# cinird_code_gen

**cinird_code_gen: clock wiring as the flow saved it**

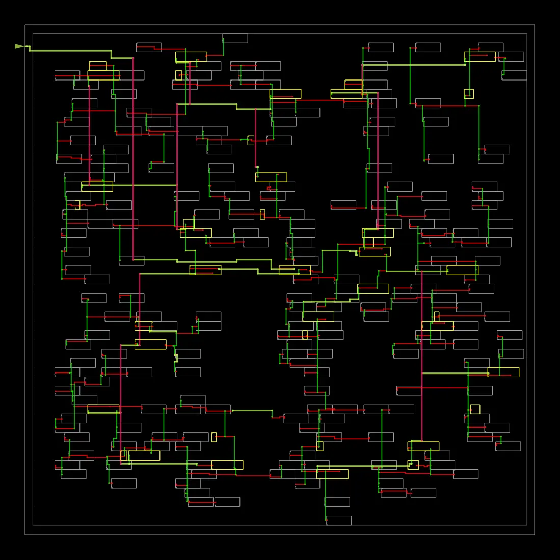

<file path="src/rtl/cinird_code_gen.sv">
// CI / NI-riu2 / RD-riu2 code producer for the joint histogram.
// Three register stages: inputs+mu, bit patterns, codes; plus frame bookkeeping.
module cinird_code_gen #(
    parameter int DATA_W = 8,
    parameter int CNT_W  = 20
) (
    input  logic                clk,
    input  logic                rst,
    input  logic                done_i,
    input  logic                last_i,
    input  logic [DATA_W-1:0]   center_i,
    input  logic [8*DATA_W-1:0] inner_i,
    input  logic [8*DATA_W-1:0] outer_i,
    input  logic [DATA_W-1:0]   mean_i,
    output logic                ci_o,
    output logic [3:0]          ni_o,
    output logic [3:0]          rd_o,
    output logic                done_o,
    output logic                progress_done_o,
    output logic [CNT_W-1:0]    frame_cnt_o
);

    function automatic logic [3:0] riu2(input logic [7:0] p);
        logic [7:0] t;
        logic [3:0] u;
        logic [3:0] ones;
        t    = p ^ {p[0], p[7:1]};
        u    = '0;
        ones = '0;
        for (int i = 0; i < 8; i++) begin
            u    = u + 4'(t[i]);
            ones = ones + 4'(p[i]);
        end
        return (u <= 4'd2) ? ones : 4'd9;
    endfunction

    // stage 1
    logic                s1_vld_q, s1_vld_d, s1_last_q, s1_last_d;
    logic [DATA_W-1:0]   s1_center_q, s1_center_d, s1_mean_q, s1_mean_d, s1_mu_q, s1_mu_d;
    logic [8*DATA_W-1:0] s1_inner_q, s1_inner_d, s1_outer_q, s1_outer_d;
    // stage 2
    logic                s2_vld_q, s2_vld_d, s2_last_q, s2_last_d;
    logic                s2_ci_q, s2_ci_d;
    logic [7:0]          s2_ni_q, s2_ni_d, s2_rd_q, s2_rd_d;
    // stage 3 / outputs
    logic                s3_vld_q, s3_vld_d, s3_last_q, s3_last_d;
    logic                ci_q, ci_d;
    logic [3:0]          ni_q, ni_d, rd_q, rd_d;
    logic                prog_q, prog_d;
    logic [CNT_W-1:0]    cnt_q, cnt_d;
    logic                new_frame_q, new_frame_d;

    logic [DATA_W+2:0]   sum;
    logic                frame_start;

    always_comb begin
        sum = '0;
        for (int k = 0; k < 8; k++)
            sum = sum + (DATA_W+3)'(inner_i[DATA_W*k +: DATA_W]);
        s1_vld_d    = done_i;
        s1_last_d   = done_i & last_i;
        s1_center_d = center_i;
        s1_mean_d   = mean_i;
        s1_inner_d  = inner_i;
        s1_outer_d  = outer_i;
        s1_mu_d     = sum[DATA_W+2:3];
    end

    always_comb begin
        s2_vld_d  = s1_vld_q;
        s2_last_d = s1_last_q;
        s2_ci_d   = (s1_center_q >= s1_mean_q);
        s2_ni_d   = '0;
        s2_rd_d   = '0;
        for (int k = 0; k < 8; k++) begin
            s2_ni_d[k] = (s1_inner_q[DATA_W*k +: DATA_W] >= s1_mu_q);
            s2_rd_d[k] = (s1_outer_q[DATA_W*k +: DATA_W] >= s1_inner_q[DATA_W*k +: DATA_W]);
        end
    end

    // A frame restarts the counter if the previous emitted code closed a frame,
    // either on the cycle right after it or later after a gap.
    assign frame_start = new_frame_q | (s3_vld_q & s3_last_q);

    always_comb begin
        s3_vld_d    = s2_vld_q;
        s3_last_d   = s2_last_q;
        ci_d        = ci_q;
        ni_d        = ni_q;
        rd_d        = rd_q;
        cnt_d       = cnt_q;
        new_frame_d = frame_start;
        prog_d      = s3_vld_q & s3_last_q;
        if (s2_vld_q) begin
            ci_d        = s2_ci_q;
            ni_d        = riu2(s2_ni_q);
            rd_d        = riu2(s2_rd_q);
            new_frame_d = 1'b0;
            if (frame_start)
                cnt_d = CNT_W'(1);
            else if (cnt_q != '1)
                cnt_d = cnt_q + CNT_W'(1);
        end
    end

    always_ff @(posedge clk) begin
        if (rst) begin
            s1_vld_q    <= 1'b0;
            s1_last_q   <= 1'b0;
            s1_center_q <= '0;
            s1_mean_q   <= '0;
            s1_mu_q     <= '0;
            s1_inner_q  <= '0;
            s1_outer_q  <= '0;
            s2_vld_q    <= 1'b0;
            s2_last_q   <= 1'b0;
            s2_ci_q     <= 1'b0;
            s2_ni_q     <= '0;
            s2_rd_q     <= '0;
            s3_vld_q    <= 1'b0;
            s3_last_q   <= 1'b0;
            ci_q        <= 1'b0;
            ni_q        <= '0;
            rd_q        <= '0;
            prog_q      <= 1'b0;
            cnt_q       <= '0;
            new_frame_q <= 1'b0;
        end else begin
            s1_vld_q    <= s1_vld_d;
            s1_last_q   <= s1_last_d;
            s1_center_q <= s1_center_d;
            s1_mean_q   <= s1_mean_d;
            s1_mu_q     <= s1_mu_d;
            s1_inner_q  <= s1_inner_d;
            s1_outer_q  <= s1_outer_d;
            s2_vld_q    <= s2_vld_d;
            s2_last_q   <= s2_last_d;
            s2_ci_q     <= s2_ci_d;
            s2_ni_q     <= s2_ni_d;
            s2_rd_q     <= s2_rd_d;
            s3_vld_q    <= s3_vld_d;
            s3_last_q   <= s3_last_d;
            ci_q        <= ci_d;
            ni_q        <= ni_d;
            rd_q        <= rd_d;
            prog_q      <= prog_d;
            cnt_q       <= cnt_d;
            new_frame_q <= new_frame_d;
        end
    end

    assign ci_o            = ci_q;
    assign ni_o            = ni_q;
    assign rd_o            = rd_q;
    assign done_o          = s3_vld_q;
    assign progress_done_o = prog_q;
    assign frame_cnt_o     = cnt_q;

endmodule

</file>
<file path="config.mk">
export PLATFORM = sky130hd
export DESIGN_NAME = cinird_code_gen
export DESIGN_NICKNAME = d
export VERILOG_FILES = /design/src/rtl/cinird_code_gen.sv
export SDC_FILE = /design/constraint.sdc
export NUM_CORES = 1
export LEC_CHECK = 0
export CORE_MARGIN = 2
export CORE_UTILIZATION = 55
export DETAILED_ROUTE_END_ITERATION = 7
export GPL_TIMING_DRIVEN = 0
export HOLD_SLACK_MARGIN = 0.08
export PLACE_DENSITY = 0.79
export SLEW_MARGIN = 30
export SYNTH_ARGS = -nofsm -noshare
export SYNTH_HDL_FRONTEND = slang
export SYNTH_SLANG_ARGS = --single-unit
</file>
<file path="constraint.sdc">
create_clock -name clk -period 4.9 [get_ports clk]
set_input_delay 0.49 -clock clk [delete_from_list [all_inputs] [get_ports clk]]
set_output_delay 0.49 -clock clk [all_outputs]
set_load 0.005 [all_outputs]
</file>
# seg7_scan_driver

**config.mk**
```make
export PLATFORM = sky130hd
export DESIGN_NAME = seg7_scan_driver
export DESIGN_NICKNAME = d
export VERILOG_FILES = /design/src/rtl/seg7_scan_driver_pkg.sv /design/src/rtl/seg7_scan_driver_bcd_to_seg7.sv /design/src/rtl/seg7_scan_driver.sv
export SDC_FILE = /design/constraint.sdc
export NUM_CORES = 1
export LEC_CHECK = 0
export CAP_MARGIN = 20
export CORE_AREA = 3 3 76 78
export CTS_CLUSTER_DIAMETER = 150
export DETAILED_ROUTE_END_ITERATION = 7
export DIE_AREA = 0 0 79 81
export PLACE_DENSITY = 0.73
export SETUP_SLACK_MARGIN = 0.05
export SLEW_MARGIN = 20
export SYNTH_ARGS = -nofsm -noshare
export SYNTH_HDL_FRONTEND = slang
export SYNTH_HIERARCHICAL = 1
export SYNTH_SLANG_ARGS = --single-unit
export TNS_END_PERCENT = 50
```
**constraint.sdc**
```tcl
create_clock -name clk -period 2.57 [get_ports clk]
set_input_delay 0.514 -clock clk [delete_from_list [all_inputs] [get_ports clk]]
set_output_delay 0.514 -clock clk [all_outputs]
set_load 0.005 [all_outputs]
```
**src/rtl/seg7_scan_driver_pkg.sv**
```systemverilog
// seg7_scan_driver_pkg: segment and anode constants shared by the display scanner
package seg7_scan_driver_pkg;
  localparam logic [6:0] SEG_BLANK = 7'h7F;
  localparam logic [6:0] SEG_DASH  = 7'b0111111;
  localparam logic [6:0] SEG_0 = 7'b1000000;
  localparam logic [6:0] SEG_1 = 7'b1111001;
  localparam logic [6:0] SEG_2 = 7'b0100100;
  localparam logic [6:0] SEG_3 = 7'b0110000;
  localparam logic [6:0] SEG_4 = 7'b0011001;
  localparam logic [6:0] SEG_5 = 7'b0010010;
  localparam logic [6:0] SEG_6 = 7'b0000010;
  localparam logic [6:0] SEG_7 = 7'b1111000;
  localparam logic [6:0] SEG_8 = 7'b0000000;
  localparam logic [6:0] SEG_9 = 7'b0010000;
  localparam logic [9:0][6:0] SEG_DIGIT = {SEG_9, SEG_8, SEG_7, SEG_6, SEG_5,
                                           SEG_4, SEG_3, SEG_2, SEG_1, SEG_0};
  localparam logic [3:0] AN_OFF = 4'b1111;
endpackage

```
**src/rtl/seg7_scan_driver_bcd_to_seg7.sv**
```systemverilog
// bcd_to_seg7: BCD to active-low gfedcba segments; non-decimal codes show a dash
module bcd_to_seg7
  import seg7_scan_driver_pkg::*;
(
  input  logic [3:0] i_bcd,
  output logic [6:0] o_seg
);
  always_comb o_seg = (i_bcd > 4'd9) ? SEG_DASH : SEG_DIGIT[i_bcd];
endmodule

```
**src/rtl/seg7_scan_driver.sv**
```systemverilog
// seg7_scan_driver: 4-digit common-anode multiplexer with per-frame snapshot,
// anti-ghosting blanking and optional leading-zero suppression
module seg7_scan_driver
  import seg7_scan_driver_pkg::*;
#(
  parameter int SCAN_DIV  = 6000,
  parameter int BLANK_CYC = 240
) (
  input  logic       clk,
  input  logic       res,
  input  logic [3:0] d0,
  input  logic [3:0] d1,
  input  logic [3:0] d2,
  input  logic [3:0] d3,
  input  logic [3:0] dp_en,
  input  logic       lz_blank,
  output logic [6:0] seg,
  output logic       dp,
  output logic [3:0] an,
  output logic       frame_tick
);
  logic [15:0]     r_cnt;
  logic [1:0]      r_idx;
  logic [3:0][3:0] r_snap;
  logic [3:0]      r_snap_dp;
  logic            r_snap_lz;
  logic [3:0][3:0] w_live;
  logic            w_term;
  logic            w_snap;
  logic            w_blank;
  logic [3:0]      w_dig;
  logic [3:0]      w_dpen;
  logic            w_lz;
  logic            w_lzhit;
  logic [6:0]      w_dec;
  logic [3:0]      w_an_on;
  assign w_live  = {d3, d2, d1, d0};
  assign w_term  = r_cnt == 16'(SCAN_DIV - 1);
  assign w_snap  = (r_cnt == 16'd0) && (r_idx == 2'd0);
  assign w_blank = r_cnt < 16'(BLANK_CYC);
  // On the snapshot cycle the freshly latched values are used so even a zero-length blank shows the new frame
  assign w_dig   = w_snap ? w_live[r_idx] : r_snap[r_idx];
  assign w_dpen  = w_snap ? dp_en : r_snap_dp;
  assign w_lz    = w_snap ? lz_blank : r_snap_lz;
  assign w_lzhit = w_lz && (r_idx == 2'd3) && (w_dig == 4'd0);
  assign w_an_on = ~(4'b0001 << r_idx);
  bcd_to_seg7 u_dec (
    .i_bcd(w_dig),
    .o_seg(w_dec)
  );
  always_ff @(posedge clk) begin
    if (!res) begin
      r_cnt      <= '0;
      r_idx      <= '0;
      r_snap     <= '0;
      r_snap_dp  <= '0;
      r_snap_lz  <= 1'b0;
      an         <= AN_OFF;
      seg        <= SEG_BLANK;
      dp         <= 1'b1;
      frame_tick <= 1'b0;
    end else begin
      r_cnt      <= w_term ? 16'd0 : r_cnt + 16'd1;
      r_idx      <= w_term ? r_idx + 2'd1 : r_idx;
      r_snap     <= w_snap ? w_live : r_snap;
      r_snap_dp  <= w_snap ? dp_en : r_snap_dp;
      r_snap_lz  <= w_snap ? lz_blank : r_snap_lz;
      frame_tick <= w_snap;
      an         <= w_blank ? AN_OFF : w_an_on;
      seg        <= (w_blank || w_lzhit) ? SEG_BLANK : w_dec;
      dp         <= w_blank || !w_dpen[r_idx];
    end
  end
endmodule

```
# memory_access

[src/rtl/memory_access.sv]
// rtl/memory_access.sv - load/store unit: decodes MIPS-style memory ops, drives a req/ack bus, returns write-back data.
// Optional macro MEM_ALIGN_CHECK_EN: misaligned half/word accesses fault without a bus request.
module memory_access #(
    parameter int unsigned BUS_TIMEOUT = 255
) (
    input  logic        sys_clk,
    input  logic        rst,
    input  logic        valid,
    input  logic [31:0] ins,
    input  logic        is_load_store,
    input  logic [31:0] addr,
    input  logic [31:0] store_data,
    output logic        stall,
    output logic        wb_valid,
    output logic [31:0] wb_data,
    output logic        fault,
    output logic        bus_req,
    output logic        bus_we,
    output logic [31:0] bus_addr,
    output logic [3:0]  bus_be,
    output logic [31:0] bus_wdata,
    input  logic        bus_ack,
    input  logic [31:0] bus_rdata
);

    typedef enum logic [1:0] {
        S_IDLE = 2'd0,
        S_REQ  = 2'd1,
        S_DONE = 2'd2
    } state_t;

    typedef enum logic [1:0] {
        SZ_BYTE = 2'd0,
        SZ_HALF = 2'd1,
        SZ_WORD = 2'd2
    } size_t;

    localparam logic [5:0] OP_LB  = 6'b100000;
    localparam logic [5:0] OP_LH  = 6'b100001;
    localparam logic [5:0] OP_LW  = 6'b100011;
    localparam logic [5:0] OP_LBU = 6'b100100;
    localparam logic [5:0] OP_LHU = 6'b100101;
    localparam logic [5:0] OP_SB  = 6'b101000;
    localparam logic [5:0] OP_SH  = 6'b101001;
    localparam logic [5:0] OP_SW  = 6'b101011;

    localparam logic [7:0] TO_LAST = 8'(BUS_TIMEOUT - 1);

    state_t      state_q, state_d;
    logic [7:0]  cnt_q, cnt_d;
    logic        wb_valid_q, wb_valid_d;
    logic        fault_q, fault_d;
    logic [31:0] wb_data_q, wb_data_d;
    logic        bus_we_q, bus_we_d;
    logic [31:0] bus_addr_q, bus_addr_d;
    logic [3:0]  bus_be_q, bus_be_d;
    logic [31:0] bus_wdata_q, bus_wdata_d;
    logic        ld_q, ld_d;
    logic        sgn_q, sgn_d;
    size_t       size_q, size_d;
    logic [1:0]  lane_q, lane_d;

    logic [5:0]  opcode;
    logic        dec_mem;
    logic        dec_load;
    logic        dec_signed;
    size_t       dec_size;
    logic        dec_misalign;
    logic [3:0]  dec_be;
    logic [31:0] dec_wdata;

    logic [7:0]  rd_byte;
    logic [15:0] rd_half;
    logic [31:0] load_val;
    logic        stall_c;

    logic        unused_ins;
    assign unused_ins = ^ins[25:0];

    assign opcode = ins[31:26];

    always_comb begin
        dec_mem    = 1'b0;
        dec_load   = 1'b0;
        dec_signed = 1'b0;
        dec_size   = SZ_WORD;
        if (is_load_store) begin
            case (opcode)
                OP_LB:  begin dec_mem = 1'b1; dec_load = 1'b1; dec_signed = 1'b1; dec_size = SZ_BYTE; end
                OP_LH:  begin dec_mem = 1'b1; dec_load = 1'b1; dec_signed = 1'b1; dec_size = SZ_HALF; end
                OP_LW:  begin dec_mem = 1'b1; dec_load = 1'b1; dec_size = SZ_WORD; end
                OP_LBU: begin dec_mem = 1'b1; dec_load = 1'b1; dec_size = SZ_BYTE; end
                OP_LHU: begin dec_mem = 1'b1; dec_load = 1'b1; dec_size = SZ_HALF; end
                OP_SB:  begin dec_mem = 1'b1; dec_size = SZ_BYTE; end
                OP_SH:  begin dec_mem = 1'b1; dec_size = SZ_HALF; end
                OP_SW:  begin dec_mem = 1'b1; dec_size = SZ_WORD; end
                default: dec_mem = 1'b0;
            endcase
        end
    end

`ifdef MEM_ALIGN_CHECK_EN
    assign dec_misalign = dec_mem &&
                          (((dec_size == SZ_HALF) && addr[0]) ||
                           ((dec_size == SZ_WORD) && (addr[1:0] != 2'b00)));
`else
    assign dec_misalign = 1'b0;
`endif

    // Reads always fetch the full word; lane selection happens on return.
    always_comb begin
        dec_be    = 4'b1111;
        dec_wdata = store_data;
        if (!dec_load) begin
            case (dec_size)
                SZ_BYTE: begin
                    dec_be    = 4'b0001 << addr[1:0];
                    dec_wdata = {4{store_data[7:0]}};
                end
                SZ_HALF: begin
                    dec_be    = 4'b0011 << {addr[1], 1'b0};
                    dec_wdata = {2{store_data[15:0]}};
                end
                default: begin
                    dec_be    = 4'b1111;
                    dec_wdata = store_data;
                end
            endcase
        end
    end

    always_comb begin
        case (lane_q)
            2'd0:    rd_byte = bus_rdata[7:0];
            2'd1:    rd_byte = bus_rdata[15:8];
            2'd2:    rd_byte = bus_rdata[23:16];
            default: rd_byte = bus_rdata[31:24];
        endcase
        rd_half = lane_q[1] ? bus_rdata[31:16] : bus_rdata[15:0];
        case (size_q)
            SZ_BYTE: load_val = {{24{sgn_q & rd_byte[7]}}, rd_byte};
            SZ_HALF: load_val = {{16{sgn_q & rd_half[15]}}, rd_half};
            default: load_val = bus_rdata;
        endcase
    end

    always_comb begin
        state_d     = state_q;
        cnt_d       = cnt_q;
        wb_valid_d  = 1'b0;
        fault_d     = 1'b0;
        wb_data_d   = wb_data_q;
        bus_we_d    = bus_we_q;
        bus_addr_d  = bus_addr_q;
        bus_be_d    = bus_be_q;
        bus_wdata_d = bus_wdata_q;
        ld_d        = ld_q;
        sgn_d       = sgn_q;
        size_d      = size_q;
        lane_d      = lane_q;
        stall_c     = 1'b0;
        case (state_q)
            S_IDLE, S_DONE: begin
                state_d = S_IDLE;
                if (valid) begin
                    if (!dec_mem) begin
                        wb_valid_d = 1'b1;
                        wb_data_d  = addr;
                    end else if (dec_misalign) begin
                        wb_valid_d = 1'b1;
                        fault_d    = 1'b1;
                        wb_data_d  = 32'd0;
                    end else begin
                        stall_c     = 1'b1;
                        state_d     = S_REQ;
                        cnt_d       = 8'd0;
                        bus_we_d    = ~dec_load;
                        bus_addr_d  = {addr[31:2], 2'b00};
                        bus_be_d    = dec_be;
                        bus_wdata_d = dec_wdata;
                        ld_d        = dec_load;
                        sgn_d       = dec_signed;
                        size_d      = dec_size;
                        lane_d      = addr[1:0];
                    end
                end
            end
            S_REQ: begin
                stall_c = 1'b1;
                cnt_d   = cnt_q + 8'd1;
                // An ack arriving on the final allowed cycle still wins over the timeout.
                if (bus_ack) begin
                    state_d    = S_DONE;
                    wb_valid_d = 1'b1;
                    wb_data_d  = ld_q ? load_val : 32'd0;
                end else if (cnt_q == TO_LAST) begin
                    state_d    = S_IDLE;
                    wb_valid_d = 1'b1;
                    fault_d    = 1'b1;
                    wb_data_d  = 32'd0;
                end
            end
            default: state_d = S_IDLE;
        endcase
    end

    always_ff @(posedge sys_clk) begin
        if (rst) begin
            state_q     <= S_IDLE;
            cnt_q       <= 8'd0;
            wb_valid_q  <= 1'b0;
            fault_q     <= 1'b0;
            wb_data_q   <= 32'd0;
            bus_we_q    <= 1'b0;
            bus_addr_q  <= 32'd0;
            bus_be_q    <= 4'd0;
            bus_wdata_q <= 32'd0;
            ld_q        <= 1'b0;
            sgn_q       <= 1'b0;
            size_q      <= SZ_WORD;
            lane_q      <= 2'd0;
        end else begin
            state_q     <= state_d;
            cnt_q       <= cnt_d;
            wb_valid_q  <= wb_valid_d;
            fault_q     <= fault_d;
            wb_data_q   <= wb_data_d;
            bus_we_q    <= bus_we_d;
            bus_addr_q  <= bus_addr_d;
            bus_be_q    <= bus_be_d;
            bus_wdata_q <= bus_wdata_d;
            ld_q        <= ld_d;
            sgn_q       <= sgn_d;
            size_q      <= size_d;
            lane_q      <= lane_d;
        end
    end

    assign stall     = stall_c & ~rst;
    assign wb_valid  = wb_valid_q;
    assign wb_data   = wb_data_q;
    assign fault     = fault_q;
    assign bus_req   = (state_q == S_REQ);
    assign bus_we    = bus_we_q;
    assign bus_addr  = bus_addr_q;
    assign bus_be    = bus_be_q;
    assign bus_wdata = bus_wdata_q;

endmodule

[config.mk]
export PLATFORM = sky130hd
export DESIGN_NAME = memory_access
export DESIGN_NICKNAME = d
export VERILOG_FILES = /design/src/rtl/memory_access.sv
export SDC_FILE = /design/constraint.sdc
export NUM_CORES = 1
export LEC_CHECK = 0
export CORE_UTILIZATION = 46
export DETAILED_ROUTE_END_ITERATION = 10
export HOLD_SLACK_MARGIN = 0.08
export PLACE_DENSITY_LB_ADDON = 0.1
export SETUP_SLACK_MARGIN = 0.3
export SLEW_MARGIN = 20
export SYNTH_ARGS = -nofsm -noshare
export SYNTH_HDL_FRONTEND = slang
export SYNTH_SLANG_ARGS = --single-unit
[constraint.sdc]
create_clock -name sys_clk -period 5.3 [get_ports sys_clk]
set_input_delay 0.795 -clock sys_clk [delete_from_list [all_inputs] [get_ports sys_clk]]
set_output_delay 0.795 -clock sys_clk [all_outputs]
set_load 0.02 [all_outputs]
# dual_port_ram_arbiter_flat

### src/rtl/dual_port_ram_arbiter_if.sv
// Requester-side and RAM-side signals of the two-master RAM arbiter.
// Combinational acks; a requester holds its command until acked.
interface dual_port_ram_arbiter_if #(
    parameter int ADDR_WIDTH = 5,
    parameter int DATA_WIDTH = 32
);
    logic                  wr_req_0,  wr_req_1;
    logic [ADDR_WIDTH-1:0] wr_addr_0, wr_addr_1;
    logic [DATA_WIDTH-1:0] wr_data_0, wr_data_1;
    logic                  wr_ack_0,  wr_ack_1;
    logic                  rd_req_0,  rd_req_1;
    logic [ADDR_WIDTH-1:0] rd_addr_0, rd_addr_1;
    logic                  rd_ack_0,  rd_ack_1;
    logic                  rd_valid_0, rd_valid_1;
    logic [DATA_WIDTH-1:0] rd_data;
    logic [ADDR_WIDTH-1:0] ram_waddr;
    logic [DATA_WIDTH-1:0] ram_din;
    logic                  ram_we;
    logic [ADDR_WIDTH-1:0] ram_raddr;
    logic [DATA_WIDTH-1:0] ram_dout;

    modport slave (
        input  wr_req_0, wr_req_1, wr_addr_0, wr_addr_1, wr_data_0, wr_data_1,
        input  rd_req_0, rd_req_1, rd_addr_0, rd_addr_1, ram_dout,
        output wr_ack_0, wr_ack_1, rd_ack_0, rd_ack_1, rd_valid_0, rd_valid_1,
        output rd_data, ram_waddr, ram_din, ram_we, ram_raddr
    );

    modport master (
        output wr_req_0, wr_req_1, wr_addr_0, wr_addr_1, wr_data_0, wr_data_1,
        output rd_req_0, rd_req_1, rd_addr_0, rd_addr_1, ram_dout,
        input  wr_ack_0, wr_ack_1, rd_ack_0, rd_ack_1, rd_valid_0, rd_valid_1,
        input  rd_data, ram_waddr, ram_din, ram_we, ram_raddr
    );
endinterface

### src/rtl/dual_port_ram_arbiter.sv
// Round-robin arbitration of two masters onto one dual-port RAM, write and read channels independent.
// Latency: ack same cycle, read data one cycle after ack; backpressure: a loser simply sees no ack.
module dual_port_ram_arbiter #(
    parameter int ADDR_WIDTH = 5,
    parameter int DATA_WIDTH = 32
) (
    input  logic                    clk,
    input  logic                    reset_n,
    dual_port_ram_arbiter_if.slave  bus
);
    logic                  wr_last_q, wr_last_d;
    logic                  wr_sel_q,  wr_sel_d;
    logic                  rd_last_q, rd_last_d;
    logic [ADDR_WIDTH-1:0] rd_addr_q, rd_addr_d;
    logic                  rd_vld0_q, rd_vld0_d;
    logic                  rd_vld1_q, rd_vld1_d;

    logic                  wr_gnt_0, wr_gnt_1, rd_gnt_0, rd_gnt_1;
    logic                  wr_mux_sel;
    logic [DATA_WIDTH-1:0] wr_din;

    always_comb begin
        // On contention the requester that did not win last time gets the grant.
        wr_gnt_0 = reset_n && bus.wr_req_0 && (!bus.wr_req_1 ||  wr_last_q);
        wr_gnt_1 = reset_n && bus.wr_req_1 && (!bus.wr_req_0 || !wr_last_q);
        rd_gnt_0 = reset_n && bus.rd_req_0 && (!bus.rd_req_1 ||  rd_last_q);
        rd_gnt_1 = reset_n && bus.rd_req_1 && (!bus.rd_req_0 || !rd_last_q);

        wr_last_d = wr_last_q;
        wr_sel_d  = wr_sel_q;
        if (wr_gnt_0) begin
            wr_last_d = 1'b0;
            wr_sel_d  = 1'b0;
        end else if (wr_gnt_1) begin
            wr_last_d = 1'b1;
            wr_sel_d  = 1'b1;
        end

        rd_last_d = rd_last_q;
        rd_addr_d = rd_addr_q;
        if (rd_gnt_0) begin
            rd_last_d = 1'b0;
            rd_addr_d = bus.rd_addr_0;
        end else if (rd_gnt_1) begin
            rd_last_d = 1'b1;
            rd_addr_d = bus.rd_addr_1;
        end

        rd_vld0_d = rd_gnt_0;
        rd_vld1_d = rd_gnt_1;

        // Idle write port keeps steering the last winner's fields.
        wr_mux_sel = (wr_gnt_0 || wr_gnt_1) ? wr_gnt_1 : wr_sel_q;
        wr_din     = wr_mux_sel ? bus.wr_data_1 : bus.wr_data_0;
    end

    always_ff @(posedge clk) begin
        if (!reset_n) begin
            wr_last_q <= 1'b1;
            rd_last_q <= 1'b1;
            wr_sel_q  <= 1'b0;
            rd_addr_q <= '0;
            rd_vld0_q <= 1'b0;
            rd_vld1_q <= 1'b0;
        end else begin
            wr_last_q <= wr_last_d;
            rd_last_q <= rd_last_d;
            wr_sel_q  <= wr_sel_d;
            rd_addr_q <= rd_addr_d;
            rd_vld0_q <= rd_vld0_d;
            rd_vld1_q <= rd_vld1_d;
        end
    end

    assign bus.wr_ack_0  = wr_gnt_0;
    assign bus.wr_ack_1  = wr_gnt_1;
    assign bus.rd_ack_0  = rd_gnt_0;
    assign bus.rd_ack_1  = rd_gnt_1;
    assign bus.ram_we    = wr_gnt_0 || wr_gnt_1;
    assign bus.ram_waddr = wr_mux_sel ? bus.wr_addr_1 : bus.wr_addr_0;
    assign bus.ram_din   = wr_din;
    // Unchanged read address keeps rd_data stable between reads.
    assign bus.ram_raddr = rd_addr_d;
    assign bus.rd_data   = bus.ram_dout;
    // A reset arriving while a read is in flight suppresses its delivery.
    assign bus.rd_valid_0 = rd_vld0_q && reset_n;
    assign bus.rd_valid_1 = rd_vld1_q && reset_n;
endmodule

### src/flat_wrapper.sv
// flat-port wrapper written by rule: the top's interface ports become plain ports
module dual_port_ram_arbiter_flat 
#(
    parameter int ADDR_WIDTH = 5,
    parameter int DATA_WIDTH = 32
)
  (clk, reset_n, bus_wr_req_0, bus_wr_req_1, bus_wr_addr_0, bus_wr_addr_1, bus_wr_data_0, bus_wr_data_1, bus_rd_req_0, bus_rd_req_1, bus_rd_addr_0, bus_rd_addr_1, bus_ram_dout, bus_wr_ack_0, bus_wr_ack_1, bus_rd_ack_0, bus_rd_ack_1, bus_rd_valid_0, bus_rd_valid_1, bus_rd_data, bus_ram_waddr, bus_ram_din, bus_ram_we, bus_ram_raddr);
  dual_port_ram_arbiter_if #(.ADDR_WIDTH(ADDR_WIDTH), .DATA_WIDTH(DATA_WIDTH)) bus_i ();
  input  logic clk;
  input  logic reset_n;
  input wire logic [$bits(bus_i.wr_req_0)-1:0] bus_wr_req_0;
  input wire logic [$bits(bus_i.wr_req_1)-1:0] bus_wr_req_1;
  input wire logic [$bits(bus_i.wr_addr_0)-1:0] bus_wr_addr_0;
  input wire logic [$bits(bus_i.wr_addr_1)-1:0] bus_wr_addr_1;
  input wire logic [$bits(bus_i.wr_data_0)-1:0] bus_wr_data_0;
  input wire logic [$bits(bus_i.wr_data_1)-1:0] bus_wr_data_1;
  input wire logic [$bits(bus_i.rd_req_0)-1:0] bus_rd_req_0;
  input wire logic [$bits(bus_i.rd_req_1)-1:0] bus_rd_req_1;
  input wire logic [$bits(bus_i.rd_addr_0)-1:0] bus_rd_addr_0;
  input wire logic [$bits(bus_i.rd_addr_1)-1:0] bus_rd_addr_1;
  input wire logic [$bits(bus_i.ram_dout)-1:0] bus_ram_dout;
  output wire logic [$bits(bus_i.wr_ack_0)-1:0] bus_wr_ack_0;
  output wire logic [$bits(bus_i.wr_ack_1)-1:0] bus_wr_ack_1;
  output wire logic [$bits(bus_i.rd_ack_0)-1:0] bus_rd_ack_0;
  output wire logic [$bits(bus_i.rd_ack_1)-1:0] bus_rd_ack_1;
  output wire logic [$bits(bus_i.rd_valid_0)-1:0] bus_rd_valid_0;
  output wire logic [$bits(bus_i.rd_valid_1)-1:0] bus_rd_valid_1;
  output wire logic [$bits(bus_i.rd_data)-1:0] bus_rd_data;
  output wire logic [$bits(bus_i.ram_waddr)-1:0] bus_ram_waddr;
  output wire logic [$bits(bus_i.ram_din)-1:0] bus_ram_din;
  output wire logic [$bits(bus_i.ram_we)-1:0] bus_ram_we;
  output wire logic [$bits(bus_i.ram_raddr)-1:0] bus_ram_raddr;
  assign bus_i.wr_req_0 = bus_wr_req_0;
  assign bus_i.wr_req_1 = bus_wr_req_1;
  assign bus_i.wr_addr_0 = bus_wr_addr_0;
  assign bus_i.wr_addr_1 = bus_wr_addr_1;
  assign bus_i.wr_data_0 = bus_wr_data_0;
  assign bus_i.wr_data_1 = bus_wr_data_1;
  assign bus_i.rd_req_0 = bus_rd_req_0;
  assign bus_i.rd_req_1 = bus_rd_req_1;
  assign bus_i.rd_addr_0 = bus_rd_addr_0;
  assign bus_i.rd_addr_1 = bus_rd_addr_1;
  assign bus_i.ram_dout = bus_ram_dout;
  assign bus_wr_ack_0 = bus_i.wr_ack_0;
  assign bus_wr_ack_1 = bus_i.wr_ack_1;
  assign bus_rd_ack_0 = bus_i.rd_ack_0;
  assign bus_rd_ack_1 = bus_i.rd_ack_1;
  assign bus_rd_valid_0 = bus_i.rd_valid_0;
  assign bus_rd_valid_1 = bus_i.rd_valid_1;
  assign bus_rd_data = bus_i.rd_data;
  assign bus_ram_waddr = bus_i.ram_waddr;
  assign bus_ram_din = bus_i.ram_din;
  assign bus_ram_we = bus_i.ram_we;
  assign bus_ram_raddr = bus_i.ram_raddr;
  dual_port_ram_arbiter #(.ADDR_WIDTH(ADDR_WIDTH), .DATA_WIDTH(DATA_WIDTH)) u_core (.clk(clk), .reset_n(reset_n), .bus(bus_i));
endmodule
### config.mk
export PLATFORM = sky130hd
export DESIGN_NAME = dual_port_ram_arbiter_flat
export DESIGN_NICKNAME = d
export VERILOG_FILES = /design/src/rtl/dual_port_ram_arbiter_if.sv /design/src/rtl/dual_port_ram_arbiter.sv /design/src/flat_wrapper.sv
export SDC_FILE = /design/constraint.sdc
export NUM_CORES = 1
export LEC_CHECK = 0
export CAP_MARGIN = 40
export CORE_AREA = 2 2 78 80
export DETAILED_ROUTE_END_ITERATION = 10
export DIE_AREA = 0 0 80 82
export PLACE_DENSITY = 0.81
export SLEW_MARGIN = 0
export SYNTH_ARGS = -nofsm -noshare
export SYNTH_HDL_FRONTEND = slang
export SYNTH_SLANG_ARGS = --single-unit
### constraint.sdc
create_clock -name clk -period 3.7 [get_ports clk]
set_input_delay 0.37 -clock clk [delete_from_list [all_inputs] [get_ports clk]]
set_output_delay 0.37 -clock clk [all_outputs]
set_load 0.1 [all_outputs]

==> screenshots <==
Clock wiring as the flow saved it.
panel A
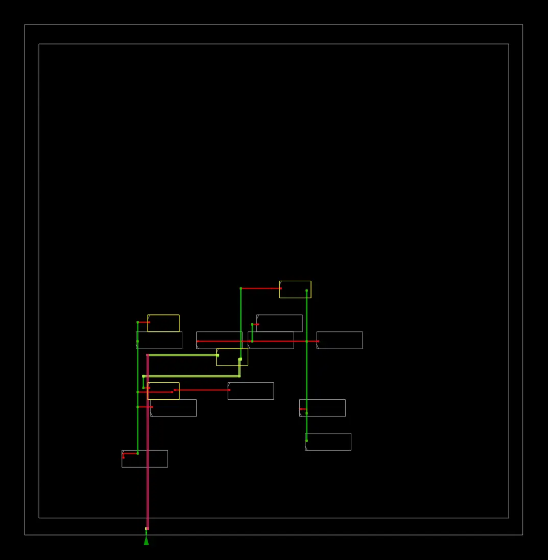
panel B
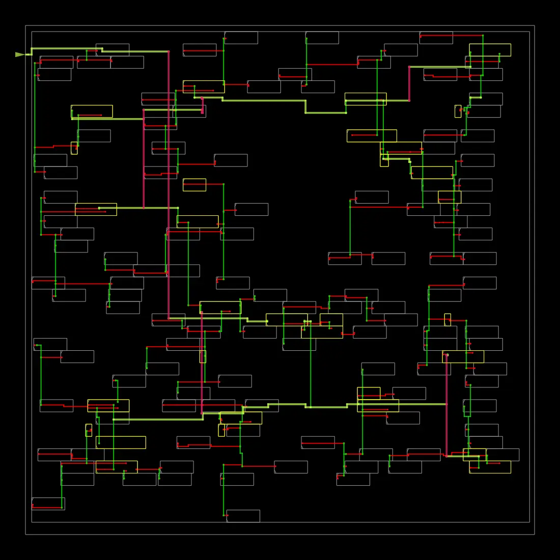
panel C
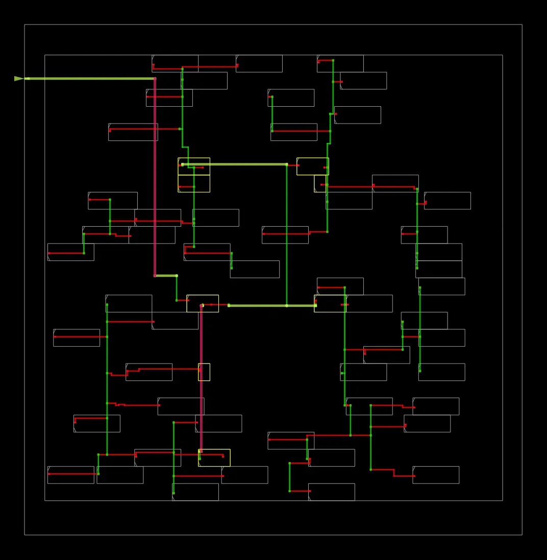
dual_port_ram_arbiter_flat is panel A.
seg7_scan_driver is panel C.
memory_access is panel B.

**cinird_code_gen: metal 4**

The bar under the picture is 50 µm long.
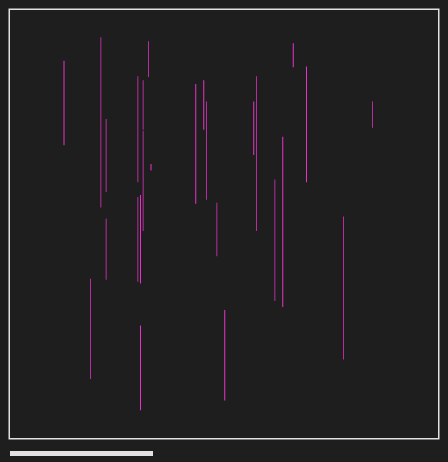
- share of all routed wire: 2.7%
- nets with wire on the layer: 18
- wire length on this layer: 783 µm
- main direction: vertical
total routed wirelength: 29.0 mm
Vias: 9,102

**cinird_code_gen: ports around the boundary**

Pins as bars across the die edge, other pins in grey.
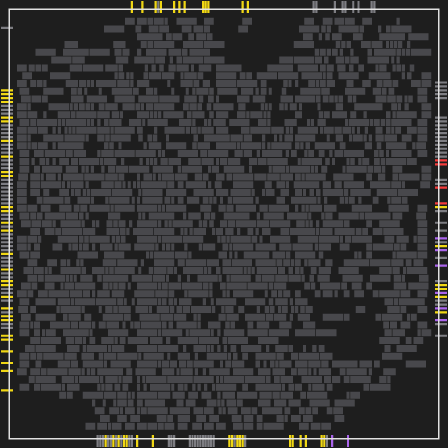
- outer_i: yellow (pins 64; direction input; edge 28 left, 18 bottom, 12 top, 6 right)
- mean_i: purple (pins 8; direction input; edge 6 right, 2 bottom)
- ni_o: red (pins 4; direction output; edge right)
Die Y-Extent: 149 µm
number of I/O port buffers: 177
floorplan die width: 149 µm

## Picture notes: 'clock wiring as the flow saved it' of cinird_code_gen
power consumed by the clock network: 1.60 mW
total CTS buffers: 22
registers: 206

==> results.txt, cinird_code_gen <==
Physical implementation.

- The run finished with clean final reports.
- Summing the areas of all and, or, nand and nor instances in the mapped netlist gives 14.6% of the synthesized area.
- The congestion estimate from routability-driven global placement came to around 0.9.
- Between clock sinks in the finished design, the worst skew comes to between 0.01 and 0.015 ns.
- The final timing report gives a worst setup slack of 0.476 ns.
- The number of nets in the finished design is ~1,800.
- The worst slew margin relative to its limit is between 40% and 50%.
- The tightest hold margin is around 0.44 ns.
- The final period demand of the worst path is 4.42 ns.
- Synthesis produced a netlist whose cell count is ~1,200.
- The number of hold-repair buffers added at the cts stage is 0.
- By area the synthesized netlist is led by dfxtp_1, ha_1, fa_1, inv_1, nor2b_1.
- The number of vias per cell is approximately 5.3.
- The library cell used most frequently in the layout, excluding fill and tap cells, is inv_1.
- The placed instance count is about 1,700.
- The kind of path behind the tightest hold check is reg2reg.
- The cell-mix breakdown from Yosys lists the compound-gate area share as 11.4%.
- The sequential cells in the finished layout cover a total of slightly above 0.004 mm².
- In this run the static leakage power is 6.87 nW.
- The combinational power reported by the tool is roughly 2.6 mW.
- The worst setup path is captured at a flop.
- The highest clock rate is between 200 and 250 MHz.
- The data required time reported for the critical path is between 5 and 6 ns.
- For reference, the mux area share after synthesis is less than 1%.
- For this run, the script counts the antenna cells in the layout as 0.
- The top cell type by area accounts for a little over a third of the synthesized area.
- The fraction of registers with async set or reset after synthesis is 0%.
- Across the placement rows, the number of tap cells is roughly 280.
- The gate family responsible for the most delay along the worst path is adder cells.
- At the pin with the least slew margin, the transition time is around 0.9 ns.
- Per the timing report, the most critical flop-to-flop path originates at s2_ni_q[0]$_SDFF_PP0_.
- In the final report, the number of pins over their slew limit comes to 0.
- The total half-perimeter wirelength after legalization and detailed placement is about 23 mm.
- The count of nets left with antenna violations once routing finished came out at 0.
- The data arrival time of the critical path is between 4 and 5 ns.
- The area added between synthesis and finish is 24.2%.
- The via count of the first global-routing pass is just over 9,000.
- Before any placement, the netlist area is recorded as between 0.01 and 0.015 mm².
- The initial antenna violation count is 0.
- TritonCTS built the clock tree.
- The final number of setup-violating endpoints is 0.
- The count of inverters not on the clock network in the layout is between 200 and 250.
- Looking at the cell usage after synthesis, the top flip-flop cell is dfxtp_1.
- Among the non-sequential cells, adder cells take the most area.
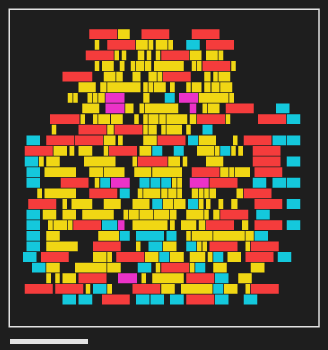
**Above:** seg7_scan_driver (cell classes on the final placement).
The bar under the picture is 20 µm long.
- remaining logic cells: yellow (cells 187)
- sequential cells: red (cells 52)
- remaining buffers and delay cells: cyan (cells 57)
- clock drivers and dummy loads: magenta (cells 8)
Finished Core Util: 62.5%
fraction of standard cell area that is sequential: 32.5%
number of standard-cell rows in the floorplan: 26

**seg7_scan_driver: routed clock nets over the placement**

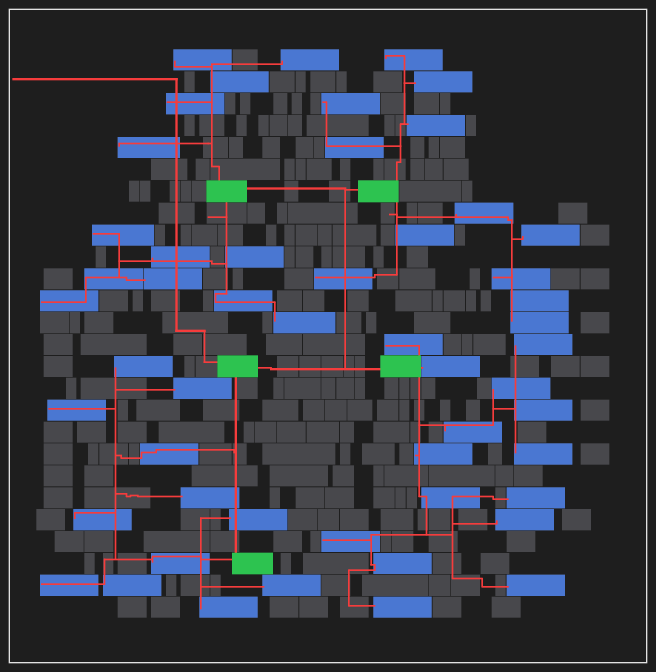
- clock-net drivers: green (count 5)
- flip-flops: blue (count 52)
- clock wires: red (length 604 µm)
- routed clock nets: 6
- flops lie: spread over the die
insertion delay of the later-clocked pin in the worst-skew pair: 0.30 ns
clock share of power: 27.6%
post-route clock skew: 0.00914 ns
power consumed by the clock network: 0.481 mW

==> results.txt, seg7_scan_driver <==
Physical implementation.

- Adding up every negative setup slack in the final design gives 0 ns.
- In the final layout, multi-input gates take up about 44% of the cell area.
- The number of post-CTS setup repair buffers is 0.
- The adder-cell area share of the yosys netlist is 5.46%.
- The largest registers in the layout are r_cnt: 16 flops, r_snap: 16 flops, seg: 7 flops.
- The standard cell with the maximum stage delay on the critical path is mux4_2.
- The final layout contains routed wiring with a total length of 5.08 mm.
- Warnings reported by Yosys during synthesis add up to 6.
- Measured on the final layout, the clock distribution area share stands at under 10%.
- The multi-input combinational cells in the finished layout cover a total of around 0.0014 mm².
- The routing usage on met3 is 2.99%.
- The number of DRC violations after detailed-routing iteration 0 is between 100 and 150.
- The internal power is roughly 1.3 mW.
- The number of fill cells is about 460.
- Among logic cells in the layout, the one with the most instances is nor2_1.
- Based on the critical path, the design can be clocked at up to approximately 410 MHz.
- The met2 layer wire length in the routed design is ~2.3 mm.
- STA lists the startpoint of the worst hold path as r_cnt[0]$_SDFF_PP0_.
- The area of the chip is 0.00640 mm².
- The library cell with the highest instance count after synthesis is nor2_1.
- Clock buffers in the final layout number 6.
- The count of unresolved DRC violations after routing is 0.
- The number of vias per cell is 5.14.
- The sink of the worst hold path is r_cnt[0]$_SDFF_PP0_.
- The tree is rooted in a clkbuf_8.
- The top metal layer carrying routed signals is met4.
- The number of combinational gates with multiple inputs is about 180.
- The worst voltage drop across the vdd grid is roughly 0.30 mV.
- The power report puts the leakage power at 1.31 nW.
- The net switching power in the latest report is roughly 0.46 mW.
- The first global-routing pass estimated 8.49 mm of wire.
- The power report attributes to the combinational group a share of 22.9%.
- The wire length on met1 is about 2.4 mm.
- The run finished with clean final reports.
- The reported combinational group power is about 0.4 mW.
- The cell-mix breakdown from Yosys lists the XOR/XNOR area share as 5.22%.
- The largest cell class by area is combinational gates.
- Post-CTS repair changed the size of 0 cells.
- The maximum number of pins on one net before global-route repair is 25.
- The net count after synthesis is about 280.
- The synthesis report names the predominant flop master as dfxtp_1.
- The OpenROAD report gives the critical path a required time of around 2.8 ns.
- Ranked by total cell area, the synthesized netlist is headed by dfxtp_1, mux2i_1, mux4_2, nor2_1, ha_1.
- The worst register-to-register path begins at r_idx[0]$_SDFFE_PN0P_.
**memory_access: ports around the boundary**

Pins as bars across the die edge, other pins in grey.
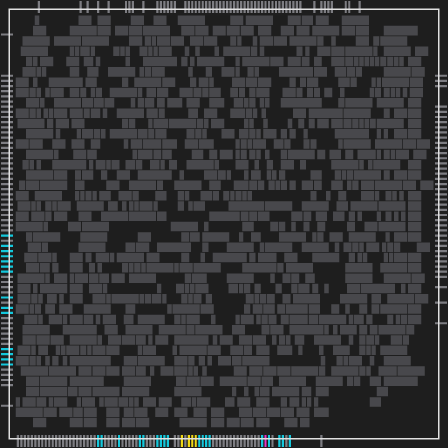
- bus_wdata: cyan (pins 32; direction output; edge 18 bottom, 14 left)
- bus_be: yellow (pins 4; direction output; edge bottom)
- valid: magenta (pins 1; direction input; edge bottom)
- all pins by edge: 78 bottom, 63 left, 57 top, 40 right
Die Y-Extent: 113 µm
number of I/O port buffers: 209

==> results.txt, memory_access <==
Physical implementation.

- The run finished with clean final reports.
- The gate family responsible for the most delay along the worst path is simple AND/OR/NAND/NOR gates.
- Per the synthesis report, the adder-cell share of the synthesized area is less than 1%.
- The floorplan has 40 rows.
- Setup slack on the worst reg-to-reg path comes out at ~2.5 ns.
- The critical path in this run is classified as reg2out.
- The chip area from the yosys synthesis statistics is around 0.0057 mm².
- The initial antenna violation count is 0.
- Together, buffers and inverters on the worst path number 2.
- Along the worst path, the maximum fanout reaches ~52.
- After the last flow step, the layout net total stands at between 1,000 and 1,500.
- Across all layers, the routed design uses between 5,000 and 6,000 vias.
- The design draws roughly 2.4 mW.
- 0 antenna diodes ended up in the layout.
- Setup repair after global routing left no endpoint under its margin.
- The kind of capture point of the worst setup path is a primary output.
- The number of vias per cell is about 5.7.
- The standard cell with the maximum stage delay on the critical path is nand2b_2.
- Prior to clock tree synthesis, the placed netlist has a worst setup slack of 1.53 ns.
- The post-placement cell area is between 0.007 and 0.008 mm².
- The storage element area is 0.00234 mm².
- The first global-routing pass estimated approximately 29 mm of wire.
- Of the combinational cells, the family taking the most area is AND-OR/OR-AND gates.
- By instance count, the leading cell after synthesis is nand2_1.
- Yosys reports that the most numerous cell types are nand2_1, dfxtp_1, a21oi_1.
- The clock buffer count is 28.
- Summed over the clock group, the power is ~1.1 mW.
- For reference, the critical path is launched at state_q[1]$_SDFFE_PP0N_.
- The data arrival time of the critical path is about 3.0 ns.
- The cell type with the largest total area after synthesis is dfxtp_1.
- The total negative setup slack is 0 ns.
**dual_port_ram_arbiter_flat: routed clock nets over the placement**

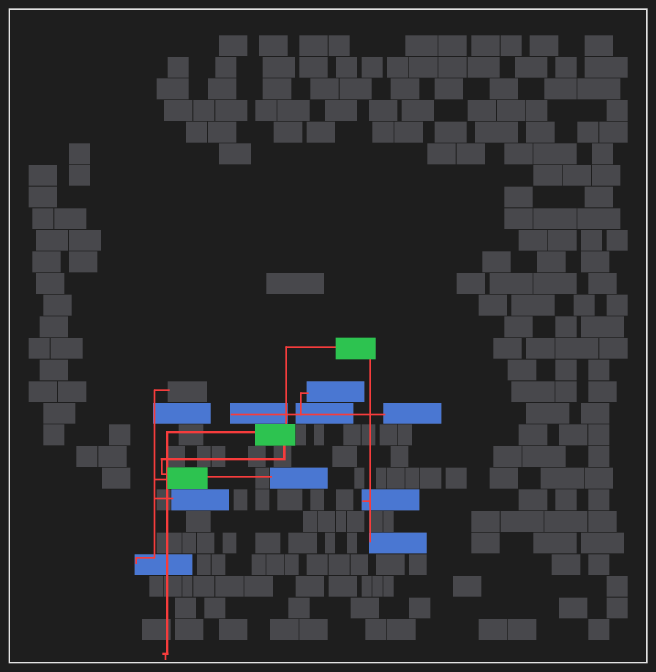
- clock-net drivers: green (count 3)
- clock wires: red (length 170 µm)
- flip-flops: blue (count 10)
- routed clock nets: 4
post-route clock skew: 0.000782 ns
clock share of power: 14.8%

**dual_port_ram_arbiter_flat: ports around the boundary**

Pins as bars across the die edge, other pins in grey.
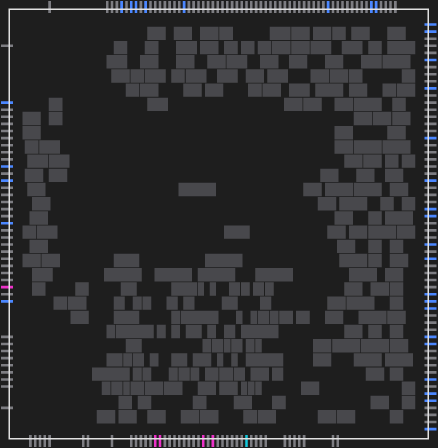
- bus_rd_addr_0: magenta (pins 5; direction input; edge 4 bottom, 1 left)
- bus_ram_din: blue (pins 32; direction output; edge 19 right, 8 top, 5 left)
- bus_ram_we: cyan (pins 1; direction output; edge bottom)
- all pins by edge: 62 top, 58 right, 44 bottom, 39 left
floorplan die width: 80 µm
number of I/O port buffers: 138
Die Y-Extent: 82 µm

==> results.txt, dual_port_ram_arbiter_flat <==
Physical implementation.

- The run finished with clean final reports.
- At the worst endpoint, the required time is 3.33 ns.
- Sorting the synthesized cells by area gives the leading types as mux2_4, buf_4, mux2_2, dfxtp_1, a311oi_1.
- Global routing used about an eighth of the available met1 tracks.
- By area, the combinational part of the netlist is dominated by multiplexers.
- The beginning of the worst register-to-register path is u_core.rd_last_q$_SDFFE_PN1P_.
- The pre-CTS setup check shows a worst slack of 1.01 ns.
- The final weighted congestion in routability-driven placement is 0.739.
- The synthesis run shows the most used standard cells to be buf_4, mux2_4, mux2_2.
- The skew report gives the latency at the later pin of the worst-skew pair as about 0.23 ns.
- Yosys reported that registers with async set or reset make up 0%.
- The via count of the first global-routing pass is 1,321.
- Per the post-route antenna check, the number of violating nets is 0.
- The fraction of layout cells with a size suffix above 1 is 38.4%.
- The post-synthesis instance area is 0.00127 mm².

# score_keeper

$ cat config.mk
export PLATFORM = sky130hd
export DESIGN_NAME = score_keeper
export DESIGN_NICKNAME = d
export VERILOG_FILES = /design/src/rtl/score_keeper.sv
export SDC_FILE = /design/constraint.sdc
export NUM_CORES = 1
export LEC_CHECK = 0
export ABC_AREA = 1
export CAP_MARGIN = 20
export CORE_AREA = 2 2 92 94
export CTS_CLUSTER_SIZE = 24
export DETAILED_ROUTE_END_ITERATION = 8
export DIE_AREA = 0 0 94 96
export SKIP_CTS_REPAIR_TIMING = 1
export SYNTH_ARGS = -nofsm -noshare
export SYNTH_HDL_FRONTEND = slang
export SYNTH_SLANG_ARGS = --single-unit
$ cat constraint.sdc
create_clock -name CLK -period 5.6 [get_ports CLK]
set_input_delay 1.12 -clock CLK [delete_from_list [all_inputs] [get_ports CLK]]
set_output_delay 1.12 -clock CLK [all_outputs]
set_load 0.005 [all_outputs]
$ cat src/rtl/score_keeper.sv
// score_keeper: match-state and scoring controller for Pong.
// Counts goals per player, paces play with a post-point pause, issues
// serve pulses and latches the winner until a new match is started.
module score_keeper #(
  parameter int WIN_SCORE    = 11,
  parameter int WIN_MARGIN   = 2,
  parameter int PAUSE_CYCLES = 50_000_000
) (
  input  logic       CLK,
  input  logic       RST_N,
  input  logic       GOAL1,
  input  logic       GOAL2,
  input  logic       NEW_GAME,
  output logic [4:0] Score1,
  output logic [4:0] Score2,
  output logic       WIN1,
  output logic       WIN2,
  output logic       PAUSED,
  output logic       SERVE,
  output logic       SERVE_DIR
);

  localparam int CNT_W = (PAUSE_CYCLES > 1) ? $clog2(PAUSE_CYCLES) : 1;
  localparam logic [CNT_W-1:0] CNT_LAST = CNT_W'(PAUSE_CYCLES - 1);
  localparam logic [5:0] WIN_SCORE_W  = 6'(WIN_SCORE);
  localparam logic [5:0] WIN_MARGIN_W = 6'(WIN_MARGIN);

  typedef enum logic [1:0] {
    S_PAUSE,
    S_PLAY,
    S_OVER
  } state_t;

  state_t           state, state_nx;
  logic [CNT_W-1:0] cnt, cnt_nx;
  logic [4:0]       score1_nx, score2_nx;
  logic             win1_nx, win2_nx, paused_nx, serve_nx, dir_nx;
  logic             ng_q, ng_armed, ng_edge;
  logic             goal_one, goal_two;
  logic [4:0]       inc1, inc2;
  logic             p1_wins, p2_wins;

  // A player wins with enough points and a sufficient lead, or by maxing out the score.
  function automatic logic wins(input logic [4:0] s, input logic [4:0] o);
    logic [5:0] diff;
    diff = {1'b0, s} - {1'b0, o};
    return (({1'b0, s} >= WIN_SCORE_W) && (s >= o) && (diff >= WIN_MARGIN_W))
           || (s == 5'd31);
  endfunction

  // ng_armed blocks an edge from a NEW_GAME level that was already high at reset release.
  assign ng_edge  = NEW_GAME & ~ng_q & ng_armed;
  assign goal_one = GOAL1 & ~GOAL2;
  assign goal_two = GOAL2 & ~GOAL1;
  assign inc1     = (Score1 == 5'd31) ? Score1 : Score1 + 5'd1;
  assign inc2     = (Score2 == 5'd31) ? Score2 : Score2 + 5'd1;
  assign p1_wins  = wins(inc1, Score2);
  assign p2_wins  = wins(inc2, Score1);

  // State and registered outputs, with synchronous active-low reset.
  always_ff @(posedge CLK) begin
    if (!RST_N) begin
      state     <= S_PAUSE;
      cnt       <= '0;
      Score1    <= '0;
      Score2    <= '0;
      WIN1      <= 1'b0;
      WIN2      <= 1'b0;
      PAUSED    <= 1'b1;
      SERVE     <= 1'b0;
      SERVE_DIR <= 1'b0;
      ng_q      <= 1'b0;
      ng_armed  <= 1'b0;
    end else begin
      state     <= state_nx;
      cnt       <= cnt_nx;
      Score1    <= score1_nx;
      Score2    <= score2_nx;
      WIN1      <= win1_nx;
      WIN2      <= win2_nx;
      PAUSED    <= paused_nx;
      SERVE     <= serve_nx;
      SERVE_DIR <= dir_nx;
      ng_q      <= NEW_GAME;
      if (!NEW_GAME) ng_armed <= 1'b1;
    end
  end

  // Next state and pause counter; a new-game edge overrides everything else.
  always_comb begin
    state_nx = state;
    cnt_nx   = cnt;
    if (ng_edge) begin
      state_nx = S_PAUSE;
      cnt_nx   = '0;
    end else begin
      case (state)
        S_PAUSE: begin
          if (cnt == CNT_LAST) begin
            state_nx = S_PLAY;
            cnt_nx   = '0;
          end else begin
            cnt_nx = cnt + 1'b1;
          end
        end
        S_PLAY: begin
          if (goal_one) begin
            state_nx = p1_wins ? S_OVER : S_PAUSE;
            cnt_nx   = '0;
          end else if (goal_two) begin
            state_nx = p2_wins ? S_OVER : S_PAUSE;
            cnt_nx   = '0;
          end
        end
        default: state_nx = state;
      endcase
    end
  end

  // Next values of the registered outputs: scoring, win flags, serve pulse and direction.
  always_comb begin
    score1_nx = Score1;
    score2_nx = Score2;
    win1_nx   = WIN1;
    win2_nx   = WIN2;
    dir_nx    = SERVE_DIR;
    paused_nx = (state_nx == S_PAUSE);
    serve_nx  = (state == S_PAUSE) && (state_nx == S_PLAY);
    if (ng_edge) begin
      score1_nx = '0;
      score2_nx = '0;
      win1_nx   = 1'b0;
      win2_nx   = 1'b0;
      dir_nx    = 1'b0;
    end else if (state == S_PLAY) begin
      if (goal_one) begin
        score1_nx = inc1;
        dir_nx    = 1'b1;
        win1_nx   = p1_wins;
      end else if (goal_two) begin
        score2_nx = inc2;
        dir_nx    = 1'b0;
        win2_nx   = p2_wins;
      end
    end
  end

endmodule
# gen_scheduler

[src/rtl/gen_scheduler.sv]
// gen_scheduler: shares the row-address port between pattern load, generation sweep and display scan.
// Define GEN_LIMIT_EN to add gen_limit/limit_hit, which stop continuous run after a set generation count.
module gen_scheduler #(
    parameter int WIDTH     = 8,
    parameter int REGBITS   = 3,
    parameter int DISP_HOLD = 4
) (
    input  logic               ph1,
    input  logic               reset,
    input  logic               run,
    input  logic               step,
    input  logic               load_req,
    input  logic [REGBITS-1:0] load_addr,
    output logic               load_ack,
    output logic [REGBITS-1:0] rf_addr,
    output logic               rf_we,
    output logic               upd_commit,
    output logic [REGBITS-1:0] disp_row,
    output logic               disp_en,
    output logic               busy,
    output logic [15:0]        gen_count
`ifdef GEN_LIMIT_EN
    ,
    input  logic [15:0]        gen_limit,
    output logic               limit_hit
`endif
);
    localparam int HB = DISP_HOLD > 1 ? $clog2(DISP_HOLD) : 1;
    typedef enum logic [2:0] {IDLE, LOAD, COMPUTE, COMMIT, DISPLAY} state_t;
    state_t             state;
    logic [REGBITS-1:0] row_cnt, load_row;
    logic [HB-1:0]      hold_cnt;
    logic               scan, hold_wrap, frame_end, run_ok;
    if (WIDTH < 1 || DISP_HOLD < 1) begin : g_bad_param
        $error("gen_scheduler: WIDTH and DISP_HOLD must be >= 1");
    end
`ifdef GEN_LIMIT_EN
    assign run_ok = run && !limit_hit;
`else
    assign run_ok = run;
`endif
    assign scan       = state == IDLE || state == DISPLAY;
    assign hold_wrap  = hold_cnt == HB'(DISP_HOLD - 1);
    assign frame_end  = state == DISPLAY && hold_wrap && disp_row == '1;
    assign load_ack   = state == LOAD;
    assign rf_we      = state == LOAD || state == COMPUTE;
    assign upd_commit = state == COMMIT;
    assign disp_en    = scan;
    assign busy       = !scan;
    assign rf_addr    = state == LOAD ? load_row : state == COMPUTE ? row_cnt : disp_row;
    always_ff @(posedge ph1 or negedge reset) begin
        if (!reset) begin
            state     <= IDLE;
            row_cnt   <= '0;
            load_row  <= '0;
            hold_cnt  <= '0;
            disp_row  <= '0;
            gen_count <= '0;
`ifdef GEN_LIMIT_EN
            limit_hit <= 1'b0;
`endif
        end else begin
            if (scan) begin
                hold_cnt <= hold_wrap ? '0 : hold_cnt + 1'b1;
                if (hold_wrap) disp_row <= disp_row + 1'b1;
            end
            case (state)
                IDLE: begin
                    if (load_req) begin
                        state    <= LOAD;
                        load_row <= load_addr;
                    end else if (run_ok || step) begin
                        state   <= COMPUTE;
                        row_cnt <= '0;
                    end
                end
                LOAD: begin
                    state <= IDLE;
`ifdef GEN_LIMIT_EN
                    limit_hit <= 1'b0;
`endif
                end
                COMPUTE: begin
                    row_cnt <= row_cnt + 1'b1;
                    if (row_cnt == '1) state <= COMMIT;
                end
                COMMIT: begin
                    // the new frame always starts from row 0, whatever the idle scan reached
                    state     <= DISPLAY;
                    gen_count <= gen_count + 16'd1;
                    hold_cnt  <= '0;
                    disp_row  <= '0;
`ifdef GEN_LIMIT_EN
                    if (gen_limit != 16'd0 && gen_count + 16'd1 == gen_limit) limit_hit <= 1'b1;
`endif
                end
                DISPLAY: if (frame_end) state <= run_ok ? COMPUTE : IDLE;
                default: state <= IDLE;
            endcase
        end
    end
endmodule

[config.mk]
export PLATFORM = sky130hd
export DESIGN_NAME = gen_scheduler
export DESIGN_NICKNAME = d
export VERILOG_FILES = /design/src/rtl/gen_scheduler.sv
export SDC_FILE = /design/constraint.sdc
export NUM_CORES = 1
export LEC_CHECK = 0
export ABC_AREA = 1
export CORE_MARGIN = 2
export CORE_UTILIZATION = 43
export CTS_BUF_LIST = sky130_fd_sc_hd__clkbuf_4 sky130_fd_sc_hd__clkbuf_8
export CTS_CLUSTER_SIZE = 40
export DETAILED_ROUTE_END_ITERATION = 8
export PLACE_DENSITY = 0.7
export RECOVER_POWER = 100
export SYNTH_ARGS = -nofsm -noshare
export SYNTH_HDL_FRONTEND = slang
export SYNTH_SLANG_ARGS = --single-unit
[constraint.sdc]
create_clock -name ph1 -period 1.6 [get_ports ph1]
set_input_delay 0.24 -clock ph1 [delete_from_list [all_inputs] [get_ports ph1]]
set_output_delay 0.24 -clock ph1 [all_outputs]
set_load 0.01 [all_outputs]
# pe_seq_ctrl

--- src/rtl/pe_seq_ctrl.sv ---
// pe_seq_ctrl: steps one dot-product command (bias, N operand pairs) through an external
// registered MAC PE and presents the accumulated result. PE_SEQ_PERF_EN adds perf_stall_cnt.
module pe_seq_ctrl #(
    parameter int ACT_WIDTH    = 16,
    parameter int WGT_WIDTH    = 16,
    parameter int PE_OUT_WIDTH = 48,
    parameter int LEN_WIDTH    = 16
) (
    input  logic                    clk,
    input  logic                    reset,
    input  logic                    cmd_valid,
    output logic                    cmd_ready,
    input  logic [LEN_WIDTH-1:0]    cmd_len,
    input  logic                    cmd_mode_8bit,
    input  logic [PE_OUT_WIDTH-1:0] cmd_bias,
    input  logic                    op_valid,
    output logic                    op_ready,
    input  logic [ACT_WIDTH-1:0]    op_a,
    input  logic [WGT_WIDTH-1:0]    op_b,
    output logic [ACT_WIDTH-1:0]    pe_a,
    output logic [WGT_WIDTH-1:0]    pe_b,
    output logic [PE_OUT_WIDTH-1:0] pe_c,
    output logic                    pe_choose_8bit,
    input  logic [PE_OUT_WIDTH-1:0] pe_out,
    output logic                    res_valid,
    input  logic                    res_ready,
    output logic [PE_OUT_WIDTH-1:0] res_data,
    output logic                    res_mode_8bit,
    output logic                    busy,
`ifdef PE_SEQ_PERF_EN
    output logic [31:0]             perf_stall_cnt,
`endif
    output logic [2:0]              dbg_state
);

    // Handshakes: a transfer happens on a rising clk edge where valid && ready are both high;
    // valid never waits on ready, and ready depends only on the current state.
    typedef enum logic [2:0] {S_IDLE, S_PRIME, S_RUN, S_DRAIN, S_DONE} state_t;

    state_t                  r_state;
    state_t                  w_next;
    logic [LEN_WIDTH-1:0]    r_len;
    logic [LEN_WIDTH-1:0]    r_remaining;
    logic                    r_mode;
    logic [PE_OUT_WIDTH-1:0] r_bias;
    logic                    w_cmd_fire;
    logic                    w_op_fire;

    assign w_cmd_fire    = (r_state == S_IDLE) && cmd_valid;
    assign w_op_fire     = (r_state == S_RUN) && op_valid;
    assign res_data      = pe_out;
    assign res_mode_8bit = r_mode;
    assign dbg_state     = r_state;

    always_ff @(posedge clk) begin
        if (reset) begin
            r_state <= S_IDLE;
        end else begin
            r_state <= w_next;
        end
    end

    always_ff @(posedge clk) begin
        if (reset) begin
            r_len       <= '0;
            r_remaining <= '0;
            r_mode      <= 1'b0;
            r_bias      <= '0;
        end else if (w_cmd_fire) begin
            r_len       <= cmd_len;
            r_remaining <= cmd_len;
            r_mode      <= cmd_mode_8bit;
            r_bias      <= cmd_bias;
        end else if (w_op_fire && (r_remaining != '0)) begin
            r_remaining <= r_remaining - LEN_WIDTH'(1);
        end
    end

    // Outside IDLE and PRIME the PE feeds its own result back, so bubbles hold the sum.
    always_comb begin
        w_next         = r_state;
        cmd_ready      = 1'b0;
        op_ready       = 1'b0;
        res_valid      = 1'b0;
        busy           = 1'b1;
        pe_a           = '0;
        pe_b           = '0;
        pe_c           = pe_out;
        pe_choose_8bit = r_mode;
        case (r_state)
            S_IDLE: begin
                cmd_ready      = 1'b1;
                busy           = 1'b0;
                pe_c           = '0;
                pe_choose_8bit = 1'b0;
                if (cmd_valid) begin
                    w_next = S_PRIME;
                end
            end
            S_PRIME: begin
                pe_c   = r_bias;
                w_next = (r_len != '0) ? S_RUN : S_DRAIN;
            end
            S_RUN: begin
                op_ready = 1'b1;
                if (op_valid) begin
                    pe_a = op_a;
                    pe_b = op_b;
                    if (r_remaining <= LEN_WIDTH'(1)) begin
                        w_next = S_DRAIN;
                    end
                end
            end
            S_DRAIN: begin
                w_next = S_DONE;
            end
            S_DONE: begin
                res_valid = 1'b1;
                if (res_ready) begin
                    w_next = S_IDLE;
                end
            end
            default: begin
                w_next = S_IDLE;
            end
        endcase
    end

`ifdef PE_SEQ_PERF_EN
    logic [31:0] r_stall_cnt;

    always_ff @(posedge clk) begin
        if (reset) begin
            r_stall_cnt <= '0;
        end else if (w_cmd_fire) begin
            r_stall_cnt <= '0;
        end else if ((r_state == S_RUN) && !op_valid && (r_stall_cnt != 32'hFFFF_FFFF)) begin
            r_stall_cnt <= r_stall_cnt + 32'd1;
        end
    end

    assign perf_stall_cnt = r_stall_cnt;
`endif

endmodule

--- config.mk ---
export PLATFORM = sky130hd
export DESIGN_NAME = pe_seq_ctrl
export DESIGN_NICKNAME = d
export VERILOG_FILES = /design/src/rtl/pe_seq_ctrl.sv
export SDC_FILE = /design/constraint.sdc
export NUM_CORES = 1
export LEC_CHECK = 0
export CORE_AREA = 2 2 142 102
export CTS_BUF_LIST = sky130_fd_sc_hd__clkbuf_4 sky130_fd_sc_hd__clkbuf_8
export CTS_CLUSTER_SIZE = 25
export DETAILED_ROUTE_END_ITERATION = 6
export DIE_AREA = 0 0 144 104
export PLACE_DENSITY = 0.77
export SLEW_MARGIN = 20
export SYNTH_ARGS = -nofsm -noshare
export SYNTH_HDL_FRONTEND = slang
export SYNTH_SLANG_ARGS = --single-unit
export TNS_END_PERCENT = 100
--- constraint.sdc ---
create_clock -name clk -period 2.5 [get_ports clk]
set_clock_uncertainty 0.2 [all_clocks]
set_input_delay 0.75 -clock clk [delete_from_list [all_inputs] [get_ports clk]]
set_output_delay 0.75 -clock clk [all_outputs]
set_load 0.01 [all_outputs]
# sum_collector_flat

### src/rtl/sum_collector_pkg.sv
// -----------------------------------------------------------------------------
// sum_collector_pkg
// Shared definitions for the sum collector: the packed result entry, default
// sizing and the pointer-width helper used by the FIFO and the interface.
// -----------------------------------------------------------------------------
package sum_collector_pkg;

    localparam int ENTRY_W       = 5;
    localparam int DEPTH_DEF     = 4;
    localparam int OVF_CNT_W_DEF = 8;

    // One captured adder result: carry-out on top, 4-bit sum below.
    typedef struct packed {
        logic       ovf;
        logic [3:0] sum;
    } entry_t;

    // Read/write pointer width for a FIFO of the given depth.
    function automatic int ptr_w(input int depth);
        return (depth > 1) ? $clog2(depth) : 1;
    endfunction

endpackage

### src/rtl/sum_collector_if.sv
// -----------------------------------------------------------------------------
// sum_collector_if
// Bundles the adder-side capture inputs and the consumer-side handshake and
// status outputs of sum_collector.
//   slave  : the collector (inputs En/Clr/Sum/Overflow/Out_Ready, drives the rest)
//   master : the environment (adder, controller and consumer)
// -----------------------------------------------------------------------------
interface sum_collector_if
    import sum_collector_pkg::*;
#(
    parameter int DEPTH     = DEPTH_DEF,
    parameter int OVF_CNT_W = OVF_CNT_W_DEF
);

    localparam int LVL_W = ptr_w(DEPTH) + 1;

    logic                 En;
    logic                 Clr;
    logic [3:0]           Sum;
    logic                 Overflow;
    logic                 Out_Ready;
    logic                 Out_Valid;
    logic [3:0]           Out_Sum;
    logic                 Out_Ovf;
    logic [LVL_W-1:0]     Level;
    logic [OVF_CNT_W-1:0] Ovf_Count;
    logic                 Drop;

    modport slave (
        input  En, Clr, Sum, Overflow, Out_Ready,
        output Out_Valid, Out_Sum, Out_Ovf, Level, Ovf_Count, Drop
    );

    modport master (
        output En, Clr, Sum, Overflow, Out_Ready,
        input  Out_Valid, Out_Sum, Out_Ovf, Level, Ovf_Count, Drop
    );

endinterface

### src/rtl/sum_collector_fifo.sv
// -----------------------------------------------------------------------------
// sum_fifo
// Generic synchronous first-word-fall-through FIFO with explicit level.
// Ports:
//   clk, rst_n : clock, asynchronous active-low reset
//   clr        : synchronous flush (overrides push and pop)
//   push, din  : write request and data
//   pop        : read request; ignored when empty
//   dout       : head entry, forced to 0 when empty
//   level      : occupancy 0..DEPTH
//   full/empty : status flags
// A push while full is accepted only if a pop happens in the same cycle.
// -----------------------------------------------------------------------------
module sum_fifo
    import sum_collector_pkg::*;
#(
    parameter int WIDTH = ENTRY_W,
    parameter int DEPTH = DEPTH_DEF
) (
    input  logic                    clk,
    input  logic                    rst_n,
    input  logic                    clr,
    input  logic                    push,
    input  logic                    pop,
    input  logic [WIDTH-1:0]        din,
    output logic [WIDTH-1:0]        dout,
    output logic [ptr_w(DEPTH):0]   level,
    output logic                    full,
    output logic                    empty
);

    localparam int PTR_W = ptr_w(DEPTH);
    localparam int LVL_W = PTR_W + 1;

    logic [WIDTH-1:0] mem_q [DEPTH];
    logic [PTR_W-1:0] rd_q, rd_d;
    logic [PTR_W-1:0] wr_q, wr_d;
    logic [LVL_W-1:0] level_q, level_d;
    logic             do_push;
    logic             do_pop;

    assign empty = (level_q == '0);
    assign full  = (level_q == LVL_W'(DEPTH));

    assign do_pop  = pop & ~empty & ~clr;
    // A pop in the same cycle frees the slot the push needs.
    assign do_push = push & ~clr & (~full | do_pop);

    always_comb begin
        rd_d    = rd_q;
        wr_d    = wr_q;
        level_d = level_q;
        if (clr) begin
            rd_d    = '0;
            wr_d    = '0;
            level_d = '0;
        end else begin
            if (do_push) wr_d = wr_q + 1'b1;
            if (do_pop)  rd_d = rd_q + 1'b1;
            case ({do_push, do_pop})
                2'b10:   level_d = level_q + 1'b1;
                2'b01:   level_d = level_q - 1'b1;
                default: level_d = level_q;
            endcase
        end
    end

    always_ff @(posedge clk or negedge rst_n) begin
        if (!rst_n) begin
            rd_q    <= '0;
            wr_q    <= '0;
            level_q <= '0;
        end else begin
            rd_q    <= rd_d;
            wr_q    <= wr_d;
            level_q <= level_d;
        end
    end

    // Storage carries no reset; its contents are only visible when non-empty.
    always_ff @(posedge clk) begin
        if (do_push) mem_q[wr_q] <= din;
    end

    assign dout  = empty ? '0 : mem_q[rd_q];
    assign level = level_q;

endmodule

### src/rtl/sum_collector.sv
// -----------------------------------------------------------------------------
// sum_collector
// Downstream stage of the 4-bit operand adder. One cycle after each enabled
// operand load the adder result {Overflow, Sum} is captured into a FWFT FIFO
// that is drained through a valid/ready handshake.
// Ports:
//   Clk, Rst_n  : clock, asynchronous active-low reset
//   bus.En      : operand-load enable of the adder (delayed here to capture)
//   bus.Clr     : synchronous flush of FIFO and statistics
//   bus.Sum/Overflow       : adder outputs
//   bus.Out_Valid/Out_Ready: output handshake, Out_Sum/Out_Ovf = head entry
//   bus.Level   : FIFO occupancy
//   bus.Ovf_Count: saturating count of captures with Overflow=1
//   bus.Drop    : sticky, set when a capture was lost to a full FIFO
// -----------------------------------------------------------------------------
module sum_collector
    import sum_collector_pkg::*;
#(
    parameter int DEPTH     = DEPTH_DEF,
    parameter int OVF_CNT_W = OVF_CNT_W_DEF
) (
    input  logic           Clk,
    input  logic           Rst_n,
    sum_collector_if.slave bus
);

    localparam int LVL_W = ptr_w(DEPTH) + 1;
    localparam logic [OVF_CNT_W-1:0] CNT_MAX = '1;

    logic                 en_q, en_d;
    logic                 drop_q, drop_d;
    logic [OVF_CNT_W-1:0] cnt_q, cnt_d;

    logic                 capture;
    logic                 pop;
    logic                 valid;
    logic                 fifo_full;
    logic                 fifo_empty;
    logic [LVL_W-1:0]     fifo_level;
    entry_t               push_e;
    entry_t               head_e;

    // The adder registers its operands on the En edge, so its result is
    // stable for the following cycle and is taken on the next edge.
    assign en_d    = bus.Clr ? 1'b0 : bus.En;
    assign capture = en_q & ~bus.Clr;
    assign push_e  = '{ovf: bus.Overflow, sum: bus.Sum};

    assign valid   = ~fifo_empty;
    assign pop     = valid & bus.Out_Ready;

    sum_fifo #(
        .WIDTH (ENTRY_W),
        .DEPTH (DEPTH)
    ) u_fifo (
        .clk   (Clk),
        .rst_n (Rst_n),
        .clr   (bus.Clr),
        .push  (capture),
        .pop   (pop),
        .din   (push_e),
        .dout  (head_e),
        .level (fifo_level),
        .full  (fifo_full),
        .empty (fifo_empty)
    );

    always_comb begin
        drop_d = drop_q;
        cnt_d  = cnt_q;
        if (bus.Clr) begin
            drop_d = 1'b0;
            cnt_d  = '0;
        end else begin
            if (capture && fifo_full && !pop) drop_d = 1'b1;
            // Dropped captures still count toward the overflow statistic.
            if (capture && bus.Overflow && (cnt_q != CNT_MAX)) cnt_d = cnt_q + 1'b1;
        end
    end

    always_ff @(posedge Clk or negedge Rst_n) begin
        if (!Rst_n) begin
            en_q   <= 1'b0;
            drop_q <= 1'b0;
            cnt_q  <= '0;
        end else begin
            en_q   <= en_d;
            drop_q <= drop_d;
            cnt_q  <= cnt_d;
        end
    end

    assign bus.Out_Valid = valid;
    assign bus.Out_Sum   = head_e.sum;
    assign bus.Out_Ovf   = head_e.ovf;
    assign bus.Level     = fifo_level;
    assign bus.Ovf_Count = cnt_q;
    assign bus.Drop      = drop_q;

endmodule

### src/flat_wrapper.sv
// flat-port wrapper written by rule: the top's interface ports become plain ports
module sum_collector_flat import sum_collector_pkg::*;
#(
    parameter int DEPTH     = DEPTH_DEF,
    parameter int OVF_CNT_W = OVF_CNT_W_DEF
)
  (Clk, Rst_n, bus_En, bus_Clr, bus_Sum, bus_Overflow, bus_Out_Ready, bus_Out_Valid, bus_Out_Sum, bus_Out_Ovf, bus_Level, bus_Ovf_Count, bus_Drop);
  sum_collector_if #(.DEPTH(DEPTH), .OVF_CNT_W(OVF_CNT_W)) bus_i ();
  input  logic Clk;
  input  logic Rst_n;
  input wire logic [$bits(bus_i.En)-1:0] bus_En;
  input wire logic [$bits(bus_i.Clr)-1:0] bus_Clr;
  input wire logic [$bits(bus_i.Sum)-1:0] bus_Sum;
  input wire logic [$bits(bus_i.Overflow)-1:0] bus_Overflow;
  input wire logic [$bits(bus_i.Out_Ready)-1:0] bus_Out_Ready;
  output wire logic [$bits(bus_i.Out_Valid)-1:0] bus_Out_Valid;
  output wire logic [$bits(bus_i.Out_Sum)-1:0] bus_Out_Sum;
  output wire logic [$bits(bus_i.Out_Ovf)-1:0] bus_Out_Ovf;
  output wire logic [$bits(bus_i.Level)-1:0] bus_Level;
  output wire logic [$bits(bus_i.Ovf_Count)-1:0] bus_Ovf_Count;
  output wire logic [$bits(bus_i.Drop)-1:0] bus_Drop;
  assign bus_i.En = bus_En;
  assign bus_i.Clr = bus_Clr;
  assign bus_i.Sum = bus_Sum;
  assign bus_i.Overflow = bus_Overflow;
  assign bus_i.Out_Ready = bus_Out_Ready;
  assign bus_Out_Valid = bus_i.Out_Valid;
  assign bus_Out_Sum = bus_i.Out_Sum;
  assign bus_Out_Ovf = bus_i.Out_Ovf;
  assign bus_Level = bus_i.Level;
  assign bus_Ovf_Count = bus_i.Ovf_Count;
  assign bus_Drop = bus_i.Drop;
  sum_collector #(.DEPTH(DEPTH), .OVF_CNT_W(OVF_CNT_W)) u_core (.Clk(Clk), .Rst_n(Rst_n), .bus(bus_i));
endmodule
### config.mk
export PLATFORM = sky130hd
export DESIGN_NAME = sum_collector_flat
export DESIGN_NICKNAME = d
export VERILOG_FILES = /design/src/rtl/sum_collector_pkg.sv /design/src/rtl/sum_collector_if.sv /design/src/rtl/sum_collector_fifo.sv /design/src/rtl/sum_collector.sv /design/src/flat_wrapper.sv
export SDC_FILE = /design/constraint.sdc
export NUM_CORES = 1
export LEC_CHECK = 0
export CORE_MARGIN = 4
export CORE_UTILIZATION = 25
export CTS_CLUSTER_SIZE = 12
export DETAILED_ROUTE_END_ITERATION = 16
export PLACE_DENSITY_LB_ADDON = 0.1
export SYNTH_ARGS = -nofsm -noshare
export SYNTH_HDL_FRONTEND = slang
export SYNTH_HIERARCHICAL = 1
export SYNTH_SLANG_ARGS = --single-unit
### constraint.sdc
create_clock -name Clk -period 4.7 [get_ports Clk]
set_input_delay 0.47 -clock Clk [delete_from_list [all_inputs] [get_ports Clk]]
set_output_delay 0.47 -clock Clk [all_outputs]
set_load 0.005 [all_outputs]

==> layout pictures side by side <==
Drive-strength map.
shot_01.png
The bar under the picture is 20 µm long.
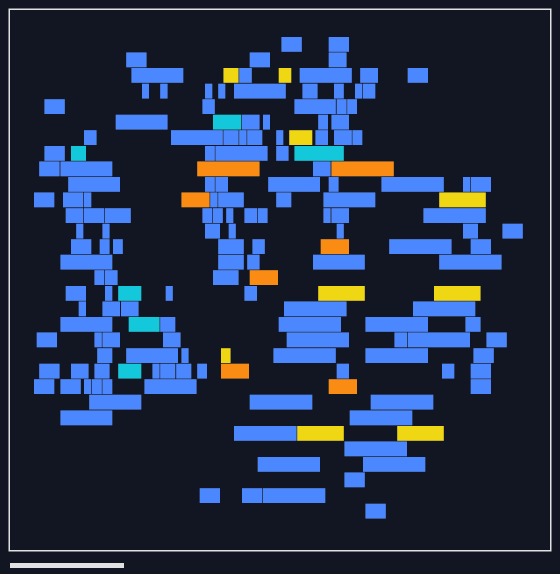
shot_02.png
The bar under the picture is 50 µm long.
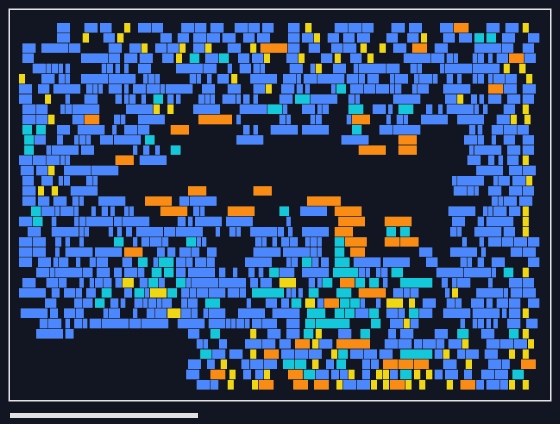
shot_03.png
The bar under the picture is 20 µm long.
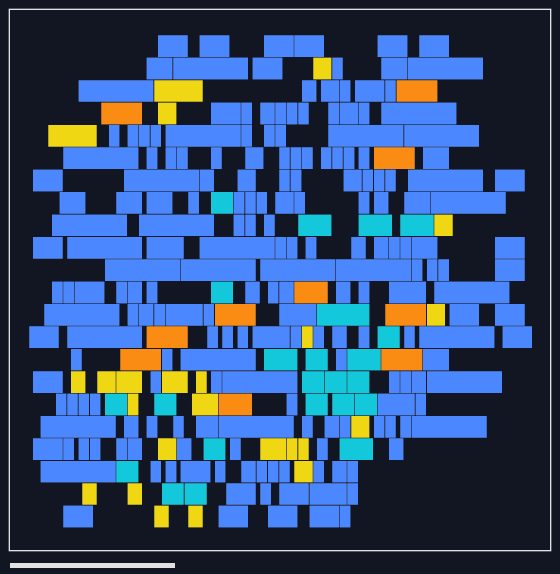
shot_04.png
The bar under the picture is 20 µm long.
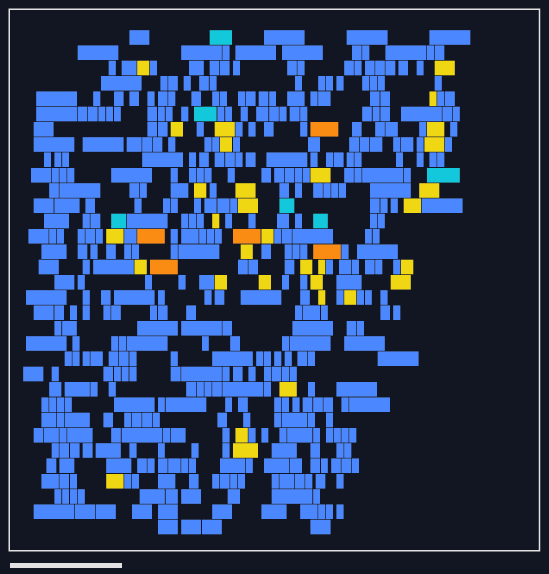
score_keeper -> shot_04.png
gen_scheduler -> shot_03.png
sum_collector_flat -> shot_01.png
pe_seq_ctrl -> shot_02.png

Key to shot_01.png:
- x2: yellow (cells 9)
- x3 and x4: cyan (cells 6)
- x1 and smaller: blue (cells 152)
- x6 and larger: orange (cells 7)

**gen_scheduler: ports around the boundary**

Pins as bars across the die edge, other pins in grey.
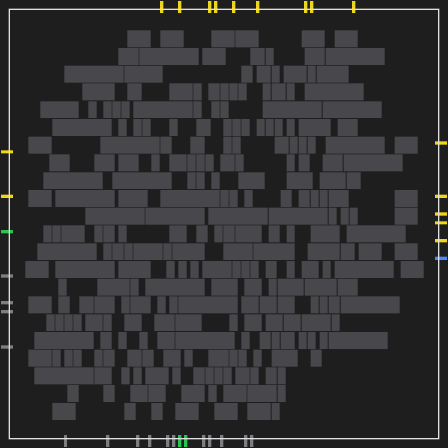
- upd_commit: blue (pins 1; direction output; edge right)
- gen_count: yellow (pins 16; direction output; edge 9 top, 5 right, 2 left)
- disp_row: green (pins 3; direction output; edge 2 bottom, 1 left)
Die Y-Extent: 65.6 µm
floorplan die width: 65.6 µm
number of I/O port buffers: 34

==> results.txt, gen_scheduler <==
Physical implementation.

- The clock latency on the worst-skew pair is between 0.2 and 0.3 ns.
- The final reports fail on setup timing.
- The final number of setup-violating endpoints is 3.
- The number of hold-repair buffers added at the cts stage is 0.
- The most critical min-delay path falls under reg2reg.
- The total number of warnings across the stage logs is 28.
- The final antenna-violating net count is 0.
- The H-tree depth is 2.
- On met1, the global router reports a usage of a little under a quarter.
- TritonCTS created 5 clock buffers.
- The met2 capacity usage during global routing is 31.4%.
- The cell type with the largest total area after synthesis is dfrtp_1.
- The synthesis run shows the most used standard cells to be nand2_1, dfrtp_1, nor2_1.
- Looking at the power breakdown, combinational cells take roughly half of the total.
- The worst setup margin is -0.0236 ns.
- The run reported a max-capacitance violation count of 0.
- Data on the critical path arrives at its endpoint at approximately 1.4 ns.
- The yosys warning tally is 0.
- The register with the most flip-flops in the layout has 16 of them.
- For this run, the detailed router's first-pass iteration total came to 4.
- The number of placement rows is 22.
- Per the layout area report, the sequential fraction of cell area is between 30% and 40%.
- The total negative setup slack is -0.0462 ns.
- The power share of the clock group is a little under a fifth.
- The number of cells traversed by the worst hold path is 2.
- The run finished, with violations left.
- Combinational power for this build is between 1.5 and 2 mW.
- The routed wire length on met3 is between 100 and 150 µm.
- The final period demand of the worst path is 1.62 ns.
- The finished design was reported to have a net count of 273.
- The count of non-filler cells in the finished layout is between 300 and 400.
- Synthesis handed over a netlist of 198 instances.
- Per the slew report, the remaining headroom to the max-slew limit stands at between 50 and 60%.
- The dominant combinational cell family by area after synthesis is simple AND/OR/NAND/NOR gates.
- The slack of the worst reg-to-reg path is approximately 0.040 ns.
- The endpoint of the worst-slack reg-to-reg timing path is gen_count[9]$_DFFE_PN0P_.
- The net count entering floorplan is around 210.
- The depth of the critical timing path with buffers and inverters included is 8.
- The number of antenna cells inserted is 0.
- The kind of capture point of the worst setup path is a primary output.
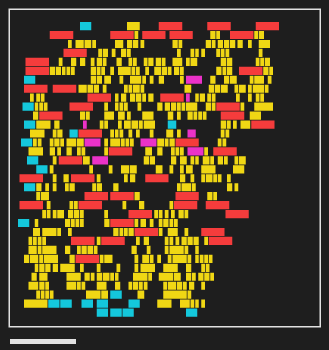
**Above:** score_keeper (cell classes on the final placement).
The bar under the picture is 20 µm long.
- sequential cells: red (cells 45)
- clock drivers and dummy loads: magenta (cells 8)
- remaining logic cells: yellow (cells 428)
- remaining buffers and delay cells: cyan (cells 21)
Finished Core Util: 43.4%
core box area: 0.00805 mm²
Non-Filler Cell Area, Final: 0.00350 mm²
number of standard-cell rows in the floorplan: 33

==> results.txt, score_keeper <==
Physical implementation.

- The sequential cells in the finished layout cover a total of 901 µm².
- The part of the cycle the worst path needs is 61.2%.
- The area of the chip is 0.00902 mm².
- Dividing the detail-routed wire length by the instance count gives 12.5 µm.
- Synthesis produced a netlist with a net count of 503.
- The clock latency on the worst-skew pair is about 0.3 ns.
- The CTS log lists the clock sinks for this run as between 40 and 50.
- The sink of the worst hold path is ng_armed$_SDFFE_PN0N_.
- Summed over all combinational cells, the power is between 0.02 and 0.025 mW.
- The primary flip-flop cell chosen by synthesis mapping is dfxtp_1.
- Per the run summary, max-cap violations total 0.
- The worst setup slack before clock tree synthesis is 1.85 ns.
- The combinational group share of total power is ~3.9%.
- The total half-perimeter wirelength after legalization and detailed placement is a little under 6 mm.
- The most congested layer reported by global routing is met2.
- Counting the buffers created by CTS gives 5.
- The cell sequence reported for the critical path is clkdlybuf4s50_1, nand2_1, nor2_1, nor2_1, clkinv_1, buf_4, a21oi_1, o21ai_0, inv_1.
- The clock network is responsible for around 36% of the overall power.
- The flow ran to the end, and the final reports show no timing, DRC or antenna violations.
- In the synthesized netlist the async set-or-reset flop fraction comes to 0%.
- The count of cell types in the netlist is 38.
- Across the routed clock network, the largest skew measured is around 0.014 ns.
- The core utilization before placement is 38.6%.
- In the final layout, the multi-input gates occupy 0.00190 mm².
- Setup slack on the critical path of the routed design comes to about 2.2 ns.
- The register with the most flip-flops is cnt.
- The overall power is between 0.5 and 0.6 mW.
- The number of cells on the worst reg-to-reg path is 18.
- Per the final timing report, the hold violations number 0.
- The most frequent cell on the critical path is nor2_1.
- The overall global routing resource usage is 17.8%.
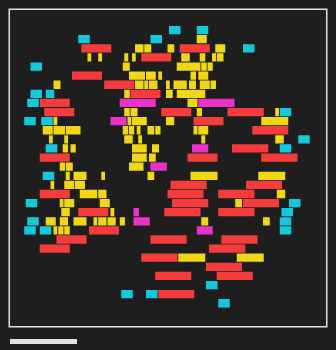
**Above:** sum_collector_flat (cell classes on the final placement).
The bar under the picture is 20 µm long.
- remaining buffers and delay cells: cyan (cells 28)
- sequential cells: red (cells 37)
- clock drivers and dummy loads: magenta (cells 8)
- remaining logic cells: yellow (cells 101)
Non-Filler Cell Area, Final: 0.00234 mm²
core box area: 0.00725 mm²
number of standard-cell rows in the floorplan: 31

==> results.txt, sum_collector_flat <==
Physical implementation.

- The register with the most flip-flops is u_core/u_fifo/mem_q.
- The critical-path maximum fanout is 11.
- Of the synthesized area, sequential elements account for between 50% and 60%.
- TritonCTS built the clock tree.
- For this run, the post-layout net count is 189.
- Per the synth stats, the flop cell with the highest instance count is edfxtp_1.
- There are 37 flip-flops and latches.
- The critical path's largest stage delay is roughly 0.73 ns.
- At the pin with the least slew margin, the transition time is between 0.8 and 0.9 ns.
- STA shows the worst min-delay path finishing at u_core/bus.Drop$_DFFE_PN0P_.
- The cell count after synthesis is around 150.
- In this run, post-CTS hold repair placed 0 buffers.
- The number of combinational gates with multiple inputs is between 90 and 100.
- The share of the core filled with cells in the final layout is between 30% and 40%.
- The clock latency on the worst-skew pair is approximately 0.28 ns.
- The clock period could shrink to around 3.2 ns.
- The HPWL after detailed placement is 2.74 mm.
- The group that draws the most power in this run is sequential cells.
- Relative to the synthesized area, the layout overhead comes to 25.3%.
- Per the layout area report, the combinational gate area comes to about 750 µm².
- The cell type with the largest total area after synthesis is edfxtp_1.
- The dominant combinational cell family by area after synthesis is simple AND/OR/NAND/NOR gates.
- Clock tree synthesis found a total of 37 sinks.
- The quantity of I/O buffers inserted on ports is 27.
- Among logic cells in the layout, the one with the most instances is clkdlybuf4s50_1.
- The run finished with clean final reports.
- The hold path startpoint is u_core/bus.Drop$_DFFE_PN0P_.
- The compound-gate portion of the synthesized area is around 8.7%.
- The count of cell types in the netlist is 45.
- The total negative setup slack is 0 ns.
- Of all flip-flops after synthesis, the portion carrying an async set or reset was between 40% and 50%.
- The fraction of layout cells with a size suffix above 1 is about an eighth.
**pe_seq_ctrl: metal 4**

The bar under the picture is 50 µm long.
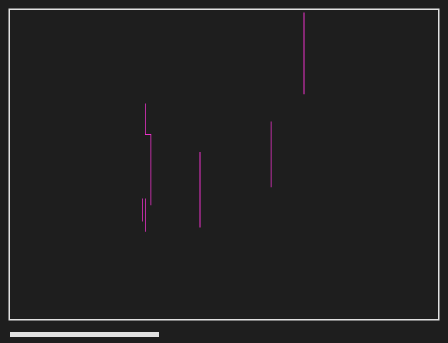
- main direction: vertical
- longest straight run: 27.2 µm
total routed wirelength: 17.7 mm
Vias: 5,266

**pe_seq_ctrl: routed clock nets over the placement**

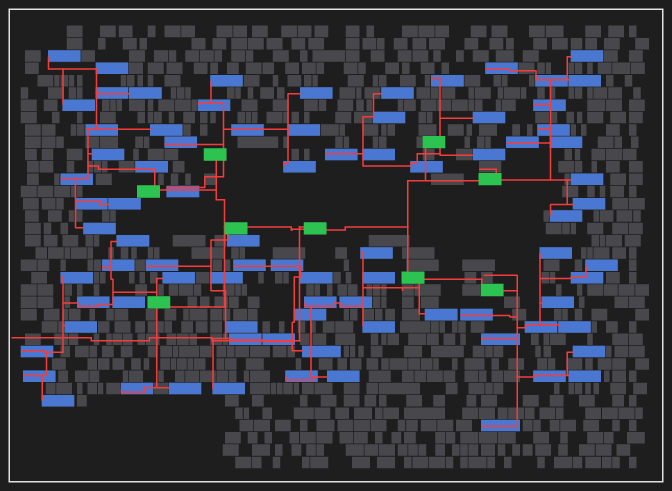
- clock-net drivers: green (count 9)
- clock wires: red (length 1,110 µm)
- flip-flops: blue (count 84)
- routed clock nets: 10
- flops lie: spread over the die
clock share of power: 11.4%
insertion delay of the later-clocked pin in the worst-skew pair: 0.35 ns
power consumed by the clock network: 0.908 mW

==> results.txt, pe_seq_ctrl <==
Physical implementation.

- The cell kind with the greatest summed area is buffers.
- The remaining global-route overflow is 0.
- Synthesis handed over a netlist of ~590 instances.
- The count of library flops with an enable pin is 0.
- The run finished, with violations left.
- The CTS report gives the tree buffer count as 9.
- The cell-mix breakdown from Yosys lists the simple-gate area share as approximately 27%.
- The group with the largest share of power is combinational cells.
- The dominant combinational cell family by area after synthesis is simple AND/OR/NAND/NOR gates.
- The start point of the critical path is dbg_state[0]$_SDFFE_PP0P_.
- The placement summary gives the final routability congestion estimate as about 0.87.
- The final reports fail on setup timing.
- TritonCTS built the clock tree.
- Along the worst hold path, the cell count comes to 2.
- The final period demand of the worst path is between 2 and 3 ns.
- Of the total synthesized cell area, the portion taken by AND-OR and OR-AND cells is 21.6%.
- The count of cell types in the netlist is between 40 and 50.
- Per the final report, the share of cell area in clock cells is approximately 2.4%.
- The worst register-to-register path begins at dbg_state[0]$_SDFFE_PP0P_.
- The final number of setup-violating endpoints is 82.
- Per the final layout report, the fraction of cells sized above drive strength 1 comes to a little under a quarter.
- The storage element area is 0.00169 mm².
- The share of final layout cell area taken by non-clock buffers is roughly 40%.
- The detail-routed net length per standard cell is 16.8 µm.
- The switching share of total power is between 40% and 50%.
- The data arrival time of the critical path is approximately 1.8 ns.
- The net count after synthesis is around 740.
- Counting flops and latches in the post-synthesis netlist gives approximately 84.
- The wire length on met1 is ~8 mm.
- In the post-route analysis, the smallest setup slack over all paths is -0.281 ns.
- The number of placement rows is 36.


## Gallery

Ports around the boundary.
Pins as bars across the die edge, other pins in grey.
image #1
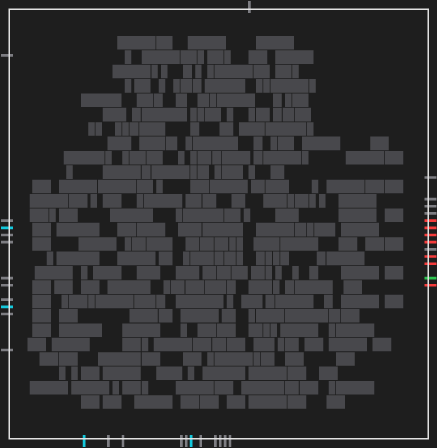
image #2
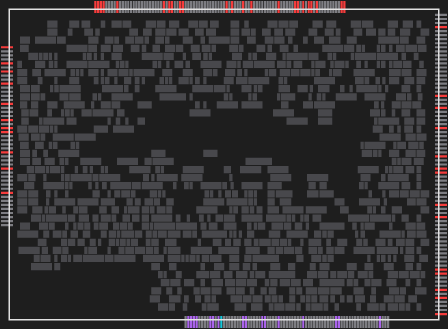
image #3
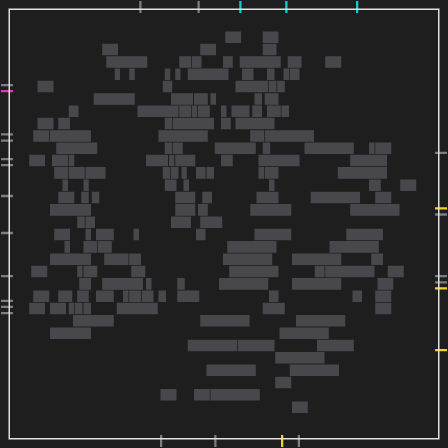
image #4
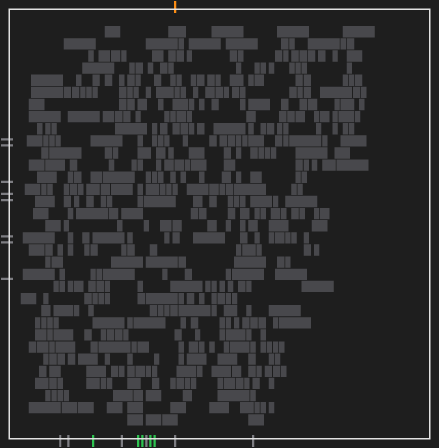
The one with the fewest pins is image #4.
The one with the most pins is image #2.
sum_collector_flat is image #3.
pe_seq_ctrl is image #2.
score_keeper is image #4.
seg7_scan_driver is image #1.

Key to image #1:
- dp: green (pins 1; direction output; edge right)
- d2: cyan (pins 4; direction input; edge 2 bottom, 2 left)
- seg: red (pins 7; direction output; edge right)
- all pins by edge: 13 right, 11 left, 11 bottom, 1 top


==> screenshots <==
Drive-strength map.
picture 1
The bar under the picture is 20 µm long.
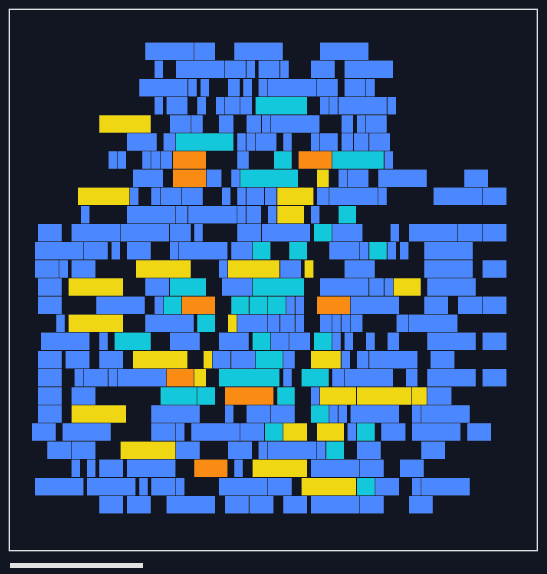
picture 2
The bar under the picture is 20 µm long.
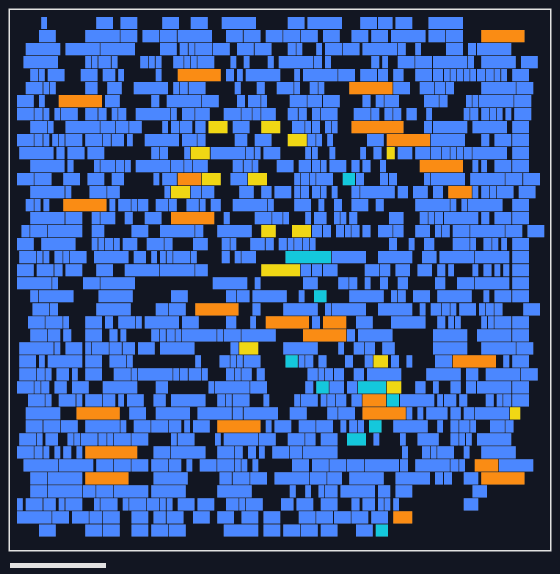
picture 3
The bar under the picture is 20 µm long.
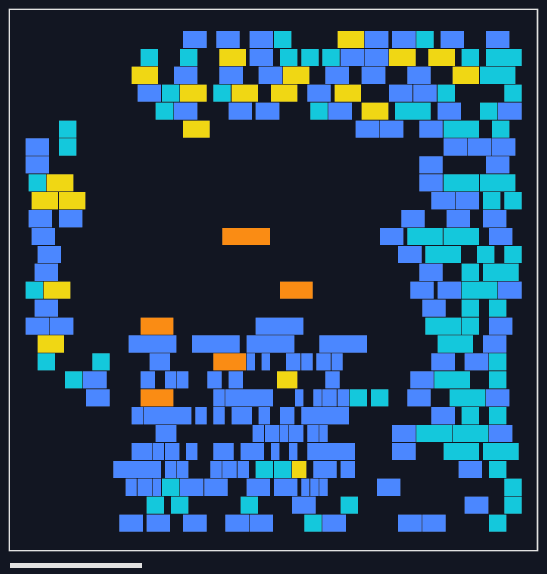
picture 4
The bar under the picture is 50 µm long.
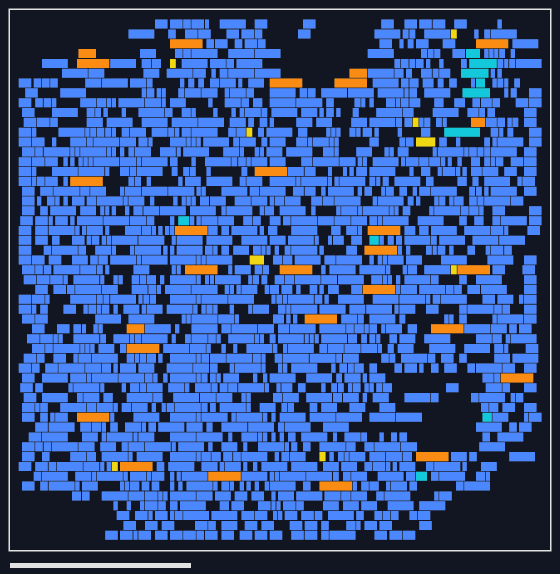
seg7_scan_driver: picture 1
cinird_code_gen: picture 4
dual_port_ram_arbiter_flat: picture 3
memory_access: picture 2
- fewest cells: picture 3

Key to picture 1:
- x6 and larger: orange (cells 8)
- x1 and smaller: blue (cells 240)
- x2: yellow (cells 25)
- x3 and x4: cyan (cells 31)

No activity file was given, so power comes from the tool's default toggle rates.
